# design 1

--- src/rtl/gear_selector.sv ---
// rtl/gear_selector.sv - lever/mode controller with brake and speed interlocks for the physics block.
// Optional auto-park from idle N is built only when GEAR_SELECTOR_AUTO_PARK_EN is defined.
module gear_selector #(
  parameter int DB_CYCLES   = 16,
  parameter int R_SPEED_MAX = 3
`ifdef GEAR_SELECTOR_AUTO_PARK_EN
  , parameter int AUTO_PARK_CYCLES = 1024
`endif
) (
  input  logic       clk,
  input  logic       rst,
  input  logic       engine_on,
  input  logic       btn_up,
  input  logic       btn_down,
  input  logic       btn_low,
  input  logic       btn_plus,
  input  logic       btn_minus,
  input  logic       is_brake_normal,
  input  logic       is_brake_hard,
  input  logic [7:0] speed,
  output logic [3:0] current_gear,
  output logic       is_low_gear_mode,
  output logic [2:0] max_gear_limit,
  output logic       shift_reject,
  output logic       gear_changed
);
  localparam int DBW = $clog2(DB_CYCLES + 1);

  typedef enum logic [3:0] {S_P = 4'd3, S_R = 4'd6, S_N = 4'd9, S_D = 4'd12} gear_t;

  // Button index: 0 up, 1 down, 2 low, 3 plus, 4 minus
  logic [4:0]     w_raw;
  logic [4:0]     w_ev;
  logic [4:0]     r_s1, r_s2, r_acc, r_acc_d;
  logic [DBW-1:0] r_cnt [5];

  assign w_raw = {btn_minus, btn_plus, btn_low, btn_down, btn_up};
  assign w_ev  = r_acc & ~r_acc_d;

  always_ff @(posedge clk or posedge rst) begin
    if (rst) begin
      r_s1    <= '0;
      r_s2    <= '0;
      r_acc   <= '0;
      r_acc_d <= '0;
      for (int i = 0; i < 5; i++) r_cnt[i] <= '0;
    end else begin
      r_s1    <= w_raw;
      r_s2    <= r_s1;
      r_acc_d <= r_acc;
      for (int i = 0; i < 5; i++) begin
        if (r_s2[i] == r_acc[i]) begin
          r_cnt[i] <= '0;
        end else if (r_cnt[i] == DBW'(DB_CYCLES - 1)) begin
          r_cnt[i] <= '0;
          r_acc[i] <= r_s2[i];
        end else begin
          r_cnt[i] <= r_cnt[i] + 1'b1;
        end
      end
    end
  end

  gear_t      r_gear;
  gear_t      w_next;
  logic       w_ok;
  logic       w_brake;
  logic       r_low;
  logic [2:0] r_limit;
  logic       r_rej;
  logic       r_chg;

  assign w_brake = is_brake_normal | is_brake_hard;

  // Lever target and its interlock; only consulted when exactly one lever event is present.
  always_comb begin
    w_next = r_gear;
    w_ok   = 1'b0;
    if (w_ev[0]) begin
      case (r_gear)
        S_R:     begin w_next = S_P; w_ok = (speed == 8'd0); end
        S_N:     begin w_next = S_R; w_ok = (speed <= 8'(R_SPEED_MAX)); end
        S_D:     begin w_next = S_N; w_ok = 1'b1; end
        default: ;
      endcase
    end else begin
      case (r_gear)
        S_P:     begin w_next = S_R; w_ok = w_brake; end
        S_R:     begin w_next = S_N; w_ok = 1'b1; end
        S_N:     begin w_next = S_D; w_ok = 1'b1; end
        default: ;
      endcase
    end
  end

`ifdef GEAR_SELECTOR_AUTO_PARK_EN
  localparam int APW = $clog2(AUTO_PARK_CYCLES + 1);
  logic [APW-1:0] r_idle;
`endif

  always_ff @(posedge clk or posedge rst) begin
    if (rst) begin
      r_gear  <= S_P;
      r_low   <= 1'b0;
      r_limit <= 3'd6;
      r_rej   <= 1'b0;
      r_chg   <= 1'b0;
`ifdef GEAR_SELECTOR_AUTO_PARK_EN
      r_idle  <= '0;
`endif
    end else begin
      r_rej <= 1'b0;
      r_chg <= 1'b0;
      if (!engine_on) begin
        r_gear  <= S_P;
        r_chg   <= (r_gear != S_P);
        r_low   <= 1'b0;
        r_limit <= 3'd6;
      end else if (w_ev[0] && w_ev[1]) begin
        r_rej <= 1'b1;
      end else if (w_ev[0] || w_ev[1]) begin
        // Mode events arriving alongside a lever event are dropped here by priority.
        if (w_ok) begin
          r_gear <= w_next;
          r_chg  <= 1'b1;
          if (r_gear == S_D) begin
            r_low   <= 1'b0;
            r_limit <= 3'd6;
          end
        end else begin
          r_rej <= 1'b1;
        end
      end else if (w_ev[2]) begin
        if (r_gear == S_D) begin
          r_low   <= ~r_low;
          r_limit <= r_low ? 3'd6 : 3'd3;
        end else begin
          r_rej <= 1'b1;
        end
      end else if (r_low && (w_ev[3] ^ w_ev[4])) begin
        if (w_ev[3]) begin
          if (r_limit == 3'd6) r_rej <= 1'b1;
          else                 r_limit <= r_limit + 3'd1;
        end else begin
          if (r_limit == 3'd1) r_rej <= 1'b1;
          else                 r_limit <= r_limit - 3'd1;
        end
      end
`ifdef GEAR_SELECTOR_AUTO_PARK_EN
      if (engine_on && r_gear == S_N && speed == 8'd0 && !w_brake && w_ev == 5'd0) begin
        if (r_idle == APW'(AUTO_PARK_CYCLES - 1)) begin
          r_idle <= '0;
          r_gear <= S_P;
          r_chg  <= 1'b1;
        end else begin
          r_idle <= r_idle + 1'b1;
        end
      end else begin
        r_idle <= '0;
      end
`endif
    end
  end

  assign current_gear     = r_gear;
  assign is_low_gear_mode = r_low;
  assign max_gear_limit   = r_limit;
  assign shift_reject     = r_rej;
  assign gear_changed     = r_chg;
endmodule

--- config.mk ---
export PLATFORM = sky130hd
export DESIGN_NAME = gear_selector
export DESIGN_NICKNAME = d
export VERILOG_FILES = /design/src/rtl/gear_selector.sv
export SDC_FILE = /design/constraint.sdc
export NUM_CORES = 1
export LEC_CHECK = 0
export CORE_MARGIN = 2
export CORE_UTILIZATION = 55
export CTS_CLUSTER_SIZE = 8
export DETAILED_ROUTE_END_ITERATION = 8
export PLACE_DENSITY_LB_ADDON = 0.12
export SYNTH_ARGS = -nofsm -noshare
export SYNTH_HDL_FRONTEND = slang
export SYNTH_SLANG_ARGS = --single-unit
--- constraint.sdc ---
create_clock -name clk -period 2 [get_ports clk]
set_clock_uncertainty 0.1 [all_clocks]
set_input_delay 0.4 -clock clk [delete_from_list [all_inputs] [get_ports clk]]
set_output_delay 0.4 -clock clk [all_outputs]
set_load 0.01 [all_outputs]
# design 2

==> src/rtl/serial_adder_pkg.sv <==
// Shared constants for the bit-serial adder: FSM encoding and counter sizing.
package serial_adder_pkg;

  localparam logic [1:0] ST_IDLE = 2'd0;
  localparam logic [1:0] ST_RUN  = 2'd1;
  localparam logic [1:0] ST_DONE = 2'd2;

  // Bit counter width: clog2(WIDTH), never below one bit.
  function automatic int cnt_width(input int w);
    return (w < 2) ? 1 : $clog2(w);
  endfunction

endpackage

==> src/rtl/serial_adder_fa.sv <==
// One-bit full-adder cell (FullAdd), the per-bit arithmetic of the serial adder.
module FullAdd (
  input  logic a,
  input  logic b,
  input  logic ci,
  output logic s,
  output logic co
);

  // Plain sum/majority carry.
  always_comb begin
    s  = a ^ b ^ ci;
    co = (a & b) | (a & ci) | (b & ci);
  end

endmodule

==> src/rtl/serial_adder.sv <==
// Bit-serial WIDTH-bit adder: one full-adder step per clock, LSB first,
// carry held in a flop between bits; result presented with a done pulse.
module serial_adder
  import serial_adder_pkg::*;
#(
  parameter int WIDTH = 8
) (
  input  logic             clk,
  input  logic             rst_n,
  input  logic             start,
  input  logic [WIDTH-1:0] a,
  input  logic [WIDTH-1:0] b,
  input  logic             cin,
  output logic             busy,
  output logic             done,
  output logic [WIDTH-1:0] sum,
  output logic             cout
);

  localparam int CNT_W = cnt_width(WIDTH);
  localparam logic [CNT_W-1:0] LAST = CNT_W'(WIDTH - 1);

  logic [1:0]       state;
  logic [WIDTH-1:0] a_sh, b_sh, wrk;
  logic             carry;
  logic [CNT_W-1:0] cnt;
  logic             fa_s, fa_co;
  logic [WIDTH-1:0] wrk_nxt;

  FullAdd u_fa (
    .a  (a_sh[0]),
    .b  (b_sh[0]),
    .ci (carry),
    .s  (fa_s),
    .co (fa_co)
  );

  // New sum bit enters at the MSB so the LSB-first stream lands in place.
  always_comb begin
    wrk_nxt = {fa_s, wrk[WIDTH-1:1]};
  end

  // Status flags are pure state decodes, so reset clears them immediately.
  always_comb begin
    busy = (state == ST_RUN);
    done = (state == ST_DONE);
  end

  // FSM plus datapath: capture on accepted start, shift one bit per RUN edge,
  // publish sum/cout only on the edge that enters DONE.
  always_ff @(posedge clk or negedge rst_n) begin
    if (!rst_n) begin
      state <= ST_IDLE;
      a_sh  <= '0;
      b_sh  <= '0;
      wrk   <= '0;
      carry <= 1'b0;
      cnt   <= '0;
      sum   <= '0;
      cout  <= 1'b0;
    end else begin
      case (state)
        ST_IDLE, ST_DONE: begin
          if (start) begin
            a_sh  <= a;
            b_sh  <= b;
            carry <= cin;
            cnt   <= '0;
            state <= ST_RUN;
          end else begin
            state <= ST_IDLE;
          end
        end
        ST_RUN: begin
          a_sh  <= a_sh >> 1;
          b_sh  <= b_sh >> 1;
          wrk   <= wrk_nxt;
          carry <= fa_co;
          cnt   <= cnt + 1'b1;
          if (cnt == LAST) begin
            sum   <= wrk_nxt;
            cout  <= fa_co;
            state <= ST_DONE;
          end
        end
        default: state <= ST_IDLE;
      endcase
    end
  end

endmodule
==> config.mk <==
export PLATFORM = sky130hd
export DESIGN_NAME = serial_adder
export DESIGN_NICKNAME = d
export VERILOG_FILES = /design/src/rtl/serial_adder_pkg.sv /design/src/rtl/serial_adder_fa.sv /design/src/rtl/serial_adder.sv
export SDC_FILE = /design/constraint.sdc
export NUM_CORES = 1
export LEC_CHECK = 0
export CORE_MARGIN = 2
export CORE_UTILIZATION = 52
export DETAILED_ROUTE_END_ITERATION = 12
export PLACE_DENSITY = 0.79
export RECOVER_POWER = 50
export SYNTH_ARGS = -nofsm -noshare
export SYNTH_HDL_FRONTEND = slang
export SYNTH_HIERARCHICAL = 1
export SYNTH_SLANG_ARGS = --single-unit
==> constraint.sdc <==
create_clock -name clk -period 1.66 [get_ports clk]
set_input_delay 0.166 -clock clk [delete_from_list [all_inputs] [get_ports clk]]
set_output_delay 0.166 -clock clk [all_outputs]
set_load 0.05 [all_outputs]
==> design_1/metal_stack.png <==
(4 px per um)
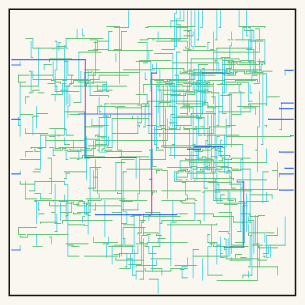
legend:
  met4:
    colour: magenta
    wire_length: 76.2 um
  met2:
    colour: cyan
    wire_length: 1,780 um
  met1:
    colour: green
    wire_length: 1,870 um
  met3:
    colour: blue
    wire_length: 130 um

==> results.ini, design 1 <==
[synthesis]
mux_share_pct = 4.13
fa_ha_area_share_pct = 4.53
syn_area_um2 = 2480
synth_async_sr_flop_share_pct = 100
ys_chip_area_um2 = 2480
ys_seq_share_pct = 55.6
synth_flops = 55

[drt]
first_pass_iters = 4
drtAntennaViolNets = 0

[power_and_ir_drop]
vdd_ir_drop_max_mv = 0.590
p_leak_nw = 1.44
total_power_w = 0.00213

[worst_setup_path]
crit_path_end = current_gear[0]
r2r_start = max_gear_limit[1]
critPathMaxFanout = 7
worstSetupStartpointType = register
crit_path_end_kind = output pin
reg2reg_depth = 7
regToRegEndpoint = max_gear_limit[0]

[sta]
fin_ws_ns = 0.0628
finalHoldViolCount = 0
clock.fmax_ghz = 0.516
worst_slew_pin_slew_ns = 0.475
fin_crit_sh_pct = 96.9
fin_hold_ws_ns = 0.253
slew_headroom_pct = 68.1

[global_route]
grt_usage_pct = 17.9
antenna_found_initial = 0
grt_start_max_net_pins = 56
overflow = 0

[placement]
dp_slack_ns = 0.0515
placed_area_um2 = 2850

[final_layout]
n_all_buffers = 32
buffer_area_share_pct = 10.9
most-common-layout-cells = dfrtp_1 (51), nor2_1 (28), clkdlybuf4s50_1 (26)
postLayoutCoreUtil_pct = 68.0
clkbuf_count = 6
nFillCells = 346
synthToLayoutAreaGrowth_pct = 19.1
layout-drive-gt1-share_pct = 11.4
clkCellAreaFrac_pct = 3.47
layout_top_cell = dfrtp_1
final_area_um2 = 2960
comb-cell-share_pct = 35.6
nMultiInputCombCells = 151

[hold_path]
hold_end = r_s2[2]
hold_path_startpoint = r_s1[2]

[clock_tree]
clkSlewWorstSetupHoldPaths_ns = 0.09
cts_setup_buffers = 0
cts-hold-fix-buffers = 0
cts_inserted_buffers = 5
cts.path.max_buffers = 2

[run]
warnings = 29

[outcome]
outcome = completed

[die]
chipArea_um2 = 5070
fp.dieW_um = 71.2
initCoreUtil_pct = 57.1
die_h_um = 71.2

## design 1: layer usage
layer	global-route usage [%]	share of wire [%]	vias up
li1	-	-	823
met1	25.2	49	794
met2	27.2	46	27
met3	4.36	3.3	8
met4	6.92	2.0	0
met5	0	0	-
## design 1: power by group
group / total, W / switching [W] / internal (W)
sequential: 0.00121 / 0.0000417 / 0.00117
clock: 0.000699 / 0.000332 / 0.000367
combinational: 0.000227 / 0.000105 / 0.000121
==> design_2/pins.png <==
(6 px per um) Pins as bars across the die edge, other pins in grey.
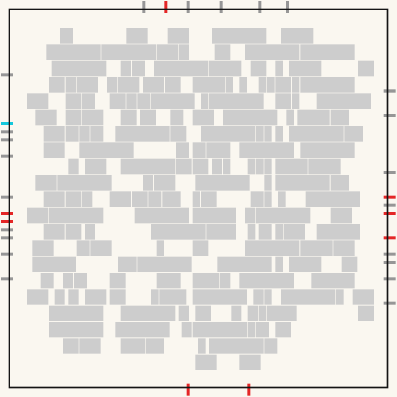
legend:
  `b`:
    colour: red
    pins: 8
    direction: input
    edge: 3 right, 2 bottom, 2 left, 1 top
  `cin`:
    colour: cyan
    pins: 1
    direction: input
    edge: left

==> design_2/density.png <==
(6 px per um) The die is cut into 6 by 6 equal tiles; black is low, pale yellow is high, 0 to 100% covered.
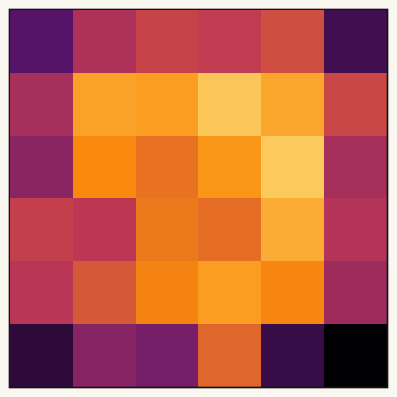
mean over tiles: 55%
nearly empty tiles: 2.8%
emptiest ninth of the die: lower right
tiles over 75% full: 22%
fullest tile: 88%

==> results.ini, design 2 <==
[clock_tree]
cts_inserted_buffers = 5
cts-hold-fix-buffers = 1
cts.path.max_buffers = 2
clock_latency_ns = 0.36
cts_setup_buffers = 0
cts_resized = 3

[synthesis]
synth_cell_type_count = 26
ys_sh_simple_pct = 14.2
yosys.area_share.aoi_pct = 11.1
synthTopLogicFamily = multiplexers
postSynthAreaPerCell_um2 = 11.5
ys_top_cells_by_count = dfrtp_1 (38), nand2_1 (22), nor2b_1 (12), mux2i_1 (11)
ys_seq_share_pct = 52.9
largest_area_cell = dfrtp_1
synth_async_sr_flop_share_pct = 100

[worst_setup_path]
r2r_start = cnt[0]
reg2reg_depth = 4
regToRegEndpoint = cnt[2]
path_buffers = 2
worstPathRequired_ns = 1.49
worstPathArrival_ns = 1.43
setup.worst_path.start = state[0]
worstSetupStartpointType = register
crit_path_end_kind = output pin
crit_chain = buf_4 > nor2b_1 > buf_12
crit_path_end = done

[final_layout]
n_all_buffers = 36
nMultiInputCombCells = 106
ff_count = 38
layout-drive-gt1-share_pct = 18.4
clkCellAreaFrac_pct = 2.89
top_regs = a_sh x8, b_sh x8, sum x8
num-nonclk-inverters = 2
largest_class = registers
buffer_area_share_pct = 16.1
clkbuf_count = 6
final_area_um2 = 2210
diodes = 0

[drt]
first_iter_violations = 65
wl_mm = 3.39
drc = 0

[hold_path]
min_path_cells = 3
hold_end = b_sh[5]
worstHoldPathType = primary input to register

[sta]
layout_min_cycle_time_ns = 1.60
drv_slew = 0
fin_hold_ws_ns = 0.413
fin_skew_ns = 0.0182
finalHoldViolCount = 0
worst_slew_pin_slew_ns = 1.11
report.final.setup_viol = 0

[placement]
dp_slack_ns = 0.186
gp_congestion = 0.753
port_buffers = 30
dpl.hpwl_mm = 2.39
dp.cells = 227
placed_area_um2 = 2140

[outcome]
outcome = completed

[die]
num_rows = 21
core_area_um2 = 3340
die_h_um = 62.8

[global_route]
grt_pass1_wl_mm = 5.84
overflow = 0
grt_start_max_net_pins = 29

==> design 2: worst min-delay path, stage by stage <==
cell             delay, ns
clkdlybuf4s50_1       0.46
a22oi_1               0.07
nand2_1               0.05
==> design 2: power breakdown <==
part	total [W]	switching, W	internal, W
combinational	0.00206	0.00117	0.000887
sequential	0.00166	0.000296	0.00136
clock	0.000522	0.000319	0.000204
==> design 2: routing by layer <==
layer	vias to the layer above	wire, um	part of all wire (%)	global-route usage, %
met5	-	0	0	0
met4	0	40	1.2	9.17
met3	5	181	5.3	4.86
met2	29	1680	50	31.5
met1	617	1480	44	23.9
li1	614	-	-	-

# design 3

==> design_3/pins.png <==
(3 px per um) Pins as bars across the die edge, other pins in grey.
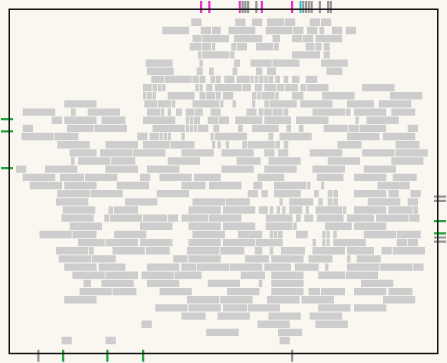

==> src/rtl/sync_fifo.sv <==
// sync_fifo: single-clock FIFO with fill count, almost-full/almost-empty flags and overflow/underflow pulses.
// Define SYNC_FIFO_FWFT_EN for first-word-fall-through reads; otherwise Dout is registered on each accepted read.
module sync_fifo #(
  parameter int ADDR_WIDTH = 4,
  parameter int DATA_WIDTH = 8,
  parameter int AF_LEVEL   = 14,
  parameter int AE_LEVEL   = 2
) (
  input  logic                  clk,
  input  logic                  rst,
  input  logic                  en_wr,
  input  logic [DATA_WIDTH-1:0] Din,
  input  logic                  en_rd,
  output logic [DATA_WIDTH-1:0] Dout,
  output logic                  empty,
  output logic                  full,
  output logic                  almost_empty,
  output logic                  almost_full,
  output logic [ADDR_WIDTH:0]   count,
  output logic                  overflow,
  output logic                  underflow
);

  localparam int DEPTH = 1 << ADDR_WIDTH;
  localparam logic [ADDR_WIDTH:0] C_DEPTH = (ADDR_WIDTH+1)'(DEPTH);
  localparam logic [ADDR_WIDTH:0] C_AF    = (ADDR_WIDTH+1)'(AF_LEVEL);
  localparam logic [ADDR_WIDTH:0] C_AE    = (ADDR_WIDTH+1)'(AE_LEVEL);
  localparam logic [ADDR_WIDTH:0] C_ONE   = (ADDR_WIDTH+1)'(1);

  logic [DATA_WIDTH-1:0] r_mem [DEPTH];
  logic [ADDR_WIDTH:0]   r_wrPtr;
  logic [ADDR_WIDTH:0]   r_rdPtr;
  logic [ADDR_WIDTH:0]   r_count;
  logic                  r_empty;
  logic                  r_full;
  logic                  r_almostEmpty;
  logic                  r_almostFull;
  logic                  r_overflow;
  logic                  r_underflow;

  logic                  w_wrAccept;
  logic                  w_rdAccept;
  logic [ADDR_WIDTH:0]   w_countNext;

  assign w_wrAccept = en_wr && !r_full;
  assign w_rdAccept = en_rd && !r_empty;

  always_comb begin
    w_countNext = r_count;
    case ({w_wrAccept, w_rdAccept})
      2'b10:   w_countNext = r_count + C_ONE;
      2'b01:   w_countNext = r_count - C_ONE;
      default: w_countNext = r_count;
    endcase
  end

  // Flags are registered from the next-state count so they always agree with count.
  always_ff @(posedge clk or negedge rst) begin
    if (!rst) begin
      r_wrPtr       <= '0;
      r_rdPtr       <= '0;
      r_count       <= '0;
      r_empty       <= 1'b1;
      r_full        <= 1'b0;
      r_almostEmpty <= 1'b1;
      r_almostFull  <= 1'b0;
      r_overflow    <= 1'b0;
      r_underflow   <= 1'b0;
    end else begin
      if (w_wrAccept) r_wrPtr <= r_wrPtr + C_ONE;
      if (w_rdAccept) r_rdPtr <= r_rdPtr + C_ONE;
      r_count       <= w_countNext;
      r_empty       <= (w_countNext == '0);
      r_full        <= (w_countNext == C_DEPTH);
      r_almostEmpty <= (w_countNext <= C_AE);
      r_almostFull  <= (w_countNext >= C_AF);
      r_overflow    <= en_wr && r_full;
      r_underflow   <= en_rd && r_empty;
    end
  end

  // Storage is deliberately left unreset; stale words are unreachable once the pointers clear.
  always_ff @(posedge clk) begin
    if (w_wrAccept) r_mem[r_wrPtr[ADDR_WIDTH-1:0]] <= Din;
  end

`ifdef SYNC_FIFO_FWFT_EN
  logic [DATA_WIDTH-1:0] w_dout;

  assign w_dout = r_empty ? '0 : r_mem[r_rdPtr[ADDR_WIDTH-1:0]];
  assign Dout   = w_dout;
`else
  logic [DATA_WIDTH-1:0] r_dout;

  always_ff @(posedge clk or negedge rst) begin
    if (!rst) begin
      r_dout <= '0;
    end else if (w_rdAccept) begin
      r_dout <= r_mem[r_rdPtr[ADDR_WIDTH-1:0]];
    end
  end

  assign Dout = r_dout;
`endif

  assign empty        = r_empty;
  assign full         = r_full;
  assign almost_empty = r_almostEmpty;
  assign almost_full  = r_almostFull;
  assign count        = r_count;
  assign overflow     = r_overflow;
  assign underflow    = r_underflow;

endmodule

==> config.mk <==
export PLATFORM = sky130hd
export DESIGN_NAME = sync_fifo
export DESIGN_NICKNAME = d
export VERILOG_FILES = /design/src/rtl/sync_fifo.sv
export SDC_FILE = /design/constraint.sdc
export NUM_CORES = 1
export LEC_CHECK = 0
export CORE_ASPECT_RATIO = 0.8
export CORE_MARGIN = 1
export CORE_UTILIZATION = 40
export CTS_CLUSTER_DIAMETER = 80
export DETAILED_ROUTE_END_ITERATION = 10
export GPL_TIMING_DRIVEN = 0
export PLACE_DENSITY = 0.64
export SLEW_MARGIN = 0
export SYNTH_ARGS = -nofsm -noshare
export SYNTH_HDL_FRONTEND = slang
export SYNTH_SLANG_ARGS = --single-unit
==> constraint.sdc <==
create_clock -name clk -period 3 [get_ports clk]
set_input_delay 0.3 -clock clk [delete_from_list [all_inputs] [get_ports clk]]
set_output_delay 0.3 -clock clk [all_outputs]
set_load 0.01 [all_outputs]
# design 4

File: config.mk
export PLATFORM = sky130hd
export DESIGN_NAME = tag_match_encoder
export DESIGN_NICKNAME = d
export VERILOG_FILES = /design/src/rtl/tag_match_encoder.sv
export SDC_FILE = /design/constraint.sdc
export NUM_CORES = 1
export LEC_CHECK = 0
export ABC_AREA = 1
export ABC_CLOCK_PERIOD_IN_PS = 2100
export CAP_MARGIN = 0
export CORE_ASPECT_RATIO = 0.8
export CORE_MARGIN = 4
export CORE_UTILIZATION = 43
export DETAILED_ROUTE_END_ITERATION = 8
export PLACE_DENSITY = 0.87
export SYNTH_ARGS = -nofsm -noshare
export SYNTH_HDL_FRONTEND = slang
export SYNTH_SLANG_ARGS = --single-unit
File: constraint.sdc
create_clock -name clk -period 2.1 [get_ports clk]
set_input_delay 0.42 -clock clk [delete_from_list [all_inputs] [get_ports clk]]
set_output_delay 0.42 -clock clk [all_outputs]
set_load 0.1 [all_outputs]
File: src/rtl/tag_match_encoder.sv
// Per-way tag comparator bank with a lowest-index priority encoder and
// multi-hit detection; results are registered one cycle after lookup_valid.
module tag_match_encoder #(
  parameter int WAYS     = 8,
  parameter int TAG_BITS = 12,
  localparam int WAY_BITS = $clog2(WAYS)
) (
  input  logic                     clk,
  input  logic                     reset,
  input  logic                     lookup_valid,
  input  logic [TAG_BITS-1:0]      addr_tag,
  input  logic [WAYS*TAG_BITS-1:0] way_tags,
  input  logic [WAYS-1:0]          way_valid,
  output logic                     result_valid,
  output logic [WAYS-1:0]          match_vec,
  output logic                     hit,
  output logic [WAY_BITS-1:0]      way_sel,
  output logic                     multi_hit
);

  // Handshake: lookup_valid is a one-cycle strobe with no ready; every strobe
  // yields exactly one result_valid pulse on the following edge, so the
  // consumer must accept a result every cycle.

  logic [WAYS-1:0]     eq;
  logic [WAY_BITS-1:0] enc_idx;
  logic                eq_multi;

  always_comb begin
    eq = '0;
    for (int i = 0; i < WAYS; i++) begin
      eq[i] = (way_tags[i*TAG_BITS +: TAG_BITS] == addr_tag) & way_valid[i];
    end
  end

  // Scan high to low so the lowest set bit is the last write and wins.
  always_comb begin
    enc_idx = '0;
    for (int i = WAYS - 1; i >= 0; i--) begin
      if (eq[i]) enc_idx = WAY_BITS'(i);
    end
  end

  // Clearing the lowest set bit leaves something only if two or more were set.
  assign eq_multi = |(eq & (eq - WAYS'(1)));

  always_ff @(posedge clk) begin
    if (reset) begin
      result_valid <= 1'b0;
      match_vec    <= '0;
      hit          <= 1'b0;
      way_sel      <= '0;
      multi_hit    <= 1'b0;
    end else begin
      result_valid <= lookup_valid;
      if (lookup_valid) begin
        match_vec <= eq;
        hit       <= |eq;
        way_sel   <= enc_idx;
        multi_hit <= eq_multi;
      end
    end
  end

endmodule

# design 5

==> src/rtl/serial_add_pkg.sv <==
// Shared types and defaults for the nibble-serial adder controller.
package serial_add_pkg;

  typedef enum logic [1:0] {
    IDLE,
    ADD,
    DONE
  } state_t;

  localparam int NIBBLES_DEF = 4;

endpackage

==> src/rtl/nibble_add4.sv <==
// 4-bit ripple adder slice shared by all nibble positions of the serial adder.
module nibble_add4 (
  input  logic [3:0] a,
  input  logic [3:0] b,
  input  logic       cin,
  output logic [3:0] sum,
  output logic       cout
);

  logic [4:0] full;

  assign full = {1'b0, a} + {1'b0, b} + {4'b0000, cin};
  assign sum  = full[3:0];
  assign cout = full[4];

endmodule

==> src/rtl/serial_add_ctrl.sv <==
// Nibble-serial adder: one shared 4-bit slice, LSB nibble first, carry held in a flop.
// Optional subtract support is enabled by defining SERIAL_SUB_EN.
module serial_add_ctrl
  import serial_add_pkg::*;
#(
  parameter int NIBBLES = NIBBLES_DEF
) (
  input  logic                 clk,
  input  logic                 rst,
  input  logic                 start,
  input  logic [4*NIBBLES-1:0] x,
  input  logic [4*NIBBLES-1:0] y,
`ifdef SERIAL_SUB_EN
  input  logic                 sub,
`endif
  output logic                 busy,
  output logic                 done,
  output logic [4*NIBBLES-1:0] s,
  output logic                 c_out
);

  localparam int W  = 4 * NIBBLES;
  localparam int CW = $clog2(NIBBLES);
  localparam logic [CW-1:0] LAST = CW'(NIBBLES - 1);

  state_t        state, state_nx;
  logic [CW-1:0] cnt;
  logic [W-1:0]  xr, yr;
  logic          carry;
  logic [3:0]    slice_sum;
  logic          slice_cout;

  nibble_add4 u_slice (
    .a    (xr[{cnt, 2'b00} +: 4]),
    .b    (yr[{cnt, 2'b00} +: 4]),
    .cin  (carry),
    .sum  (slice_sum),
    .cout (slice_cout)
  );

  always_ff @(posedge clk or posedge rst) begin
    if (rst) state <= IDLE;
    else     state <= state_nx;
  end

  always_comb begin
    state_nx = state;
    busy     = 1'b1;
    done     = 1'b0;
    case (state)
      IDLE: begin
        busy = 1'b0;
        if (start) state_nx = ADD;
      end
      ADD:  if (cnt == LAST) state_nx = DONE;
      DONE: begin
        done     = 1'b1;
        state_nx = IDLE;
      end
      default: state_nx = IDLE;
    endcase
  end

  // s is only written nibble by nibble, so the previous result persists until the next ADD
  always_ff @(posedge clk or posedge rst) begin
    if (rst) begin
      xr    <= '0;
      yr    <= '0;
      cnt   <= '0;
      carry <= 1'b0;
      s     <= '0;
      c_out <= 1'b0;
    end else begin
      case (state)
        IDLE: if (start) begin
          xr  <= x;
          cnt <= '0;
`ifdef SERIAL_SUB_EN
          yr    <= sub ? ~y : y;
          carry <= sub;
`else
          yr    <= y;
          carry <= 1'b0;
`endif
        end
        ADD: begin
          s[{cnt, 2'b00} +: 4] <= slice_sum;
          if (cnt == LAST) begin
            c_out <= slice_cout;
          end else begin
            carry <= slice_cout;
            cnt   <= cnt + 1'b1;
          end
        end
        default: ;
      endcase
    end
  end

endmodule

==> config.mk <==
export PLATFORM = sky130hd
export DESIGN_NAME = serial_add_ctrl
export DESIGN_NICKNAME = d
export VERILOG_FILES = /design/src/rtl/serial_add_pkg.sv /design/src/rtl/nibble_add4.sv /design/src/rtl/serial_add_ctrl.sv
export SDC_FILE = /design/constraint.sdc
export NUM_CORES = 1
export LEC_CHECK = 0
export ABC_AREA = 1
export CAP_MARGIN = 0
export CORE_UTILIZATION = 40
export DETAILED_ROUTE_END_ITERATION = 12
export PLACE_DENSITY_LB_ADDON = 0.25
export SYNTH_ARGS = -nofsm -noshare
export SYNTH_HDL_FRONTEND = slang
export SYNTH_SLANG_ARGS = --single-unit
==> constraint.sdc <==
create_clock -name clk -period 2.6 [get_ports clk]
set_input_delay 0.52 -clock clk [delete_from_list [all_inputs] [get_ports clk]]
set_output_delay 0.52 -clock clk [all_outputs]
set_load 0.02 [all_outputs]
# design 6

--- src/rtl/sdram_arbiter.sv ---
// Two-requester arbiter in front of the single sdram controller port: the CPU bridge
// (reads and writes) and the sample DMA writer. At most one transaction is in flight downstream.
module sdram_arbiter #(
   parameter int AW    = 24,
   parameter int DW    = 16,
   parameter int BURST = 8
) (
   input  logic          clk,
   input  logic          rst_n,
   input  logic          enable,

   input  logic [AW-1:0] cpu_awaddr,
   input  logic [DW-1:0] cpu_wdata,
   input  logic          cpu_wvalid,
   output logic          cpu_wready,
   input  logic [AW-1:0] cpu_araddr,
   input  logic          cpu_arvalid,
   output logic          cpu_arready,
   output logic [DW-1:0] cpu_rdata,
   output logic          cpu_rvalid,

   input  logic [AW-1:0] dma_awaddr,
   input  logic [DW-1:0] dma_wdata,
   input  logic          dma_wvalid,
   output logic          dma_wready,

   output logic [AW-1:0] m_awaddr,
   output logic [DW-1:0] m_wdata,
   output logic          m_wvalid,
   input  logic          m_wready,
   output logic [AW-1:0] m_araddr,
   output logic          m_arvalid,
   input  logic          m_arready,
   input  logic [DW-1:0] m_rdata,
   input  logic          m_rvalid,

   output logic          grant_dma,
   output logic [15:0]   dma_stall,
   input  logic          stall_clr
);

   typedef enum logic [2:0] {
      IDLE,
      WR_CPU,
      WR_DMA,
      RD_ADDR,
      RD_WAIT
   } state_t;

   localparam logic [3:0] BURST_MAX = 4'(BURST);

   state_t      state_reg;
   state_t      state_next;
   logic [3:0]  run_cnt_reg;
   logic [3:0]  run_cnt_next;
   logic [15:0] stall_reg;
   logic [15:0] stall_next;
   logic        cpu_req;
   logic        dma_done;

   assign cpu_req  = cpu_wvalid | cpu_arvalid;
   assign dma_done = (state_reg == WR_DMA) && m_wready;

   // Read data is passed straight through: only the CPU ever issues reads.
   assign cpu_rdata  = m_rdata;
   assign cpu_rvalid = m_rvalid;
   assign dma_stall  = stall_reg;

   always_ff @(posedge clk or negedge rst_n) begin
      if (!rst_n) begin
         state_reg   <= IDLE;
         run_cnt_reg <= '0;
         stall_reg   <= '0;
      end else begin
         state_reg   <= state_next;
         run_cnt_reg <= run_cnt_next;
         stall_reg   <= stall_next;
      end
   end

   always_comb begin
      stall_next = stall_reg;
      if (stall_clr) begin
         stall_next = '0;
      end else if (dma_wvalid && !dma_done && (stall_reg != 16'hFFFF)) begin
         stall_next = stall_reg + 16'd1;
      end
   end

   always_comb begin
      state_next   = state_reg;
      run_cnt_next = run_cnt_reg;
      m_awaddr     = '0;
      m_wdata      = '0;
      m_wvalid     = 1'b0;
      m_araddr     = '0;
      m_arvalid    = 1'b0;
      cpu_wready   = 1'b0;
      cpu_arready  = 1'b0;
      dma_wready   = 1'b0;
      grant_dma    = 1'b0;

      case (state_reg)
         IDLE: begin
            if (enable) begin
               // DMA wins unless the CPU has already sat through a full burst of DMA grants.
               if (dma_wvalid && !(cpu_req && (run_cnt_reg >= BURST_MAX))) begin
                  state_next   = WR_DMA;
                  run_cnt_next = (run_cnt_reg >= BURST_MAX) ? BURST_MAX : run_cnt_reg + 4'd1;
               end else if (cpu_wvalid) begin
                  state_next   = WR_CPU;
                  run_cnt_next = '0;
               end else if (cpu_arvalid) begin
                  state_next   = RD_ADDR;
                  run_cnt_next = '0;
               end
            end
         end

         WR_CPU: begin
            m_awaddr   = cpu_awaddr;
            m_wdata    = cpu_wdata;
            m_wvalid   = 1'b1;
            cpu_wready = m_wready;
            if (m_wready) begin
               state_next = IDLE;
            end
         end

         WR_DMA: begin
            m_awaddr   = dma_awaddr;
            m_wdata    = dma_wdata;
            m_wvalid   = 1'b1;
            dma_wready = m_wready;
            grant_dma  = 1'b1;
            if (m_wready) begin
               state_next = IDLE;
            end
         end

         RD_ADDR: begin
            m_araddr    = cpu_araddr;
            m_arvalid   = 1'b1;
            cpu_arready = m_arready;
            if (m_arready) begin
               state_next = RD_WAIT;
            end
         end

         RD_WAIT: begin
            if (m_rvalid) begin
               state_next = IDLE;
            end
         end

         default: begin
            state_next = IDLE;
         end
      endcase
   end

endmodule
--- config.mk ---
export PLATFORM = sky130hd
export DESIGN_NAME = sdram_arbiter
export DESIGN_NICKNAME = d
export VERILOG_FILES = /design/src/rtl/sdram_arbiter.sv
export SDC_FILE = /design/constraint.sdc
export NUM_CORES = 1
export LEC_CHECK = 0
export CAP_MARGIN = 20
export CORE_MARGIN = 4
export CORE_UTILIZATION = 28
export CTS_CLUSTER_DIAMETER = 80
export DETAILED_ROUTE_END_ITERATION = 8
export PLACE_DENSITY = 0.95
export SYNTH_ARGS = -nofsm -noshare
export SYNTH_HDL_FRONTEND = slang
export SYNTH_SLANG_ARGS = --single-unit
export TNS_END_PERCENT = 5
--- constraint.sdc ---
create_clock -name clk -period 2.1 [get_ports clk]
set_input_delay 0.21 -clock clk [delete_from_list [all_inputs] [get_ports clk]]
set_output_delay 0.21 -clock clk [all_outputs]
set_load 0.02 [all_outputs]

==> notes/layouts.md <==
Pictures saved along the way, in no particular order.

Cell classes on the final placement.
panel A
(3 px per um)
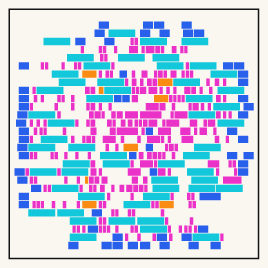
panel B
(2 px per um)
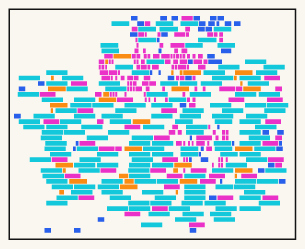
panel C
(3 px per um)
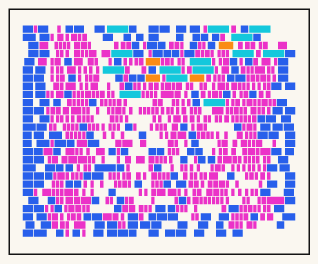
panel D
(3 px per um)
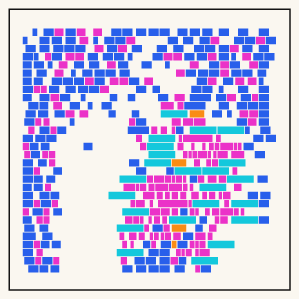
| picture | from |
|---|---|
| panel C | design 4 |
| panel D | design 6 |
| panel A | design 5 |
| panel B | design 3 |

==> design_3/metal_stack.png <==
(2 px per um)
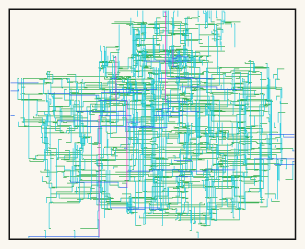
legend:
  met3:
    colour: blue
    wire_length: 597 um
  met1:
    colour: green
    wire_length: 5,940 um
  met4:
    colour: magenta
    wire_length: 179 um
  met2:
    colour: cyan
    wire_length: 5,840 um

Notes on design_3/pins.png above:
legend:
  `count`:
    colour: magenta
    pins: 5
    direction: output
    edge: top
  `en_wr`:
    colour: cyan
    pins: 1
    direction: input
    edge: top
  `Din`:
    colour: green
    pins: 8
    direction: input
    edge: 3 left, 3 bottom, 2 right
all pins by edge: 17 top, 6 right, 5 bottom, 3 left

==> results.ini, design 3 <==
[outcome]
outcome = completed

[synthesis]
synth_flops = 155
xor_share_pct = 1.63
ys_sh_simple_pct = 5.36
synth_nets = 361
fa_ha_area_share_pct = 1.39
mux_share_pct = 14.3
syn_area_um2 = 6300
flop_cell = edfxtp_1
ys_top_cells_by_count = edfxtp_1 (128), mux4_2 (35), dfrtp_1 (25), nand2_1 (25), nor2_1 (16)
synth_cells = 342
synthTopLogicFamily = multiplexers
top_area_share_pct = 61.0

[placement]
placed_area_um2 = 6880
port_buffers = 30
dp_slack_ns = 0.154
gp_congestion = 0.739

[drt]
first_iter_violations = 254
wl_mm = 12.6
drt-met1-wl_mm = 5.94
routed.top_layer = met4

[final_layout]
logic_area_um2 = 1620
largest_class = registers
nMultiInputCombCells = 161
clkbuf_count = 24
largest_reg_flops = 128
most-common-layout-cells = edfxtp_1 (128), mux4_2 (35), clkdlybuf4s50_1 (29)
sh_seq_area_pct = 61.0
nets = 411
diodes = 0
postLayoutCoreUtil_pct = 48.7
n_all_buffers = 52
stdcell_count = 615
final_area_um2 = 7410
nFillCells = 1274

[power_and_ir_drop]
p_seq_w = 0.00284
total_power_w = 0.00716
maxPowerGroup = sequential cells
vdd_ir_drop_max_mv = 0.432
comb-power_w = 0.00244
p_per_area_nw_per_um2 = 966

[sta]
worst_slew_pin_slew_ns = 1.03
report.final.setup_viol = 0
drv_slew = 0
layout_min_cycle_time_ns = 2.60
grt_setup_unrepaired = false
finalHoldViolCount = 0

[clock_tree]
cts_setup_buffers = 0
clock-sinks = 155
htree_levels = 4
cts_root_buf = clkbuf_16
cts.path.max_buffers = 2

[die]
die_h_um = 114
core_area_um2 = 15200
fp.dieW_um = 142
initCoreUtil_pct = 41.4

[worst_setup_path]
setup.worst_path.start = empty
r2r_start = empty
critPathTopFamily = AND-OR/OR-AND gates
worstSetupStartpointType = register
crit_type = register to register
worstPathArrival_ns = 2.90
path_buffers = 3

[global_route]
antenna_found_initial = 0
grt_pass1_wl_mm = 19.4
grt_usage_pct = 17.3

## design 3: worst min path at each step
stage	start	endpoint	slack, ns	cells after the start
finish	rst	full	0.43	2
global route	en_wr	overflow	0.47	2
CTS	en_wr	overflow	0.45	2
detailed placement	Dout[0]	Dout[0]	0.49	2
global placement	Dout[7]	Dout[7]	0.49	2
floorplan	rst	Dout[0]	0.004	0
## design 3: kinds of logic after synthesis
| logic type | count (synthesis) |
|---|---|
| xor gates and xnor gates | 10 |
| and+or+nand+nor | 72 |
| buffers and inverters | 26 |
| muxes | 46 |
| AOI/OAI and AO/OA | 26 |
| adders and majority gates | 7 |
| DFF | 155 |
==> design_4/metal_stack.png <==
(3 px per um)
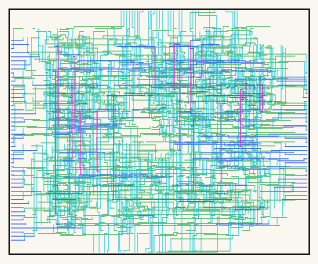
legend:
  met4:
    colour: magenta
    wire_length: 452 um
  met1:
    colour: green
    wire_length: 5,340 um
  met2:
    colour: cyan
    wire_length: 5,660 um
  met3:
    colour: blue
    wire_length: 1,650 um

==> design_4/pins.png <==
(4 px per um) Pins as bars across the die edge, other pins in grey.
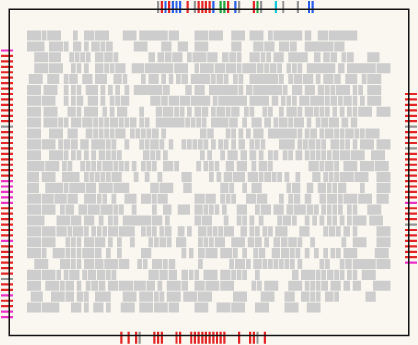
legend:
  `way_sel`:
    colour: green
    pins: 3
    direction: output
    edge: top
  `addr_tag`:
    colour: magenta
    pins: 12
    direction: input
    edge: 10 left, 2 right
  `way_tags`:
    colour: red
    pins: 96
    direction: input
    edge: 38 left, 27 right, 22 bottom, 9 top
  `hit`:
    colour: cyan
    pins: 1
    direction: output
    edge: top
  `match_vec`:
    colour: blue
    pins: 8
    direction: output
    edge: top
all pins by edge: 50 left, 32 right, 27 top, 24 bottom

==> results.ini, design 4 <==
[sta]
fin_hold_ws_ns = 0.477
worst_slew_pin_slew_ns = 0.273
tns_ns = 0
clock.fmax_ghz = 0.491
fin_ws_ns = 0.0641
grt_setup_unrepaired = false

[synthesis]
synth_cells = 583
fa_ha_area_share_pct = 0
mux_share_pct = 0
postSynthAreaPerCell_um2 = 4.94
ys_seq_share_pct = 9.73
largest_area_cell = nand2_1
synth_async_sr_flop_share_pct = 0
syn_area_um2 = 2880
synth_cell_type_count = 38
synthTopLogicFamily = simple AND/OR/NAND/NOR gates
ys_sh_simple_pct = 59.3
synth_flops = 14
ys_cells = 583
ys_top_cells_by_count = nand2_1 (217), nor2_1 (84), inv_1 (77), o21ai_0 (26), nand3_1 (25)
synthMostInstantiatedCell = nand2_1

[final_layout]
final_area_um2 = 4840
nets = 896
top_regs = match_vec x8, way_sel x3
largest_reg_flops = 8
postLayoutCoreUtil_pct = 75.2
stdcell_count = 860
layout-drive-gt1-share_pct = 16.8

[drt]
viasPerCell = 5.28
vias = 4543
wl_met2_mm = 5.66
drc = 0
drt-met1-wl_mm = 5.34

[hold_path]
hold_path_startpoint = way_sel[0]
hold_end = way_sel[0]
min_path_cells = 2

[die]
die_h_um = 81.2

[power_and_ir_drop]
pg_clk_w = 0.000275
clockPowerShare_pct = 18.6
p_leak_nw = 2.60

[outcome]
outcome = completed

[clock_tree]
clock_latency_ns = 0.25
cts.path.max_buffers = 2
cts_tree = done

[global_route]
first_global_vias = 4398
met1_usage_pct = 39.4
overflow = 0
grtUsageMet3_pct = 6.18

[placement]
placed_area_um2 = 4690
gp_congestion = 1.02

[worst_setup_path]
worstPathArrival_ns = 2.17
critPathTopFamily = simple AND/OR/NAND/NOR gates
crit_path_end_kind = register
critPathMaxFanout = 6
regToRegEndpoint = hit

design 4: layout make-up:
cell class | count | area, um2
clock buffers | 4 | 55.1
fillers | 534 | 1600
inverters | 85 | 327
multi-input cells | 468 | 2200
flip-flops and latches | 14 | 280
well taps | 84 | 105
repair buffers | 205 | 1870
design 4: placed cells by master, fill, tap and decap left out, types with 14 or more instances in the layout:
master and count:
a21oi_1 16, nor2_1 81, nand3_1 24, nand4_1 21, inv_1 75, dfxtp_1 14
o21ai_0 24, buf_4 83, nand2_1 214, clkdlybuf4s50_1 106
==> design_5/metal_stack.png <==
(3 px per um)
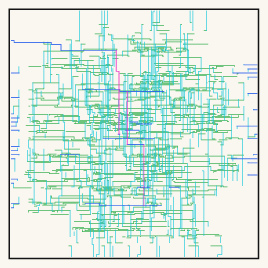
legend:
  met4:
    colour: magenta
    wire_length: 66.9 um
  met2:
    colour: cyan
    wire_length: 2,580 um
  met3:
    colour: blue
    wire_length: 218 um
  met1:
    colour: green
    wire_length: 2,720 um

==> design_5/density.png <==
(4 px per um) The die is cut into 8 by 8 equal tiles; black is low, pale yellow is high, 0 to 100% covered.
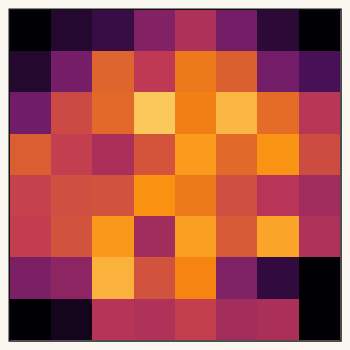
emptiest ninth of the die: upper left
tiles over 75% full: 14%
densest ninth of the die: centre
nearly empty tiles: 7.8%
fullest tile: 88%
mean over tiles: 47%

==> results.ini, design 5 <==
[placement]
gp_congestion = 0.907
placed_area_um2 = 3220

[outcome]
outcome = completed

[sta]
layout_min_cycle_time_ns = 2.46
worst_slew_pin_slew_ns = 0.497
fin_ws_ns = 0.141
clock.fmax_ghz = 0.407
report.final.setup_viol = 0
fin_hold_ws_ns = 0.481
grt_setup_unrepaired = false
fin_skew_ns = 0.0103

[power_and_ir_drop]
maxPowerGroup = combinational cells
netSwitchingFraction_pct = 44.9
pg_clk_w = 0.000482
clockPowerShare_pct = 11.3
pwr-share-seq_pct = 34.0

[hold_path]
hold_path_startpoint = xr[11]
hold_end = xr[11]

[drt]
wl_mm = 5.59
drtAntennaViolNets = 0
vias = 2109

[global_route]
antenna_found_initial = 0
grt_start_max_net_pins = 35
globalRoute.busiestLayer = met2
use_met2_pct = 29.0
overflow = 0

[worst_setup_path]
worstPathArrival_ns = 2.66
crit_type = register to register
worstSetupStartpointType = register
worstPathRequired_ns = 2.80
critPathTopFamily = adder cells
slowest_stage = fa_1
critPathMaxFanout = 8

[synthesis]
synth_cells = 306
synthMostInstantiatedCell = nand2_1
ys_top_cells_by_count = nand2_1 (127), dfrtp_1 (54), o21ai_0 (24), nor2_1 (21), inv_1 (17)
largest_area_cell = dfrtp_1
postSynthAreaPerCell_um2 = 8.48
synth_async_sr_flop_share_pct = 100
yosysWarnings = 0
ys_seq_share_pct = 52.0

[final_layout]
buffer_area_share_pct = 18.2
num-nonclk-inverters = 23
stdcell_count = 441
clkCellAreaFrac_pct = 2.76
largest_class = registers
ff_count = 54

[clock_tree]
cts_setup_buffers = 0
cts_root_buf = clkbuf_8
cts-hold-fix-buffers = 0

[die]
core_area_um2 = 6100
initCoreUtil_pct = 42.6

-- design 5: cells in the final DEF (no fill, tap or decap), drive strengths merged, types with 4 or more instances in the layout --
cell type      instances
o21ai                 30
nand3                  8
nand4                  4
o22ai                  8
ha                     9
buf                    8
dfrtp                 54
clkbuf                 7
inv                   22
nor2                  24
clkdlybuf4s50         53
nand2                129
-- design 5: cells by family after synthesis --
group / count (synthesis) / synth area share [%]
xor gates and xnor gates: 1 / 0.337
adders and majority gates: 11 / 5.88
buffers and inverters: 32 / 6.07
and+or+nand+nor: 165 / 26.2
DFF: 54 / 52.0
AOI/OAI and AO/OA: 43 / 9.49
==> design_6/pins.png <==
(4 px per um) Pins as bars across the die edge, other pins in grey.
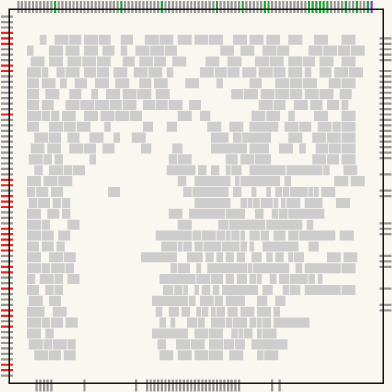
legend:
  `cpu_wready`:
    colour: purple
    pins: 1
    direction: output
    edge: top
  `m_araddr`:
    colour: red
    pins: 24
    direction: output
    edge: left
  `cpu_wdata`:
    colour: green
    pins: 16
    direction: input
    edge: top
all pins by edge: 97 top, 67 left, 35 bottom, 34 right

==> results.ini, design 6 <==
[outcome]
outcome = completed

[synthesis]
synth_cells = 234
yosys.area_share.aoi_pct = 26.6
synthTopLogicFamily = simple AND/OR/NAND/NOR gates
edf_count = 0
top_area_share_pct = 28.4
synthMostInstantiatedCell = a22o_1
synth_cell_type_count = 40
largest_area_cell = dfrtp_1
flop_cell = dfrtp_1
xor_share_pct = 0

[die]
die_h_um = 93.1
num_rows = 30
chipArea_um2 = 8670
initCoreUtil_pct = 29.4

[power_and_ir_drop]
netSwitchingFraction_pct = 46.6
comb-power_w = 0.00227
p_per_area_nw_per_um2 = 774
vdd_ir_drop_max_mv = 0.448
clockPowerShare_pct = 9.2

[placement]
placed_area_um2 = 4080
dpl.hpwl_mm = 8.64

[clock_tree]
cts_resized = 63
clkSlewWorstSetupHoldPaths_ns = 0.09
cts-hold-fix-buffers = 0

[final_layout]
postLayoutCoreUtil_pct = 58.1
regArea_um2 = 576
layout_top_cell = clkdlybuf4s50_1

[global_route]
met1_usage_pct = 22.9
grtUsageMet3_pct = 6.52
globalRoute.busiestLayer = met2

[drt]
first_iter_violations = 129
met3WireLength_mm = 1.04
drtAntennaViolNets = 0
wl_met2_mm = 5.36

[worst_setup_path]
r2r_start = dma_stall[0]
crit_path_end = dma_wready
slowest_delay_ns = 0.62
worstSetupStartpointType = register
slowest_stage = clkdlybuf4s50_1

[sta]
grt_setup_unrepaired = true
finalHoldViolCount = 0
fin_hold_ws_ns = 0.293

[run]
warnings = 29
maxCapViolations = 0

[design 6: area by class of cell]
| type | instances | area share [%] |
|---|---|---|
| clock buffer | 3 | 1.03 |
| clock inverter | 1 | 0.125 |
| inverter | 7 | 0.655 |
| multi-input combinational | 172 | 31.0 |
| sequential | 23 | 14.3 |
| tap | 96 | 2.99 |
| timing repair buffer | 211 | 49.8 |
[design 6: critical path: cells and delay by family (launching register included)]
kind	cells	cell delay, ns
buffers and inverters	2	0.76
DFF	1	0.47
and+or+nand+nor	1	0.32

# design 7

==> design_7/pins.png <==
(3 px per um) Pins as bars across the die edge, other pins in grey.
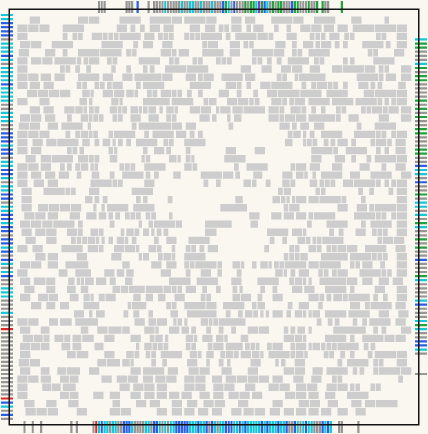

## src/rtl/fwd_hazard_pipe_pkg.sv

```systemverilog
// Shared types and constants for the operand-forwarding / load-use hazard block.
// Holds the fwd-select width helper, reserved encodings and the EX control bundle.
package fwd_hazard_pipe_pkg;

  localparam int FWD_SEL_RF = 0;
  localparam int REG_ZERO   = 0;

  typedef struct packed {
    logic valid;
    logic we;
    logic compflg;
  } ex_ctrl_t;

  localparam ex_ctrl_t EX_CTRL_BUBBLE = '{valid: 1'b0, we: 1'b0, compflg: 1'b0};

  // Select encoding: 0 = register file, s+1 = bypass stage s.
  function automatic int fwd_sel_w(input int num_stages);
    return $clog2(num_stages + 1);
  endfunction

endpackage

```

## src/rtl/fwd_operand_sel.sv

```systemverilog
// Priority bypass match for one source operand: picks the youngest matching stage
// (lowest index) or the register-file value, and flags when that producer is not ready.
module fwd_operand_sel
  import fwd_hazard_pipe_pkg::*;
#(
  parameter int XLEN       = 32,
  parameter int REG_ADDR_W = 5,
  parameter int NUM_STAGES = 3,
  parameter int SEL_W      = fwd_sel_w(NUM_STAGES)
) (
  input  logic [REG_ADDR_W-1:0]            i_rs,
  input  logic                             i_rs_used,
  input  logic [XLEN-1:0]                  i_rf_data,
  input  logic [NUM_STAGES-1:0]            i_byp_valid,
  input  logic [NUM_STAGES*REG_ADDR_W-1:0] i_byp_rd,
  input  logic [NUM_STAGES-1:0]            i_byp_ready,
  input  logic [NUM_STAGES*XLEN-1:0]       i_byp_data,
  output logic [SEL_W-1:0]                 o_sel,
  output logic [XLEN-1:0]                  o_data,
  output logic                             o_need_stall
);

  logic [NUM_STAGES-1:0] w_match;

  for (genvar s = 0; s < NUM_STAGES; s++) begin : g_match
    assign w_match[s] = i_rs_used && i_byp_valid[s]
                     && (i_byp_rd[s*REG_ADDR_W +: REG_ADDR_W] == i_rs)
                     && (i_rs != REG_ADDR_W'(REG_ZERO));
  end

  // Walk oldest to youngest so the youngest match overwrites, including its
  // ready bit: an older ready copy must never mask a younger pending load.
  always_comb begin
    // NOTE: every output gets a default first so no path leaves it unassigned (no latch).
    o_sel        = SEL_W'(FWD_SEL_RF);
    o_data       = i_rf_data;
    o_need_stall = 1'b0;
    for (int s = NUM_STAGES - 1; s >= 0; s--) begin
      if (w_match[s]) begin
        o_sel        = SEL_W'(s + 1);
        o_data       = i_byp_data[s*XLEN +: XLEN];
        o_need_stall = !i_byp_ready[s];
      end
    end
  end

endmodule

```

## src/rtl/fwd_hazard_pipe.sv

```systemverilog
// Operand forwarding, load-use hazard detection and the ID/EX pipeline register.
// Optional FWD_STATS_EN adds saturating stall / forward event counters.
module fwd_hazard_pipe
  import fwd_hazard_pipe_pkg::*;
#(
  parameter int XLEN       = 32,
  parameter int REG_ADDR_W = 5,
  parameter int NUM_SRC    = 2,
  parameter int NUM_STAGES = 3
) (
  input  logic                                     clk,
  input  logic                                     reset_n,
  input  logic                                     flush,
  input  logic                                     ex_hold,
  input  logic                                     id_valid,
  input  logic [NUM_SRC*REG_ADDR_W-1:0]            id_rs,
  input  logic [NUM_SRC-1:0]                       id_rs_used,
  input  logic [NUM_SRC*XLEN-1:0]                  id_rf_data,
  input  logic [XLEN-1:0]                          id_imm,
  input  logic [REG_ADDR_W-1:0]                    id_rd,
  input  logic                                     id_we,
  input  logic                                     id_compflg,
  input  logic [NUM_STAGES-1:0]                    byp_valid,
  input  logic [NUM_STAGES*REG_ADDR_W-1:0]         byp_rd,
  input  logic [NUM_STAGES-1:0]                    byp_ready,
  input  logic [NUM_STAGES*XLEN-1:0]               byp_data,
  output logic                                     id_stall,
  output logic                                     ex_valid,
  output logic [NUM_SRC*XLEN-1:0]                  ex_op,
  output logic [XLEN-1:0]                          ex_imm,
  output logic [REG_ADDR_W-1:0]                    ex_rd,
  output logic                                     ex_we,
  output logic                                     ex_compflg,
  output logic [NUM_SRC*$clog2(NUM_STAGES+1)-1:0]  ex_fwd_sel
`ifdef FWD_STATS_EN
  ,
  output logic [31:0]                              stat_stall_cnt,
  output logic [31:0]                              stat_fwd_cnt
`endif
);

  localparam int SEL_W = fwd_sel_w(NUM_STAGES);

  logic [NUM_SRC*SEL_W-1:0] w_sel;
  logic [NUM_SRC*XLEN-1:0]  w_op;
  logic [NUM_SRC-1:0]       w_need_stall;
  logic                     w_hazard;
  logic                     w_load;
  logic                     w_bubble;

  ex_ctrl_t                 r_ex_ctrl;
  logic [NUM_SRC*XLEN-1:0]  r_ex_op;
  logic [XLEN-1:0]          r_ex_imm;
  logic [REG_ADDR_W-1:0]    r_ex_rd;
  logic [NUM_SRC*SEL_W-1:0] r_ex_fwd_sel;

  for (genvar k = 0; k < NUM_SRC; k++) begin : g_src
    fwd_operand_sel #(
      .XLEN       (XLEN),
      .REG_ADDR_W (REG_ADDR_W),
      .NUM_STAGES (NUM_STAGES),
      .SEL_W      (SEL_W)
    ) u_sel (
      .i_rs         (id_rs[k*REG_ADDR_W +: REG_ADDR_W]),
      .i_rs_used    (id_rs_used[k]),
      .i_rf_data    (id_rf_data[k*XLEN +: XLEN]),
      .i_byp_valid  (byp_valid),
      .i_byp_rd     (byp_rd),
      .i_byp_ready  (byp_ready),
      .i_byp_data   (byp_data),
      .o_sel        (w_sel[k*SEL_W +: SEL_W]),
      .o_data       (w_op[k*XLEN +: XLEN]),
      .o_need_stall (w_need_stall[k])
    );
  end

  assign w_hazard = id_valid && (|w_need_stall);
  assign id_stall = (w_hazard && !flush) || ex_hold;

  // Flush beats hold; hold beats a hazard bubble; an invalid decode loads a bubble.
  assign w_load   = !flush && !ex_hold && !w_hazard && id_valid;
  assign w_bubble = flush || (!ex_hold && !w_load);

  always_ff @(posedge clk) begin
    // NOTE: sequential state uses non-blocking assignments so every register samples pre-edge values.
    if (!reset_n || w_bubble) begin
      r_ex_ctrl    <= EX_CTRL_BUBBLE;
      r_ex_op      <= '0;
      r_ex_imm     <= '0;
      r_ex_rd      <= '0;
      r_ex_fwd_sel <= '0;
    end else if (w_load) begin
      r_ex_ctrl    <= '{valid: 1'b1, we: id_we, compflg: id_compflg};
      r_ex_op      <= w_op;
      r_ex_imm     <= id_imm;
      r_ex_rd      <= id_rd;
      r_ex_fwd_sel <= w_sel;
    end
  end

  assign ex_valid   = r_ex_ctrl.valid;
  assign ex_we      = r_ex_ctrl.we;
  assign ex_compflg = r_ex_ctrl.compflg;
  assign ex_op      = r_ex_op;
  assign ex_imm     = r_ex_imm;
  assign ex_rd      = r_ex_rd;
  assign ex_fwd_sel = r_ex_fwd_sel;

`ifdef FWD_STATS_EN
  localparam int CNT_W = $clog2(NUM_SRC + 1);

  logic [CNT_W-1:0] w_fwd_num;
  logic [32:0]      w_fwd_sum;
  logic             w_stall_bubble;
  logic [31:0]      r_stall_cnt;
  logic [31:0]      r_fwd_cnt;

  always_comb begin
    w_fwd_num = '0;
    for (int k = 0; k < NUM_SRC; k++) begin
      if (w_sel[k*SEL_W +: SEL_W] != SEL_W'(FWD_SEL_RF)) begin
        w_fwd_num = w_fwd_num + CNT_W'(1);
      end
    end
  end

  assign w_fwd_sum      = {1'b0, r_fwd_cnt} + 33'(w_fwd_num);
  assign w_stall_bubble = w_hazard && !flush && !ex_hold;

  always_ff @(posedge clk) begin
    if (!reset_n) begin
      r_stall_cnt <= '0;
      r_fwd_cnt   <= '0;
    end else begin
      if (w_stall_bubble && (r_stall_cnt != '1)) begin
        r_stall_cnt <= r_stall_cnt + 32'd1;
      end
      if (w_load) begin
        r_fwd_cnt <= w_fwd_sum[32] ? '1 : w_fwd_sum[31:0];
      end
    end
  end

  assign stat_stall_cnt = r_stall_cnt;
  assign stat_fwd_cnt   = r_fwd_cnt;
`endif

endmodule

```

## config.mk

```make
export PLATFORM = sky130hd
export DESIGN_NAME = fwd_hazard_pipe
export DESIGN_NICKNAME = d
export VERILOG_FILES = /design/src/rtl/fwd_hazard_pipe_pkg.sv /design/src/rtl/fwd_operand_sel.sv /design/src/rtl/fwd_hazard_pipe.sv
export SDC_FILE = /design/constraint.sdc
export NUM_CORES = 1
export LEC_CHECK = 0
export CAP_MARGIN = 20
export CORE_AREA = 2 2 134 136
export DETAILED_ROUTE_END_ITERATION = 8
export DIE_AREA = 0 0 136 138
export PLACE_DENSITY_LB_ADDON = 0.15
export SYNTH_ARGS = -nofsm -noshare
export SYNTH_HDL_FRONTEND = slang
export SYNTH_HIERARCHICAL = 1
export SYNTH_SLANG_ARGS = --single-unit
```

## constraint.sdc

```tcl
create_clock -name clk -period 8.65 [get_ports clk]
set_clock_uncertainty 0.1 [all_clocks]
set_input_delay 1.73 -clock clk [delete_from_list [all_inputs] [get_ports clk]]
set_output_delay 1.73 -clock clk [all_outputs]
set_load 0.1 [all_outputs]
```

# design 8

File: config.mk
export PLATFORM = sky130hd
export DESIGN_NAME = alu_frame_ctrl
export DESIGN_NICKNAME = d
export VERILOG_FILES = /design/src/rtl/alu_frame_ctrl.sv
export SDC_FILE = /design/constraint.sdc
export NUM_CORES = 1
export LEC_CHECK = 0
export ABC_AREA = 1
export CAP_MARGIN = 10
export CORE_AREA = 5 5 75 77
export CTS_CLUSTER_DIAMETER = 60
export DETAILED_ROUTE_END_ITERATION = 8
export DIE_AREA = 0 0 80 82
export PLACE_DENSITY = 0.73
export RECOVER_POWER = 100
export SLEW_MARGIN = 40
export SYNTH_ARGS = -nofsm -noshare
export SYNTH_HDL_FRONTEND = slang
export SYNTH_SLANG_ARGS = --single-unit
File: constraint.sdc
create_clock -name clk -period 1.45 [get_ports clk]
set_clock_uncertainty 0.1 [all_clocks]
set_input_delay 0.29 -clock clk [delete_from_list [all_inputs] [get_ports clk]]
set_output_delay 0.29 -clock clk [all_outputs]
set_load 0.05 [all_outputs]
File: src/rtl/alu_frame_ctrl.sv
// rtl/alu_frame_ctrl.sv - A/B/OP frame sequencer in front of a combinational ALU
// Optional inter-byte abort timer enabled by `define ALU_CTRL_TIMEOUT_EN.
module alu_frame_ctrl #(
   parameter int nb_data     = 8,
   parameter int nb_timeout  = 16,
   parameter int timeout_cyc = 50000
) (
   input  logic               clk,
   input  logic               reset_n,
   input  logic [nb_data-1:0] i_data,
   input  logic               i_valid,
   output logic               o_ready,
   output logic [nb_data-1:0] o_alu_a,
   output logic [nb_data-1:0] o_alu_b,
   output logic [nb_data-1:0] o_alu_op,
   input  logic [nb_data-1:0] i_alu_res,
   output logic [nb_data-1:0] o_res,
   output logic               o_res_valid,
   input  logic               i_res_ready,
   output logic               o_err,
   output logic [7:0]         o_frame_cnt,
   output logic               o_timeout,
   output logic               o_busy
);

   typedef enum logic [2:0] {S_A, S_B, S_OP, S_EXEC, S_SEND} state_t;

   state_t state, next_state;
   logic   accept;
   logic   exec_settled;
   logic   timeout_hit;

   function automatic logic is_legal(input logic [nb_data-1:0] op);
      case (op)
         8'h20, 8'h22, 8'h24, 8'h25, 8'h26, 8'h03, 8'h02, 8'h27: is_legal = 1'b1;
         default:                                                is_legal = 1'b0;
      endcase
   endfunction

   assign accept = i_valid & o_ready;

   always_ff @(posedge clk) begin
      if (!reset_n) state <= S_A;
      else          state <= next_state;
   end

   always_comb begin
      next_state = state;
      case (state)
         S_A:    if (accept) next_state = S_B;
         S_B:    if (accept) next_state = S_OP;
                 else if (timeout_hit) next_state = S_A;
         S_OP:   if (accept) next_state = S_EXEC;
                 else if (timeout_hit) next_state = S_A;
         S_EXEC: if (exec_settled) next_state = S_SEND;
         S_SEND: if (i_res_ready) next_state = S_A;
         default: next_state = S_A;
      endcase
   end

   always_comb begin
      o_ready = (state == S_A) || (state == S_B) || (state == S_OP);
      o_busy  = (state != S_A);
   end

   // Result is captured on the second S_EXEC edge so the ALU sees a full cycle of stable operands.
   always_ff @(posedge clk) begin
      if (!reset_n) begin
         o_alu_a      <= '0;
         o_alu_b      <= '0;
         o_alu_op     <= '0;
         o_res        <= '0;
         o_res_valid  <= 1'b0;
         o_err        <= 1'b0;
         o_frame_cnt  <= 8'd0;
         exec_settled <= 1'b0;
      end else begin
         exec_settled <= 1'b0;
         case (state)
            S_A:  if (accept) o_alu_a <= i_data;
            S_B:  if (accept) o_alu_b <= i_data;
            S_OP: if (accept) begin
               o_alu_op <= i_data;
               o_err    <= ~is_legal(i_data);
            end
            S_EXEC: if (!exec_settled) begin
               exec_settled <= 1'b1;
            end else begin
               o_res       <= i_alu_res;
               o_res_valid <= 1'b1;
            end
            S_SEND: if (i_res_ready) begin
               o_res_valid <= 1'b0;
               o_err       <= 1'b0;
               o_frame_cnt <= o_frame_cnt + 8'd1;
            end
            default: ;
         endcase
      end
   end

`ifdef ALU_CTRL_TIMEOUT_EN
   localparam logic [nb_timeout-1:0] timeout_lim = nb_timeout'(timeout_cyc - 1);

   logic [nb_timeout-1:0] idle_cnt;
   logic                  mid_frame;

   assign mid_frame   = (state == S_B) || (state == S_OP);
   assign timeout_hit = mid_frame && !accept && (idle_cnt == timeout_lim);

   always_ff @(posedge clk) begin
      if (!reset_n) begin
         idle_cnt  <= '0;
         o_timeout <= 1'b0;
      end else begin
         o_timeout <= timeout_hit;
         if (!mid_frame || accept || timeout_hit) idle_cnt <= '0;
         else                                    idle_cnt <= idle_cnt + 1'b1;
      end
   end
`else
   assign timeout_hit = 1'b0;
   assign o_timeout   = 1'b0;
`endif

endmodule

==> design_7/cell_classes.png <==
(2 px per um)
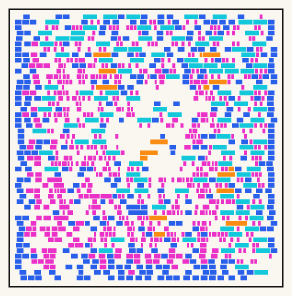
legend:
  clock drivers and dummy loads:
    colour: orange
    cells: 16
  all other logic:
    colour: magenta
    cells: 660
  flops:
    colour: cyan
    cells: 108
  other buffers and delay cells:
    colour: blue
    cells: 354

## Picture notes: design_7/pins.png
legend:
  `byp_data`:
    colour: cyan
    pins: 96
    direction: input
    edge: 40 bottom, 34 left, 13 right, 9 top
  `byp_valid`:
    colour: red
    pins: 3
    direction: input
    edge: 2 left, 1 bottom
  `id_compflg`:
    colour: purple
    pins: 1
    direction: input
    edge: top
  `id_imm`:
    colour: green
    pins: 32
    direction: input
    edge: 18 right, 14 top
  `id_rf_data`:
    colour: blue
    pins: 64
    direction: input
    edge: 27 bottom, 26 left, 6 right, 5 top
all pins by edge: 100 left, 95 bottom, 79 right, 72 top

==> results.ini, design 7 <==
[synthesis]
ys_top_cells_by_count = a21oi_1 (108), dfxtp_1 (108), nand3_1 (107), o21ai_0 (78), nor2_1 (70)

[global_route]
antenna_found_initial = 1
grtUsageMet3_pct = 7.00

[worst_setup_path]
worstSetupStartpointType = primary input
slowest_delay_ns = 0.61
worstPathRequired_ns = 6.82
r2r_start = ex_op[0]

[sta]
fin_hold_ws_ns = 0.370
finalHoldViolCount = 0

[clock_tree]
cts_setup_buffers = 0
cts_tree = done

[power_and_ir_drop]
vdd_ir_drop_max_mv = 0.0922

[drt]
post_drt_wl_per_cell_um = 20.3

[outcome]
outcome = completed

[final_layout]
sh_seq_area_pct = 20.9
final_area_um2 = 10300

## design 7: power breakdown
group / total (W) / switching [W] / internal [W]
registers: 0.000505 / 0.00000266 / 0.000502
logic: 0.000304 / 0.000161 / 0.000143
clock network: 0.000475 / 0.000213 / 0.000261
total: 0.00128 / 0.000377 / 0.000906
## design 7: sequential cells by signal (all words and copies together), names as in the netlist
| signal | count |
|---|---|
| ex_fwd_sel | 4 |
| ex_valid | 1 |
| ex_we | 1 |
| ex_imm | 32 |
| ex_rd | 5 |
| ex_compflg | 1 |
| ex_op | 64 |
==> design_8/final_clocks.png <==
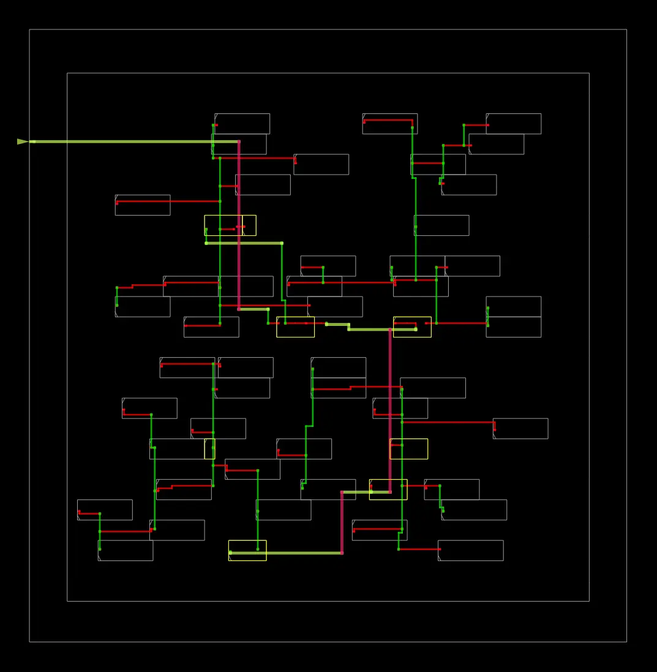
CTS Buf Count: 5
CTS sink count: 46
clock-net power: 0.000801 W
Clk Latency, worst-skew pair: 0.30 ns
clock buffers: 7

==> results.ini, design 8 <==
[worst_setup_path]
crit_type = register to output pin
path_buffers = 2
worstPathRequired_ns = 1.06
critPathMaxFanout = 4
slowest_delay_ns = 0.37
crit_path_end_kind = output pin
worstSetupStartpointType = register
regToRegEndpoint = o_alu_b[0]
path_depth = 3
crit_path_end = o_ready
crit_chain = buf_6 > a21oi_4 > buf_12
rrSetupSlack_ns = 0.04

[synthesis]
yosys.area_share.aoi_pct = 18.0
synth_cells = 246
synth_cell_type_count = 20
yosysWarnings = 0
ys_sh_simple_pct = 21.8
top_cells_by_area = dfxtp_1 (50%), a21oi_1 (11%), nand2_1 (7.7%)
xor_share_pct = 0
flop_cell = dfxtp_1
largest_area_cell = dfxtp_1
ys_top_cells_by_count = dfxtp_1 (46), a21oi_1 (40), nand2_1 (38), inv_1 (29), o21ai_0 (24)
fa_ha_area_share_pct = 0.673
ys_seq_share_pct = 49.5
synthMostInstantiatedCell = dfxtp_1

[sta]
grt_setup_unrepaired = true
clock.fmax_ghz = 0.670
fin_crit_sh_pct = 103
layout_min_cycle_time_ns = 1.49
fin_hold_ws_ns = 0.350
fin_ws_ns = -0.0418
drv_slew = 0
report.final.setup_viol = 1

[placement]
port_buffers = 63
dp.cells = 383
dpl.hpwl_mm = 3.70

[die]
fp.dieW_um = 80
initCoreUtil_pct = 37.6
die_h_um = 82
chipArea_um2 = 6560
ios = 65

[run]
warnings = 28
maxCapViolations = 0

[final_layout]
clkCellAreaFrac_pct = 3.15
layout-drive-gt1-share_pct = 29.8
ff_count = 46
nFillCells = 446
layout_top_cell = dfxtp_1
nets = 352
num-nonclk-inverters = 32
diodes = 0
nMultiInputCombCells = 157
buffer_area_share_pct = 29.5

[global_route]
met1_usage_pct = 17.9
globalRoute.busiestLayer = met2
grt_pass1_wl_mm = 8.06
grtUsageMet3_pct = 6.25

[outcome]
outcome = finished with violations
violations = setup timing

[clock_tree]
clkSlewWorstSetupHoldPaths_ns = 0.08
cts-hold-fix-buffers = 0
cts.path.max_buffers = 2

[drt]
post_drt_wl_per_cell_um = 13.0
wl_mm = 5.22
drt-met1-wl_mm = 2.12

[hold_path]
hold_end = o_alu_a[5]

[power_and_ir_drop]
total_power_w = 0.00287

[design 8: power breakdown]
part	switching [W]	leakage, nW	total (W)	internal, W
registers	0.0000567	0.376	0.00138	0.00133
logic	0.000433	0.832	0.000683	0.000250
clock network	0.000416	0.0482	0.000801	0.000385
total	0.000905	1.26	0.00287	0.00196
[design 8: timing repair]
action | in CTS | in global routing
setup buffers | 3 | 7
cloned | 0 | 1
pin swaps | 1 | 3
setup endpoints to repair | 2 | 22
resized | 7 | 14

# design 9

==> design_9/cell_classes.png <==
(2 px per um)
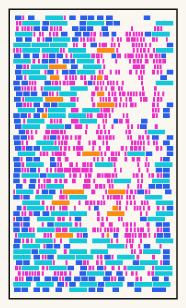

<file path="src/rtl/if_fetch_stage.sv">
// rtl/if_fetch_stage.sv - MIPS instruction-fetch stage: PC, next-PC select and IF/ID register
module if_fetch_stage #(
    parameter logic [31:0] RESET_PC = 32'h0000_3000,
    parameter int          IM_WORDS = 4096
) (
    input  logic        clk,
    input  logic        reset,
    input  logic        stall,
    input  logic        flush,
    input  logic        redirect,
    input  logic [31:0] redirect_pc,
    input  logic [31:0] instr,
    output logic [11:0] im_addr,
    output logic [31:0] pc,
    output logic [31:0] instr_d,
    output logic [31:0] pc_d,
    output logic        valid_d,
    output logic        pc_fault
);

    localparam logic [11:0] ADDR_MASK    = 12'(IM_WORDS - 1);
    localparam logic [31:0] WINDOW_BYTES = 32'(4 * IM_WORDS);

    logic [31:0] next_pc;
    logic [31:0] next_off;
    logic        misaligned;
    logic        out_of_window;

    // Word index wraps inside the window, so a runaway PC still fetches something.
    assign im_addr = 12'((pc - RESET_PC) >> 2) & ADDR_MASK;

    assign next_pc       = redirect ? {redirect_pc[31:2], 2'b00} : pc + 32'd4;
    assign misaligned    = redirect && (redirect_pc[1:0] != 2'b00);
    // Unsigned offset compare catches both below-base and past-end addresses.
    assign next_off      = next_pc - RESET_PC;
    assign out_of_window = next_off >= WINDOW_BYTES;

    always_ff @(posedge clk or negedge reset) begin
        if (!reset) begin
            pc       <= RESET_PC;
            instr_d  <= 32'h0;
            pc_d     <= 32'h0;
            valid_d  <= 1'b0;
            pc_fault <= 1'b0;
        end else if (!stall) begin
            pc   <= next_pc;
            pc_d <= pc;
            if (flush) begin
                instr_d <= 32'h0;
                valid_d <= 1'b0;
            end else begin
                instr_d <= instr;
                valid_d <= 1'b1;
            end
            if (misaligned || out_of_window) begin
                pc_fault <= 1'b1;
            end
        end
    end

endmodule

</file>
<file path="config.mk">
export PLATFORM = sky130hd
export DESIGN_NAME = if_fetch_stage
export DESIGN_NICKNAME = d
export VERILOG_FILES = /design/src/rtl/if_fetch_stage.sv
export SDC_FILE = /design/constraint.sdc
export NUM_CORES = 1
export LEC_CHECK = 0
export ABC_AREA = 1
export CAP_MARGIN = 30
export CORE_ASPECT_RATIO = 1.75
export CORE_UTILIZATION = 47
export CTS_CLUSTER_SIZE = 25
export DETAILED_ROUTE_END_ITERATION = 10
export PLACE_DENSITY_LB_ADDON = 0.08
export SLEW_MARGIN = 20
export SYNTH_ARGS = -nofsm -noshare
export SYNTH_HDL_FRONTEND = slang
export SYNTH_SLANG_ARGS = --single-unit
</file>
<file path="constraint.sdc">
create_clock -name clk -period 2.99 [get_ports clk]
set_input_delay 0.4485 -clock clk [delete_from_list [all_inputs] [get_ports clk]]
set_output_delay 0.4485 -clock clk [all_outputs]
set_load 0.005 [all_outputs]
</file>
# design 10

**src/rtl/instruction_fetch_unit.sv**
```systemverilog
// Instruction fetch: PC register driving a combinational ROM, small fetch queue to decode.
// Optional ADDR_CHECK_EN macro stops fetching and raises fetch_fault when the PC leaves the ROM.
module instruction_fetch_unit #(
    parameter logic [31:0] RESET_PC   = 32'h0000_0000,
    parameter int          FIFO_DEPTH = 2,
    parameter int          IMEM_WORDS = 64
) (
    input  logic        clk,
    input  logic        rst_n,
    output logic [31:0] imem_addr,
    input  logic [31:0] imem_instr,
    input  logic        redirect_valid,
    input  logic [31:0] redirect_pc,
    output logic        dec_valid,
    input  logic        dec_ready,
    output logic [31:0] dec_instr,
    output logic [31:0] dec_pc,
    output logic        fetch_fault
);
    localparam int PTR_W = (FIFO_DEPTH > 1) ? $clog2(FIFO_DEPTH) : 1;
    localparam int CNT_W = $clog2(FIFO_DEPTH + 1);

    logic [31:0]      pc;
    logic [PTR_W-1:0] rd_ptr;
    logic [PTR_W-1:0] wr_ptr;
    logic [CNT_W-1:0] count;
    logic [31:0]      q_pc    [FIFO_DEPTH];
    logic [31:0]      q_instr [FIFO_DEPTH];
    logic             pop;
    logic             push;
    logic             fetch_ok;
    logic             unused_redirect_lsb;

    assign unused_redirect_lsb = ^redirect_pc[1:0];

`ifdef ADDR_CHECK_EN
    localparam logic [32:0] IMEM_LIMIT = 33'(IMEM_WORDS) * 33'd4;

    // Fault follows the PC register, so it stays set until a redirect lands in range.
    assign fetch_ok    = ({1'b0, pc} < IMEM_LIMIT);
    assign fetch_fault = ~fetch_ok;
`else
    logic unused_imem_words;

    assign unused_imem_words = ^IMEM_WORDS;
    assign fetch_ok          = 1'b1;
    assign fetch_fault       = 1'b0;
`endif

    assign imem_addr = pc;
    assign dec_valid = (count != '0);
    assign pop       = dec_valid & dec_ready;
    assign push      = ~redirect_valid & fetch_ok &
                       ((count < CNT_W'(FIFO_DEPTH)) | pop);
    assign dec_pc    = dec_valid ? q_pc[rd_ptr]    : 32'h0;
    assign dec_instr = dec_valid ? q_instr[rd_ptr] : 32'h0;

    always_ff @(posedge clk or negedge rst_n) begin
        if (!rst_n) begin
            pc     <= RESET_PC;
            count  <= '0;
            rd_ptr <= '0;
            wr_ptr <= '0;
        end else if (redirect_valid) begin
            pc     <= {redirect_pc[31:2], 2'b00};
            count  <= '0;
            rd_ptr <= '0;
            wr_ptr <= '0;
        end else begin
            if (push) begin
                wr_ptr <= wr_ptr + PTR_W'(1);
                pc     <= pc + 32'd4;
            end
            if (pop) begin
                rd_ptr <= rd_ptr + PTR_W'(1);
            end
            case ({push, pop})
                2'b10:   count <= count + CNT_W'(1);
                2'b01:   count <= count - CNT_W'(1);
                default: count <= count;
            endcase
        end
    end

    // Storage needs no reset: head outputs are masked by count.
    always_ff @(posedge clk) begin
        if (push) begin
            q_pc[wr_ptr]    <= pc;
            q_instr[wr_ptr] <= imem_instr;
        end
    end

endmodule

```
**config.mk**
```make
export PLATFORM = sky130hd
export DESIGN_NAME = instruction_fetch_unit
export DESIGN_NICKNAME = d
export VERILOG_FILES = /design/src/rtl/instruction_fetch_unit.sv
export SDC_FILE = /design/constraint.sdc
export NUM_CORES = 1
export LEC_CHECK = 0
export CAP_MARGIN = 20
export CORE_MARGIN = 1
export CORE_UTILIZATION = 45
export CTS_CLUSTER_SIZE = 14
export DETAILED_ROUTE_END_ITERATION = 16
export PLACE_DENSITY = 0.78
export SYNTH_ARGS = -nofsm -noshare
export SYNTH_HDL_FRONTEND = slang
export SYNTH_SLANG_ARGS = --single-unit
export TNS_END_PERCENT = 30
```
**constraint.sdc**
```tcl
create_clock -name clk -period 5.35 [get_ports clk]
set_input_delay 1.07 -clock clk [delete_from_list [all_inputs] [get_ports clk]]
set_output_delay 1.07 -clock clk [all_outputs]
set_load 0.02 [all_outputs]
```
# design 11

[src/rtl/mem_arb_pkg.sv]
// mem_arb_pkg: shared types, owner codes and arbitration helper for the memory port arbiter
package mem_arb_pkg;
  typedef enum logic [1:0] {
    IDLE    = 2'd0,
    SERVE   = 2'd1,
    RELEASE = 2'd2
  } state_t;
  typedef logic [1:0] owner_t;
  localparam owner_t OWN_NONE = 2'b00;
  localparam owner_t OWN_I    = 2'b01;
  localparam owner_t OWN_D    = 2'b10;
  localparam int ADDR_W_DEF = 28;
  localparam int LINE_W_DEF = 128;
  localparam int unsigned TIMEOUT_DEF = 1023;
  // rr_d high means D was served last, so I wins the next tie
  function automatic logic pick_d(input logic pend_i, input logic pend_d, input logic fixed, input logic rr_d);
    return pend_d && (!pend_i || fixed || !rr_d);
  endfunction
endpackage

[src/rtl/mem_port_arbiter_if.sv]
// mem_port_arbiter_if: I-cache, D-cache and memory line-port signals of the arbiter
interface mem_port_arbiter_if
  import mem_arb_pkg::*;
#(
  parameter int ADDR_W = ADDR_W_DEF,
  parameter int LINE_W = LINE_W_DEF
);
  logic              i_read;
  logic [ADDR_W-1:0] i_addr;
  logic [LINE_W-1:0] i_rdata;
  logic              i_ready;
  logic              d_read;
  logic              d_write;
  logic [ADDR_W-1:0] d_addr;
  logic [LINE_W-1:0] d_wdata;
  logic [LINE_W-1:0] d_rdata;
  logic              d_ready;
  logic              mem_read;
  logic              mem_write;
  logic [ADDR_W-1:0] mem_addr;
  logic [LINE_W-1:0] mem_wdata;
  logic [LINE_W-1:0] mem_rdata;
  logic              mem_ready;
  owner_t            owner;
  logic              err;
  modport master (
    input  i_read, i_addr, d_read, d_write, d_addr, d_wdata, mem_rdata, mem_ready,
    output i_rdata, i_ready, d_rdata, d_ready, mem_read, mem_write, mem_addr, mem_wdata, owner, err
  );
  modport slave (
    output i_read, i_addr, d_read, d_write, d_addr, d_wdata, mem_rdata, mem_ready,
    input  i_rdata, i_ready, d_rdata, d_ready, mem_read, mem_write, mem_addr, mem_wdata, owner, err
  );
endinterface

[src/rtl/mem_arb_watchdog.sv]
// mem_arb_watchdog: saturating SERVE-cycle counter that flags a transaction timeout
module mem_arb_watchdog #(
  parameter int unsigned TIMEOUT = 1023
) (
  input  logic clk,
  input  logic rst,
  input  logic clr,
  input  logic en,
  output logic timeout
);
  localparam int W = TIMEOUT > 0 ? $clog2(TIMEOUT + 1) : 1;
  logic [W-1:0] cnt;
  always_ff @(posedge clk) begin
    if (rst || clr) cnt <= '0;
    else if (en && 32'(cnt) < TIMEOUT) cnt <= cnt + 1'b1;
  end
  // fires on the SERVE cycle that would bring the count to TIMEOUT
  assign timeout = (TIMEOUT != 0) && en && (32'(cnt) + 32'd1 >= TIMEOUT);
endmodule

[src/rtl/mem_port_arbiter.sv]
// mem_port_arbiter: serialises I-cache and D-cache line transactions onto one memory port
module mem_port_arbiter
  import mem_arb_pkg::*;
#(
  parameter int          ADDR_W       = ADDR_W_DEF,
  parameter int          LINE_W       = LINE_W_DEF,
  parameter int          FIXED_D_PRIO = 0,
  parameter int unsigned TIMEOUT      = TIMEOUT_DEF
) (
  input logic clk,
  input logic rst,
  mem_port_arbiter_if.master bus
);
  state_t            state, state_n;
  owner_t            own;
  logic              rr_d;
  logic              pend_i, pend_d, sel_d, grant, finish, tmo;
  logic [LINE_W-1:0] line;
  logic              mem_read, mem_write, i_ready, d_ready, err;
  logic [ADDR_W-1:0] mem_addr;
  logic [LINE_W-1:0] mem_wdata, i_rdata, d_rdata;
  mem_arb_watchdog #(.TIMEOUT(TIMEOUT)) wd (
    .clk(clk),
    .rst(rst),
    .clr(grant),
    .en(state == SERVE),
    .timeout(tmo)
  );
  always_comb begin
    pend_i  = bus.i_read;
    pend_d  = bus.d_read | bus.d_write;
    sel_d   = pick_d(pend_i, pend_d, FIXED_D_PRIO != 0, rr_d);
    grant   = (state == IDLE) && (pend_i || pend_d);
    finish  = (state == SERVE) && (bus.mem_ready || tmo);
    line    = bus.mem_ready ? bus.mem_rdata : '0;
    state_n = (state == IDLE)  ? (grant ? SERVE : IDLE) :
              (state == SERVE) ? (finish ? RELEASE : SERVE) : IDLE;
  end
  always_ff @(posedge clk) begin
    if (rst) begin
      state     <= IDLE;
      own       <= OWN_NONE;
      rr_d      <= 1'b1;
      mem_read  <= 1'b0;
      mem_write <= 1'b0;
      mem_addr  <= '0;
      mem_wdata <= '0;
      i_rdata   <= '0;
      d_rdata   <= '0;
      i_ready   <= 1'b0;
      d_ready   <= 1'b0;
      err       <= 1'b0;
    end else begin
      state   <= state_n;
      i_ready <= finish && own == OWN_I;
      d_ready <= finish && own == OWN_D;
      // a simultaneous D read+write is issued as a write only
      if (grant) begin
        own       <= sel_d ? OWN_D : OWN_I;
        mem_read  <= sel_d ? bus.d_read && !bus.d_write : 1'b1;
        mem_write <= sel_d && bus.d_write;
        mem_addr  <= sel_d ? bus.d_addr : bus.i_addr;
        mem_wdata <= sel_d ? bus.d_wdata : '0;
      end
      if (finish) begin
        mem_read  <= 1'b0;
        mem_write <= 1'b0;
        rr_d      <= own == OWN_D;
        if (own == OWN_I) i_rdata <= line;
        if (own == OWN_D) d_rdata <= line;
      end
      if (state == RELEASE) own <= OWN_NONE;
      err <= err | (grant && sel_d && bus.d_read && bus.d_write) |
             (bus.mem_ready && state != SERVE) | (finish && !bus.mem_ready);
    end
  end
  assign bus.mem_read  = mem_read;
  assign bus.mem_write = mem_write;
  assign bus.mem_addr  = mem_addr;
  assign bus.mem_wdata = mem_wdata;
  assign bus.i_rdata   = i_rdata;
  assign bus.d_rdata   = d_rdata;
  assign bus.i_ready   = i_ready;
  assign bus.d_ready   = d_ready;
  assign bus.owner     = own;
  assign bus.err       = err;
endmodule

[src/flat_wrapper.sv]
// flat-port wrapper written by rule: the top's interface ports become plain ports
module mem_port_arbiter_flat import mem_arb_pkg::*;
#(
  parameter int          ADDR_W       = ADDR_W_DEF,
  parameter int          LINE_W       = LINE_W_DEF,
  parameter int          FIXED_D_PRIO = 0,
  parameter int unsigned TIMEOUT      = TIMEOUT_DEF
)
  (clk, rst, bus_i_read, bus_i_addr, bus_d_read, bus_d_write, bus_d_addr, bus_d_wdata, bus_mem_rdata, bus_mem_ready, bus_i_rdata, bus_i_ready, bus_d_rdata, bus_d_ready, bus_mem_read, bus_mem_write, bus_mem_addr, bus_mem_wdata, bus_owner, bus_err);
  mem_port_arbiter_if #(.ADDR_W(ADDR_W), .LINE_W(LINE_W)) bus_i ();
  input logic clk;
  input logic rst;
  input wire logic [$bits(bus_i.i_read)-1:0] bus_i_read;
  input wire logic [$bits(bus_i.i_addr)-1:0] bus_i_addr;
  input wire logic [$bits(bus_i.d_read)-1:0] bus_d_read;
  input wire logic [$bits(bus_i.d_write)-1:0] bus_d_write;
  input wire logic [$bits(bus_i.d_addr)-1:0] bus_d_addr;
  input wire logic [$bits(bus_i.d_wdata)-1:0] bus_d_wdata;
  input wire logic [$bits(bus_i.mem_rdata)-1:0] bus_mem_rdata;
  input wire logic [$bits(bus_i.mem_ready)-1:0] bus_mem_ready;
  output wire logic [$bits(bus_i.i_rdata)-1:0] bus_i_rdata;
  output wire logic [$bits(bus_i.i_ready)-1:0] bus_i_ready;
  output wire logic [$bits(bus_i.d_rdata)-1:0] bus_d_rdata;
  output wire logic [$bits(bus_i.d_ready)-1:0] bus_d_ready;
  output wire logic [$bits(bus_i.mem_read)-1:0] bus_mem_read;
  output wire logic [$bits(bus_i.mem_write)-1:0] bus_mem_write;
  output wire logic [$bits(bus_i.mem_addr)-1:0] bus_mem_addr;
  output wire logic [$bits(bus_i.mem_wdata)-1:0] bus_mem_wdata;
  output wire logic [$bits(bus_i.owner)-1:0] bus_owner;
  output wire logic [$bits(bus_i.err)-1:0] bus_err;
  assign bus_i.i_read = bus_i_read;
  assign bus_i.i_addr = bus_i_addr;
  assign bus_i.d_read = bus_d_read;
  assign bus_i.d_write = bus_d_write;
  assign bus_i.d_addr = bus_d_addr;
  assign bus_i.d_wdata = bus_d_wdata;
  assign bus_i.mem_rdata = bus_mem_rdata;
  assign bus_i.mem_ready = bus_mem_ready;
  assign bus_i_rdata = bus_i.i_rdata;
  assign bus_i_ready = bus_i.i_ready;
  assign bus_d_rdata = bus_i.d_rdata;
  assign bus_d_ready = bus_i.d_ready;
  assign bus_mem_read = bus_i.mem_read;
  assign bus_mem_write = bus_i.mem_write;
  assign bus_mem_addr = bus_i.mem_addr;
  assign bus_mem_wdata = bus_i.mem_wdata;
  assign bus_owner = bus_i.owner;
  assign bus_err = bus_i.err;
  mem_port_arbiter #(.ADDR_W(ADDR_W), .LINE_W(LINE_W), .FIXED_D_PRIO(FIXED_D_PRIO), .TIMEOUT(TIMEOUT)) u_core (.clk(clk), .rst(rst), .bus(bus_i));
endmodule
[config.mk]
export PLATFORM = sky130hd
export DESIGN_NAME = mem_port_arbiter_flat
export DESIGN_NICKNAME = d
export VERILOG_FILES = /design/src/rtl/mem_arb_pkg.sv /design/src/rtl/mem_port_arbiter_if.sv /design/src/rtl/mem_arb_watchdog.sv /design/src/rtl/mem_port_arbiter.sv /design/src/flat_wrapper.sv
export SDC_FILE = /design/constraint.sdc
export NUM_CORES = 1
export LEC_CHECK = 0
export CORE_AREA = 2 2 285 287
export DETAILED_ROUTE_END_ITERATION = 8
export DIE_AREA = 0 0 287 289
export PLACE_DENSITY = 0.43
export SYNTH_ARGS = -nofsm -noshare
export SYNTH_HDL_FRONTEND = slang
export SYNTH_SLANG_ARGS = --single-unit
[constraint.sdc]
create_clock -name clk -period 2.63 [get_ports clk]
set_clock_uncertainty 0.1 [all_clocks]
set_input_delay 0.263 -clock clk [delete_from_list [all_inputs] [get_ports clk]]
set_output_delay 0.263 -clock clk [all_outputs]
set_load 0.05 [all_outputs]
# design 12

`src/rtl/uart_tx_fifo.sv`:
```
// uart_tx_fifo: byte FIFO in front of an 8N1 UART transmitter.
//
// Bytes pushed on tx_valid/tx_ready are queued. Each byte is popped into a
// shift register and sent LSB first. A frame is one start bit, eight data
// bits and one stop bit. The bit period is selected per frame by b_sel,
// which is latched at the pop that starts the frame. A pop on the last
// stop-bit cycle gives back-to-back frames with no idle gap.
//
// Ports:
//   clk        system clock (50 MHz), rising edge
//   rst        asynchronous active-high reset
//   b_sel      baud select: 00=4800 01=9600 10=57600 11=115200
//   tx_data    byte to queue
//   tx_valid   tx_data is valid this cycle
//   tx_ready   FIFO can accept a byte (fifo_count < FIFO_DEPTH)
//   tx         registered serial line, idle high
//   busy       frame in progress or bytes queued
//   fifo_count bytes queued, excluding the byte in the shifter
module uart_tx_fifo #(
    parameter int unsigned FIFO_DEPTH = 8
) (
    input  logic                        clk,
    input  logic                        rst,
    input  logic [1:0]                  b_sel,
    input  logic [7:0]                  tx_data,
    input  logic                        tx_valid,
    output logic                        tx_ready,
    output logic                        tx,
    output logic                        busy,
    output logic [$clog2(FIFO_DEPTH):0] fifo_count
);

    localparam int unsigned AW = $clog2(FIFO_DEPTH);
    localparam int unsigned CW = AW + 1;
    localparam logic [CW-1:0] FULL = CW'(FIFO_DEPTH);

    typedef enum logic [1:0] {
        IDLE,
        START,
        DATA,
        STOP
    } state_t;

    state_t        state;
    logic [7:0]    mem [FIFO_DEPTH];
    logic [AW-1:0] wr_ptr;
    logic [AW-1:0] rd_ptr;
    logic [13:0]   div_m1;
    logic [13:0]   sel_m1;
    logic [13:0]   baud_cnt;
    logic [2:0]    bit_cnt;
    logic [7:0]    shifter;
    logic          push;
    logic          pop;
    logic          bit_end;

    // Bit period minus one, so the baud counter runs 0..divisor-1.
    always_comb begin
        sel_m1 = 14'd433;
        case (b_sel)
            2'b00:   sel_m1 = 14'd10416;
            2'b01:   sel_m1 = 14'd5207;
            2'b10:   sel_m1 = 14'd867;
            default: sel_m1 = 14'd433;
        endcase
    end

    assign bit_end  = (baud_cnt == div_m1);
    assign tx_ready = (fifo_count < FULL);
    assign push     = tx_valid && tx_ready;
    // Popping on the final stop-bit cycle starts the next frame directly.
    assign pop      = ((state == IDLE) || ((state == STOP) && bit_end))
                      && (fifo_count != '0);
    assign busy     = (state != IDLE) || (fifo_count != '0);

    always_ff @(posedge clk) begin
        if (push) begin
            mem[wr_ptr] <= tx_data;
        end
    end

    always_ff @(posedge clk or posedge rst) begin
        if (rst) begin
            wr_ptr     <= '0;
            rd_ptr     <= '0;
            fifo_count <= '0;
        end else begin
            if (push) begin
                wr_ptr <= wr_ptr + 1'b1;
            end
            if (pop) begin
                rd_ptr <= rd_ptr + 1'b1;
            end
            case ({push, pop})
                2'b10:   fifo_count <= fifo_count + 1'b1;
                2'b01:   fifo_count <= fifo_count - 1'b1;
                default: fifo_count <= fifo_count;
            endcase
        end
    end

    always_ff @(posedge clk or posedge rst) begin
        if (rst) begin
            state    <= IDLE;
            tx       <= 1'b1;
            baud_cnt <= '0;
            bit_cnt  <= '0;
            shifter  <= '0;
            div_m1   <= '0;
        end else if (pop) begin
            shifter  <= mem[rd_ptr];
            div_m1   <= sel_m1;
            bit_cnt  <= '0;
            baud_cnt <= '0;
            state    <= START;
            tx       <= 1'b0;
        end else begin
            case (state)
                IDLE: begin
                    tx       <= 1'b1;
                    baud_cnt <= '0;
                end
                START: begin
                    if (bit_end) begin
                        baud_cnt <= '0;
                        state    <= DATA;
                        tx       <= shifter[0];
                    end else begin
                        baud_cnt <= baud_cnt + 1'b1;
                    end
                end
                DATA: begin
                    if (bit_end) begin
                        baud_cnt <= '0;
                        if (bit_cnt == 3'd7) begin
                            state <= STOP;
                            tx    <= 1'b1;
                        end else begin
                            // Next bit is shifter[1]; drive it as the shift happens.
                            shifter <= shifter >> 1;
                            tx      <= shifter[1];
                            bit_cnt <= bit_cnt + 1'b1;
                        end
                    end else begin
                        baud_cnt <= baud_cnt + 1'b1;
                    end
                end
                STOP: begin
                    if (bit_end) begin
                        baud_cnt <= '0;
                        state    <= IDLE;
                        tx       <= 1'b1;
                    end else begin
                        baud_cnt <= baud_cnt + 1'b1;
                    end
                end
                default: begin
                    state <= IDLE;
                    tx    <= 1'b1;
                end
            endcase
        end
    end

endmodule

```
`config.mk`:
```
export PLATFORM = sky130hd
export DESIGN_NAME = uart_tx_fifo
export DESIGN_NICKNAME = d
export VERILOG_FILES = /design/src/rtl/uart_tx_fifo.sv
export SDC_FILE = /design/constraint.sdc
export NUM_CORES = 1
export LEC_CHECK = 0
export ABC_AREA = 1
export CAP_MARGIN = 20
export CORE_UTILIZATION = 39
export CTS_CLUSTER_DIAMETER = 150
export DETAILED_ROUTE_END_ITERATION = 6
export PLACE_DENSITY_LB_ADDON = 0.05
export SYNTH_ARGS = -nofsm -noshare
export SYNTH_HDL_FRONTEND = slang
export SYNTH_SLANG_ARGS = --single-unit
```
`constraint.sdc`:
```
create_clock -name clk -period 6.41 [get_ports clk]
set_input_delay 0.9615 -clock clk [delete_from_list [all_inputs] [get_ports clk]]
set_output_delay 0.9615 -clock clk [all_outputs]
set_load 0.05 [all_outputs]
```
# design 13

$ cat src/rtl/if_stage_ifid.sv
// ============================================================================
// Module   : if_stage_ifid
// Purpose  : MIPS instruction-fetch stage (PC owner) plus IF/ID register.
//            Optional stall/flush counters when IF_PERF_CNT_EN is defined.
// Revision : 1.0  initial release
// ============================================================================
`default_nettype none

module if_stage_ifid #(
  parameter logic [31:0] RESET_PC  = 32'h0000_0000,
  parameter logic [31:0] NOP_INSTR = 32'h0000_0000
) (
  input  logic        clk,
  input  logic        rst,
  input  logic        PC_IFWrite,
  input  logic        BranchTaken,
  input  logic [31:0] BranchTarget,
  input  logic        JumpTaken,
  input  logic [31:0] JumpTarget,
  output logic [31:0] IMemAddr,
  input  logic [31:0] IMemData,
  input  logic        IMemReady,
  output logic [31:0] IF_ID_Instr,
  output logic [31:0] IF_ID_PC,
  output logic [31:0] IF_ID_PCPlus4,
  output logic        IF_ID_Valid,
  output logic        FetchWait
`ifdef IF_PERF_CNT_EN
  ,
  output logic [31:0] IfStallCnt,
  output logic [31:0] IfFlushCnt
`endif
);

  logic [31:0] r_pc;
  logic [31:0] r_instr;
  logic [31:0] r_ifidPc;
  logic [31:0] r_ifidPcPlus4;
  logic        r_valid;

  logic        w_redirect;
  logic [31:0] w_target;
  logic [31:0] w_pcPlus4;

  assign w_redirect = BranchTaken | JumpTaken;
  // The branch sits in EX and is older than the jump in ID, so it wins.
  assign w_target   = BranchTaken ? {BranchTarget[31:2], 2'b00}
                                  : {JumpTarget[31:2], 2'b00};
  assign w_pcPlus4  = r_pc + 32'd4;

  always_ff @(posedge clk) begin
    if (rst) begin
      r_pc          <= RESET_PC;
      r_instr       <= NOP_INSTR;
      r_ifidPc      <= 32'd0;
      r_ifidPcPlus4 <= 32'd0;
      r_valid       <= 1'b0;
    end else if (w_redirect) begin
      r_pc          <= w_target;
      r_instr       <= NOP_INSTR;
      r_ifidPc      <= 32'd0;
      r_ifidPcPlus4 <= 32'd0;
      r_valid       <= 1'b0;
    end else if (!PC_IFWrite) begin
      r_pc          <= r_pc;
    end else if (!IMemReady) begin
      r_instr       <= NOP_INSTR;
      r_ifidPc      <= 32'd0;
      r_ifidPcPlus4 <= 32'd0;
      r_valid       <= 1'b0;
    end else begin
      r_pc          <= w_pcPlus4;
      r_instr       <= IMemData;
      r_ifidPc      <= r_pc;
      r_ifidPcPlus4 <= w_pcPlus4;
      r_valid       <= 1'b1;
    end
  end

  assign IMemAddr      = r_pc;
  assign IF_ID_Instr   = r_instr;
  assign IF_ID_PC      = r_ifidPc;
  assign IF_ID_PCPlus4 = r_ifidPcPlus4;
  assign IF_ID_Valid   = r_valid;
  assign FetchWait     = !IMemReady && !w_redirect;

`ifdef IF_PERF_CNT_EN
  logic [31:0] r_stallCnt;
  logic [31:0] r_flushCnt;
  logic        w_stallCycle;

  assign w_stallCycle = !w_redirect && (!PC_IFWrite || !IMemReady);

  // Both counters saturate rather than wrap.
  always_ff @(posedge clk) begin
    if (rst) begin
      r_stallCnt <= 32'd0;
      r_flushCnt <= 32'd0;
    end else begin
      if (w_stallCycle && (r_stallCnt != 32'hFFFF_FFFF))
        r_stallCnt <= r_stallCnt + 32'd1;
      if (w_redirect && (r_flushCnt != 32'hFFFF_FFFF))
        r_flushCnt <= r_flushCnt + 32'd1;
    end
  end

  assign IfStallCnt = r_stallCnt;
  assign IfFlushCnt = r_flushCnt;
`endif

endmodule

`default_nettype wire

$ cat config.mk
export PLATFORM = sky130hd
export DESIGN_NAME = if_stage_ifid
export DESIGN_NICKNAME = d
export VERILOG_FILES = /design/src/rtl/if_stage_ifid.sv
export SDC_FILE = /design/constraint.sdc
export NUM_CORES = 1
export LEC_CHECK = 0
export ABC_AREA = 1
export CAP_MARGIN = 15
export CORE_MARGIN = 4
export CORE_UTILIZATION = 40
export DETAILED_ROUTE_END_ITERATION = 10
export GPL_ROUTABILITY_DRIVEN = 0
export GPL_TIMING_DRIVEN = 0
export PLACE_DENSITY = 0.81
export REMOVE_ABC_BUFFERS = 1
export SYNTH_ARGS = -nofsm -noshare
export SYNTH_HDL_FRONTEND = slang
export SYNTH_SLANG_ARGS = --single-unit
$ cat constraint.sdc
create_clock -name clk -period 1.6 [get_ports clk]
set_input_delay 0.32 -clock clk [delete_from_list [all_inputs] [get_ports clk]]
set_output_delay 0.32 -clock clk [all_outputs]
set_load 0.01 [all_outputs]

==> layout pictures side by side <==
Local utilization.
Plate I
(3 px per um) The die is cut into 8 by 14 equal tiles; black is low, pale yellow is high, 0 to 100% covered.
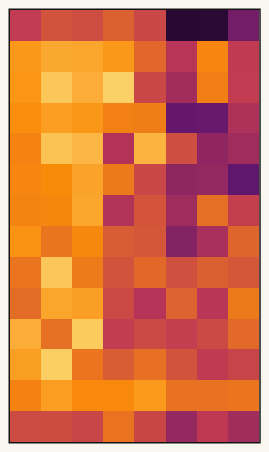
Plate II
(3 px per um) The die is cut into 12 by 12 equal tiles; black is low, pale yellow is high, 0 to 100% covered.
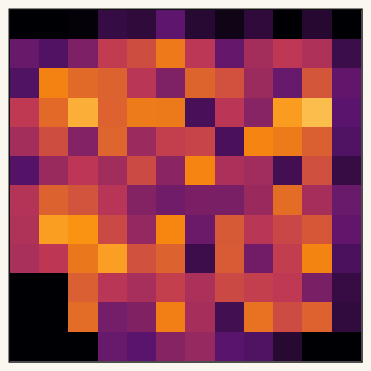
Plate III
(1 px per um) The die is cut into 29 by 29 equal tiles; black is low, pale yellow is high, 0 to 100% covered.
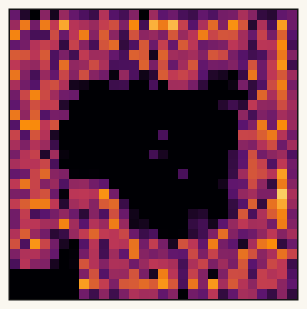
Plate IV
(3 px per um) The die is cut into 12 by 12 equal tiles; black is low, pale yellow is high, 0 to 100% covered.
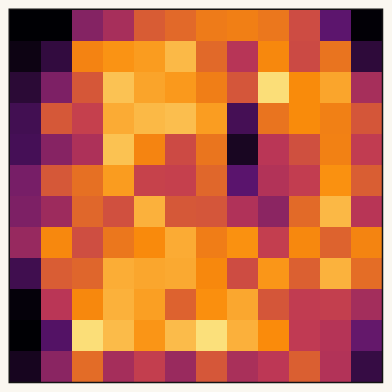
Plate V
(3 px per um) The die is cut into 12 by 12 equal tiles; black is low, pale yellow is high, 0 to 100% covered.
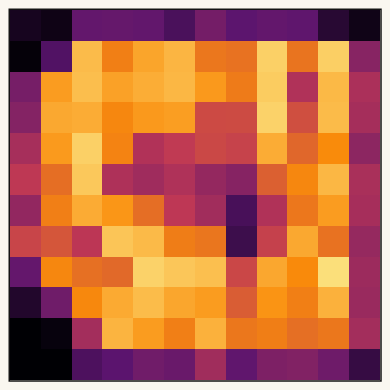
- lowest utilization: Plate III
| picture | from |
|---|---|
| Plate IV | design 10 |
| Plate II | design 12 |
| Plate III | design 11 |
| Plate I | design 9 |
| Plate V | design 13 |

Key to Plate III:
nearly empty tiles: 28%
tiles over 75% full: 1.8%
mean over tiles: 29%

==> design_13/cell_classes.png <==
(2 px per um)
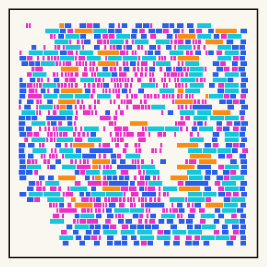
legend:
  all other logic:
    colour: magenta
    cells: 522
  other buffers and delay cells:
    colour: blue
    cells: 253
  clock drivers and dummy loads:
    colour: orange
    cells: 32
  flops:
    colour: cyan
    cells: 123

==> results.ini, design 13 <==
[power_and_ir_drop]
p_int_w = 0.00689
pwr-share-seq_pct = 36.5
clockPowerShare_pct = 52.5
pwr-share-comb_pct = 10.9
netSwitchingFraction_pct = 23.1

[final_layout]
ff_count = 123
buffer_area_share_pct = 28.2
nets = 1020
synthToLayoutAreaGrowth_pct = 64.9

[hold_path]
min_path_cells = 2

[sta]
tns_ns = 0
slew_headroom_pct = 64.2
finalHoldViolCount = 0
worst_slew_pin_slew_ns = 0.537

[synthesis]
yosys.area_share.aoi_pct = 21.1
flop_cell = dfxtp_1
syn_area_um2 = 5330
synth_async_sr_flop_share_pct = 0
ys_cells = 674
synthTopLogicFamily = simple AND/OR/NAND/NOR gates
synthMostInstantiatedCell = nand2_1
ys_chip_area_um2 = 5330

[outcome]
outcome = completed

[die]
ios = 232
num_rows = 41
core_area_um2 = 12800

[clock_tree]
cts_root_buf = clkbuf_16
clkSlewWorstSetupHoldPaths_ns = 0.06

[placement]
dp_slack_ns = -2.01
placed_area_um2 = 7660

[worst_setup_path]
critPathTopFamily = buffers and inverters
worstPathRequired_ns = 1.28
crit_chain = clkdlybuf4s50_1 > nor2_1 > dlygate4sd2_1
worstSetupStartpointType = primary input
slowest_delay_ns = 0.59

[drt]
met3WireLength_mm = 1.78
drt-met1-wl_mm = 8.60
wl_mm = 20.4

[global_route]
grt_pass1_wl_mm = 30.6

-- design 13: power by group through the flow --
stage / combinational, W / sequential [W] / clock, W
2_1_floorplan: 0.000317 / 0.00333 / 0
3_5_place_dp: 0.000915 / 0.00332 / 0
5_1_grt: 0.00105 / 0.00328 / 0.00488
6_report: 0.000979 / 0.00327 / 0.00470
4_1_cts: 0.000940 / 0.00326 / 0.00475
3_3_place_gp: 0.000888 / 0.00332 / 0
-- design 13: flip-flops by register name, summed over array words and instances, names as in the netlist --
signal and count:
IF_ID_Valid 1, IF_ID_PCPlus4 30, IF_ID_PC 30, IF_ID_Instr 32
IMemAddr 30
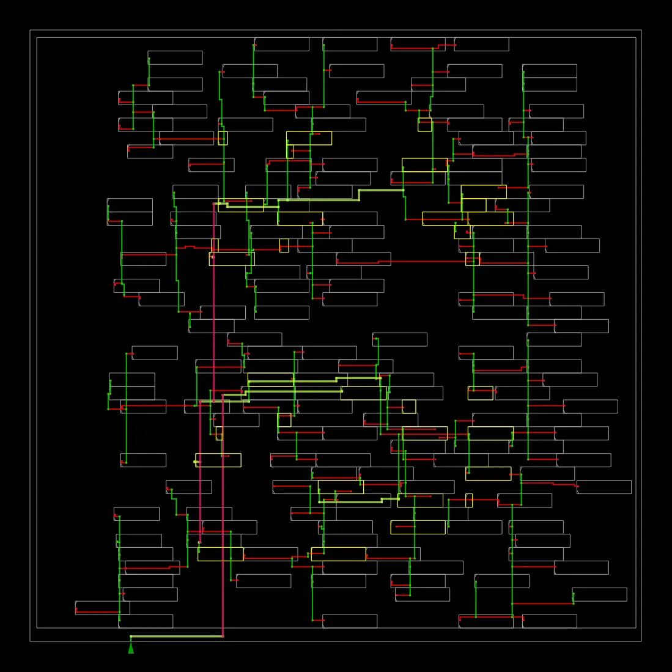
(design_10/final_clocks.png)
CTS Buf Count: 17
clock buffers: 22
Clk Latency, worst-skew pair: 0.41 ns
clock-net power: 0.00116 W
CTS sink count: 158

==> results.ini, design 10 <==
[outcome]
outcome = completed

[synthesis]
postSynthAreaPerCell_um2 = 13.5
synthTopLogicFamily = simple AND/OR/NAND/NOR gates
flop_cell = edfxtp_1
yosys.area_share.aoi_pct = 4.92
ys_seq_share_pct = 68.4

[final_layout]
n_all_buffers = 166
most-common-layout-cells = clkdlybuf4s50_1 (158), edfxtp_1 (124), nor2_1 (86)
postLayoutCoreUtil_pct = 62.0
stdcell_count = 847
layout-drive-gt1-share_pct = 7.84
synthToLayoutAreaGrowth_pct = 34.6

[clock_tree]
cts_root_buf = clkbuf_16
clkSlewWorstSetupHoldPaths_ns = 0.06

[placement]
dp.cells = 814

[power_and_ir_drop]
p_leak_nw = 3.14

-- design 10: layer usage --
layer	GRT usage, %	share of wire, %
met5	0	0
met4	7.81	2.0
met3	4.44	5.7
met2	30.9	49
met1	25.1	43
-- design 10: power by group --
group          total, W  internal (W)  switching, W
clock network   0.00116      0.000710      0.000455
registers       0.00153       0.00144     0.0000941
logic          0.000559      0.000272      0.000287
total           0.00325       0.00242      0.000836
-- design 10: state kept, by name, summed over array words and instances (netlist names) --
register,flops
imem_addr,30
q_instr,64
wr_ptr,1
q_pc,60
rd_ptr,1
count,2
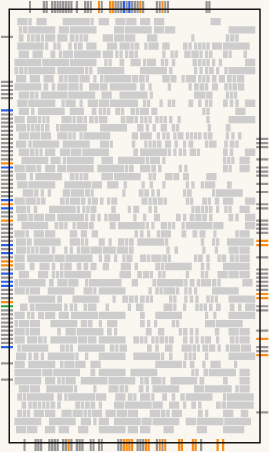
(design_9/pins.png)
(3 px per um) Pins as bars across the die edge, other pins in grey.
legend:
  `im_addr`:
    colour: blue
    pins: 12
    direction: output
    edge: 10 left, 2 top
  `stall`:
    colour: green
    pins: 1
    direction: input
    edge: left
  `pc_d`:
    colour: orange
    pins: 32
    direction: output
    edge: 15 bottom, 6 left, 6 right, 5 top

## Picture notes: design_9/cell_classes.png
legend:
  all other logic:
    colour: magenta
    cells: 615
  other buffers and delay cells:
    colour: blue
    cells: 189
  clock drivers and dummy loads:
    colour: orange
    cells: 16
  flops:
    colour: cyan
    cells: 98

==> results.ini, design 9 <==
[power_and_ir_drop]
vdd_ir_drop_max_mv = 0.363
pwr-share-comb_pct = 25.3
netSwitchingFraction_pct = 30.4

[global_route]
grt_usage_pct = 30.0
overflow = 0
grt_start_max_net_pins = 76
grtUsageMet3_pct = 5.51

[worst_setup_path]
critPathTopFamily = simple AND/OR/NAND/NOR gates
crit_type = register to register
crit_chain = ha_1 > nand2_1 > nor2_4 > nand3_2 > nand2_1 > nand3_1 > nand2_2 > nor2_1 > nor2_2 > nor2_1 > nor2_1 > nand3_1 > nor2_1 > nand2_1 > nor2_1 > nand3_1 > nand2_1 > nand2_1
worstPathArrival_ns = 2.89

[sta]
tns_ns = 0
drv_slew = 0

[synthesis]
postSynthAreaPerCell_um2 = 7.24
ys_top_cells_by_count = nand2_1 (255), dfrtp_1 (96), o21ai_0 (85), inv_1 (73), nor2_1 (62)
flop_cell = dfrtp_1
synth_nets = 819
synth_cell_type_count = 32
top_cells_by_area = dfrtp_1 (44%), nand2_1 (18%), o21ai_0 (7.9%)
top_area_share_pct = 44.4

[final_layout]
regArea_um2 = 2450
postLayoutCoreUtil_pct = 68.0
nets = 984
most-common-layout-cells = nand2_1 (255), clkdlybuf4s50_1 (176), dfrtp_1 (96)
logic_area_um2 = 2460
largest_class = logic gates
comb-cell-share_pct = 32.5

[clock_tree]
cts_root_buf = clkbuf_16
clock_latency_ns = 0.35
cts_resized = 0

[die]
nWellTaps = 132
initCoreUtil_pct = 48.5

[run]
warnings = 26

[outcome]
outcome = completed

[placement]
dpl.hpwl_mm = 13.8

==> design 9: how the worst max path moves through the flow <==
stage | slack (ns) | depth (start not counted) | startpoint | to
6_report | 0.34 | 18 | pc[2] | pc_fault
3_3_place_gp | 0.26 | 16 | redirect | pc_fault
2_1_floorplan | 0.81 | 18 | pc[12] | pc_fault
5_1_grt | 0.06 | 18 | pc[2] | pc_fault
4_1_cts | 0.32 | 18 | pc[12] | pc_fault
3_5_place_dp | 0.24 | 16 | redirect | pc_fault
==> design_12/metal_stack.png <==
(2 px per um)
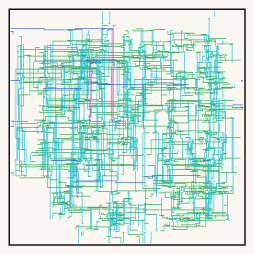
legend:
  met4:
    colour: magenta
    wire_length: 115 um
  met2:
    colour: cyan
    wire_length: 5,620 um
  met1:
    colour: green
    wire_length: 5,020 um
  met3:
    colour: blue
    wire_length: 303 um

==> results.ini, design 12 <==
[worst_setup_path]
setup.worst_path.start = fifo_count[1]
crit_path_end = busy
crit_type = register to output pin

[synthesis]
synth_cells = 507
mux_share_pct = 1.16
yosysWarnings = 0
synth_async_sr_flop_share_pct = 42.3

[hold_path]
hold_path_startpoint = baud_cnt[0]

[die]
core_area_um2 = 12800
chipArea_um2 = 13700

[power_and_ir_drop]
pwr-share-seq_pct = 39.9
p_sw_w = 0.00104
p_per_area_nw_per_um2 = 447

[placement]
port_buffers = 19
gp_congestion = 0.780

[global_route]
grt_start_max_net_pins = 48
overflow = 0

[sta]
drv_slew = 0
layout_min_cycle_time_ns = 3.21

[final_layout]
largest_class = registers
num-nonclk-inverters = 47

[outcome]
outcome = completed

[clock_tree]
cts_resized = 0
cts_tree = done

design 12: stage by stage:
stage,setup slack (ns),util [%],area (um2),total power (W),hold slack [ns]
final,3.20,45.4,5800,0.00259,0.489
after CTS,3.10,45.4,5800,0.00262,0.492
after global placement,3.46,43.1,5500,0.00203,0.479
after detailed placement,3.40,43.1,5500,0.00205,0.482
after floorplan,3.93,-,5160,0.00179,0.451
after global routing,3.01,45.4,5800,0.00279,0.524
design 12: registers in the layout, indices dropped and copies added, names as in the netlist:
register and flops:
mem 64, baud_cnt 14, div_m1 9, shifter 8, fifo_count 4, bit_cnt 3, rd_ptr 3, wr_ptr 3
state 2, tx 1
==> design_11/final_clocks.png <==
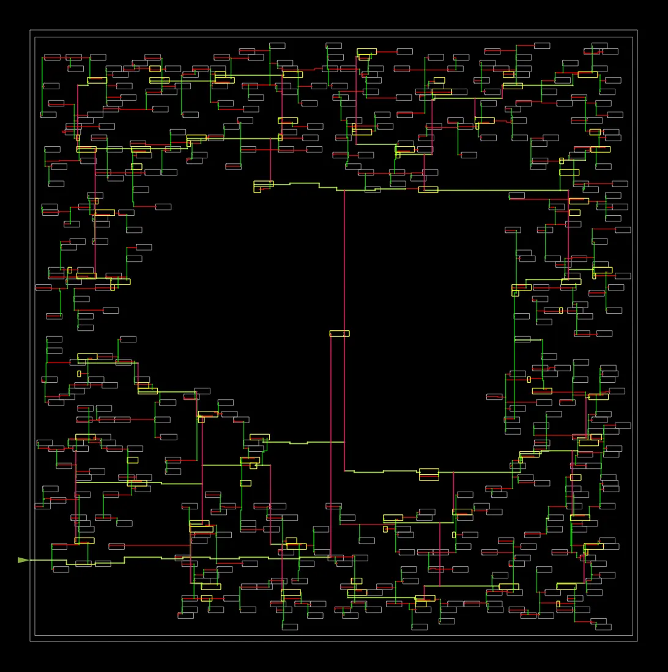
CTS Buf Count: 52
seq_cells: 432
Clk Latency, worst-skew pair: 0.58 ns
clock buffers: 82

==> results.ini, design 11 <==
[power_and_ir_drop]
pg_clk_w = 0.00715
total_power_w = 0.0169
pwr-share-seq_pct = 41.1
p_seq_w = 0.00693
pwr-share-comb_pct = 16.5

[final_layout]
regArea_um2 = 8650
nets = 2406
n_all_buffers = 795
nFillCells = 8115
clkCellAreaFrac_pct = 6.78
layout-drive-gt1-share_pct = 7.33
num-nonclk-inverters = 5
diodes = 2

[global_route]
grt_pass1_wl_mm = 93.2

[outcome]
outcome = completed

[sta]
layout_min_cycle_time_ns = 2.47
fin_crit_sh_pct = 93.9
worst_slew_pin_slew_ns = 0.797
finalHoldViolCount = 0
drv_slew = 0
tns_ns = 0
slew_headroom_pct = 46.7

[synthesis]
ys_cells = 1367
mux_share_pct = 0.0681
top_area_share_pct = 58.8
synth_nets = 1687
yosysWarnings = 0
synth_async_sr_flop_share_pct = 0
largest_area_cell = dfxtp_1
synthTopLogicFamily = AND-OR/OR-AND gates
fa_ha_area_share_pct = 0.170
synth_cell_type_count = 45
synthMostInstantiatedCell = dfxtp_1
ys_chip_area_um2 = 14700
ys_seq_share_pct = 58.8
flop_cell = dfxtp_1
ys_top_cells_by_count = dfxtp_1 (432), a22o_1 (256), nand2_1 (146), a21oi_1 (134), a211oi_1 (131)

[drt]
wl_met2_mm = 31.5
wl_mm = 65.1
met3WireLength_mm = 6.37
drc = 0
first_pass_iters = 8
viasPerCell = 4.38

[die]
num_rows = 104
initCoreUtil_pct = 18.4
fp.dieW_um = 287
core_area_um2 = 79900

[worst_setup_path]
path_buffers = 4
worstPathRequired_ns = 3.00
critPathTopFamily = AND-OR/OR-AND gates
timing.critical_path.mode_cell = buf_12
setup.worst_path.start = u_core.wd.cnt[0]
reg2reg_depth = 11
worstPathArrival_ns = 2.84

[run]
maxCapViolations = 0
warnings = 27

[clock_tree]
cts_root_buf = clkbuf_16
htree_levels = 2

[placement]
gp_congestion = 0.766
placed_area_um2 = 23500
dp_slack_ns = 0.0766
port_buffers = 736

[hold_path]
hold_path_startpoint = bus_d_wdata[41]
hold_end = u_core.bus.mem_wdata[41]

-- design 11: cell families after synthesis --
| family | Yosys count |
|---|---|
| DFF | 432 |
| adders and majority gates | 2 |
| buffers and inverters | 135 |
| xor gates and xnor gates | 8 |
| muxes | 1 |
| AOI/OAI and AO/OA | 566 |
| and+or+nand+nor | 223 |
-- design 11: what timing repair did --
action / CTS / global route
endpoints found under the hold margin: 16 / 0
endpoints found under the setup margin: 0 / 109
resized: 0 / 3
hold buffers: 1 / 0

# design 14

$ cat src/rtl/gate3_pkg.sv
// Shared state encoding, reference truth tables and sizing helper for the 3-input gate sweep checker.
// Truth table bit i is the required gate output for input vector x = i.
package gate3_pkg;

    typedef enum logic [1:0] {
        ST_IDLE   = 2'd0,
        ST_SETTLE = 2'd1,
        ST_SAMPLE = 2'd2,
        ST_DONE   = 2'd3
    } state_t;

    localparam logic [7:0] TT_AND3  = 8'h80;
    localparam logic [7:0] TT_NAND3 = 8'h7F;
    localparam logic [7:0] TT_OR3   = 8'hFE;
    localparam logic [7:0] TT_XOR3  = 8'h96;

    // The counter may step one past the expiry value before being cleared, so it must hold n.
    function automatic int timer_width(input int n);
        return (n < 2) ? 1 : $clog2(n + 1);
    endfunction

endpackage

$ cat src/rtl/settle_timer.sv
// Settle-time counter: counts enabled cycles, expired flags the last cycle of the settle window.
// Clear and reset force zero; clear wins over enable.
module settle_timer
    import gate3_pkg::*;
#(
    parameter int SETTLE_CYCLES = 5
) (
    input  logic clk,
    input  logic rst,
    input  logic clear,
    input  logic en,
    output logic expired
);

    localparam int W = timer_width(SETTLE_CYCLES);

    logic [W-1:0] cnt;

    always_ff @(posedge clk) begin
        if (rst || clear) begin
            cnt <= '0;
        end else if (en) begin
            cnt <= cnt + 1'b1;
        end
    end

    assign expired = (cnt == W'(SETTLE_CYCLES - 1));

endmodule

$ cat config.mk
export PLATFORM = sky130hd
export DESIGN_NAME = settle_timer
export DESIGN_NICKNAME = d
export VERILOG_FILES = /design/src/rtl/gate3_pkg.sv /design/src/rtl/settle_timer.sv
export SDC_FILE = /design/constraint.sdc
export NUM_CORES = 1
export LEC_CHECK = 0
export CORE_AREA = 2 2 39 41
export CTS_BUF_LIST = sky130_fd_sc_hd__clkbuf_4 sky130_fd_sc_hd__clkbuf_8 sky130_fd_sc_hd__clkbuf_16
export DETAILED_ROUTE_END_ITERATION = 6
export DIE_AREA = 0 0 41 43
export PLACE_DENSITY = 0.39
export SYNTH_ARGS = -nofsm -noshare
export SYNTH_HDL_FRONTEND = slang
export SYNTH_SLANG_ARGS = --single-unit
$ cat constraint.sdc
create_clock -name clk -period 1.2 [get_ports clk]
set_input_delay 0.24 -clock clk [delete_from_list [all_inputs] [get_ports clk]]
set_output_delay 0.24 -clock clk [all_outputs]
set_load 0.03 [all_outputs]
==> design_14/metal_stack.png <==
(6 px per um)
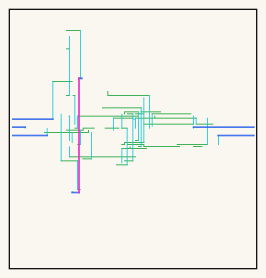
legend:
  met4:
    colour: magenta
    wire_length: 19.0 um
  met2:
    colour: cyan
    wire_length: 117 um
  met1:
    colour: green
    wire_length: 131 um
  met3:
    colour: blue
    wire_length: 31.8 um

==> design_14/cell_classes.png <==
(6 px per um)
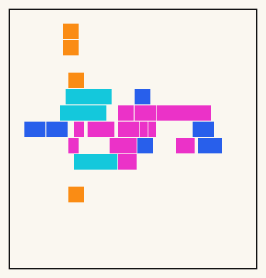
legend:
  flops:
    colour: cyan
    cells: 3
  all other logic:
    colour: magenta
    cells: 12
  other buffers and delay cells:
    colour: blue
    cells: 6
  clock drivers and dummy loads:
    colour: orange
    cells: 4

==> design_14/density.png <==
(8 px per um) The die is cut into 8 by 9 equal tiles; black is low, pale yellow is high, 0 to 100% covered.
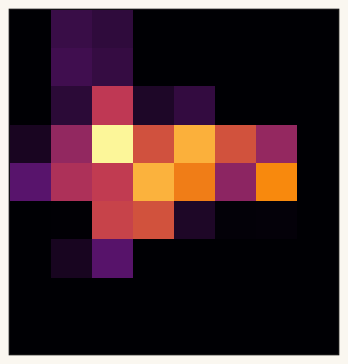
fullest tile: 98%
mean over tiles: 15%
tiles over 75% full: 4.2%
densest ninth of the die: centre
nearly empty tiles: 63%

==> results.ini <==
[outcome]
outcome = finished with violations
violations = setup timing

[final_layout]
postLayoutCoreUtil_pct = 20.3
clkCellAreaFrac_pct = 10.7

[power_and_ir_drop]
p_int_w = 0.000269
maxPowerGroup = clock

[worst_setup_path]
worstSetupStartpointType = register
worstPathRequired_ns = 0.96
setup.worst_path.start = cnt[0]
slowest_delay_ns = 0.33

[global_route]
antenna_found_initial = 0
overflow = 0

[synthesis]
synth_flops = 3
yosysWarnings = 0
synth_cell_type_count = 10
synth_nets = 21

[drt]
drt-met1-wl_um = 130

[sta]
fin_ws_ns = -0.0359
report.final.setup_viol = 1

[clock_tree]
clock_latency_ns = 0.23

[die]
num_rows = 14

[hold_path]
worstHoldPathType = register to register
hold_end = cnt[2]

==> cells in the final DEF, fill, tap and decap left out, drive strengths merged <==
master,instances
a211oi,1
dfxtp,3
and2,1
xnor2,1
nand3b,1
a21bo,1
clkdlybuf4s50,3
inv,2
ha,2
mux2i,1
clkbuf,4
nor3,2
buf,3
==> kinds of logic (layout without fill, tap and decap cells) <==
family,after synthesis,after routing,synth area share (%)
xor+xnor,1,1,5.56
buf+inv,2,12,4.76
flops,3,3,38.1
mux,1,1,6.35
fa+ha+maj,2,2,15.9
compound gates,2,2,14.3
simple gates,4,4,15.1


==> gallery <==
Cell classes on the final placement.
image #1
(3 px per um)
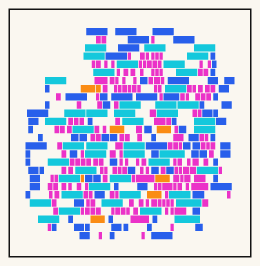
image #2
(4 px per um)
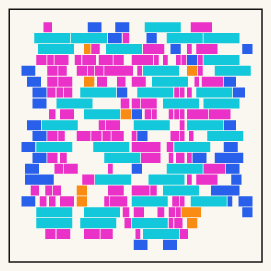
image #3
(2 px per um)
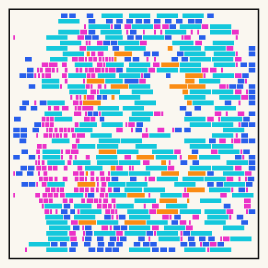
image #4
(4 px per um)
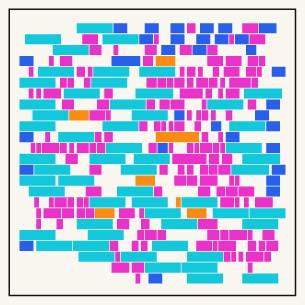
image #5
(1 px per um)
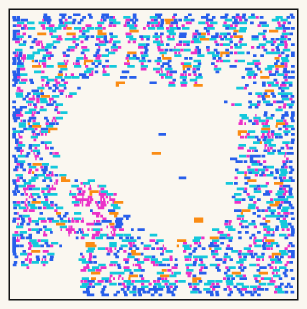
image #6
(2 px per um)
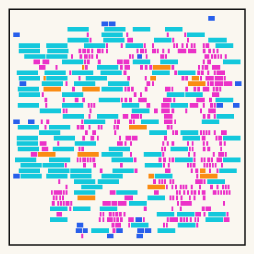
- image #1 = design 8
- image #6 = design 12
- image #3 = design 10
- image #5 = design 11
- image #2 = design 2
- image #4 = design 1
Of these, lowest utilization: image #5

Key to image #5:
legend:
  other buffers and delay cells:
    colour: blue
    cells: 795
  all other logic:
    colour: magenta
    cells: 805
  clock drivers and dummy loads:
    colour: orange
    cells: 95
  flops:
    colour: cyan
    cells: 432


==> notes/layouts.md <==
Pictures saved along the way, in no particular order.

Wiring by layer.
shot_01.png
(2 px per um)
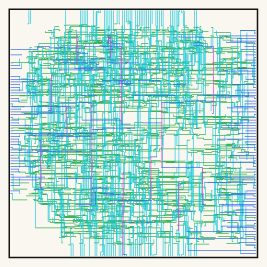
shot_02.png
(1 px per um)
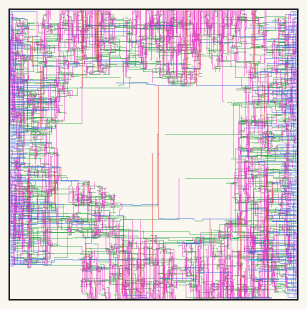
shot_03.png
(2 px per um)
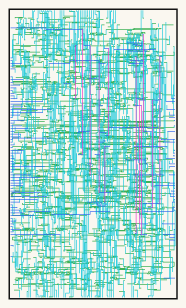
shot_04.png
(2 px per um)
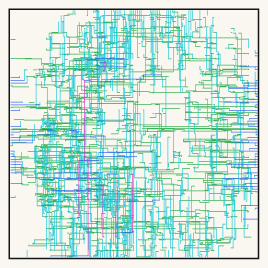
shot_05.png
(3 px per um)
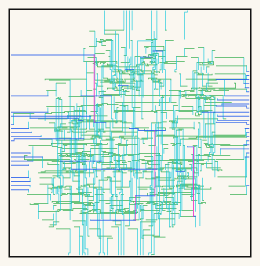
shot_06.png
(3 px per um)
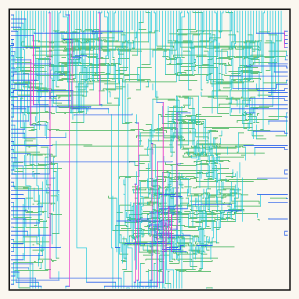
shot_04.png -> design 10
shot_05.png -> design 8
shot_01.png -> design 13
shot_02.png -> design 11
shot_03.png -> design 9
shot_06.png -> design 6
The one with the least wire is shot_05.png.

Power and IR drop assume default switching activity.
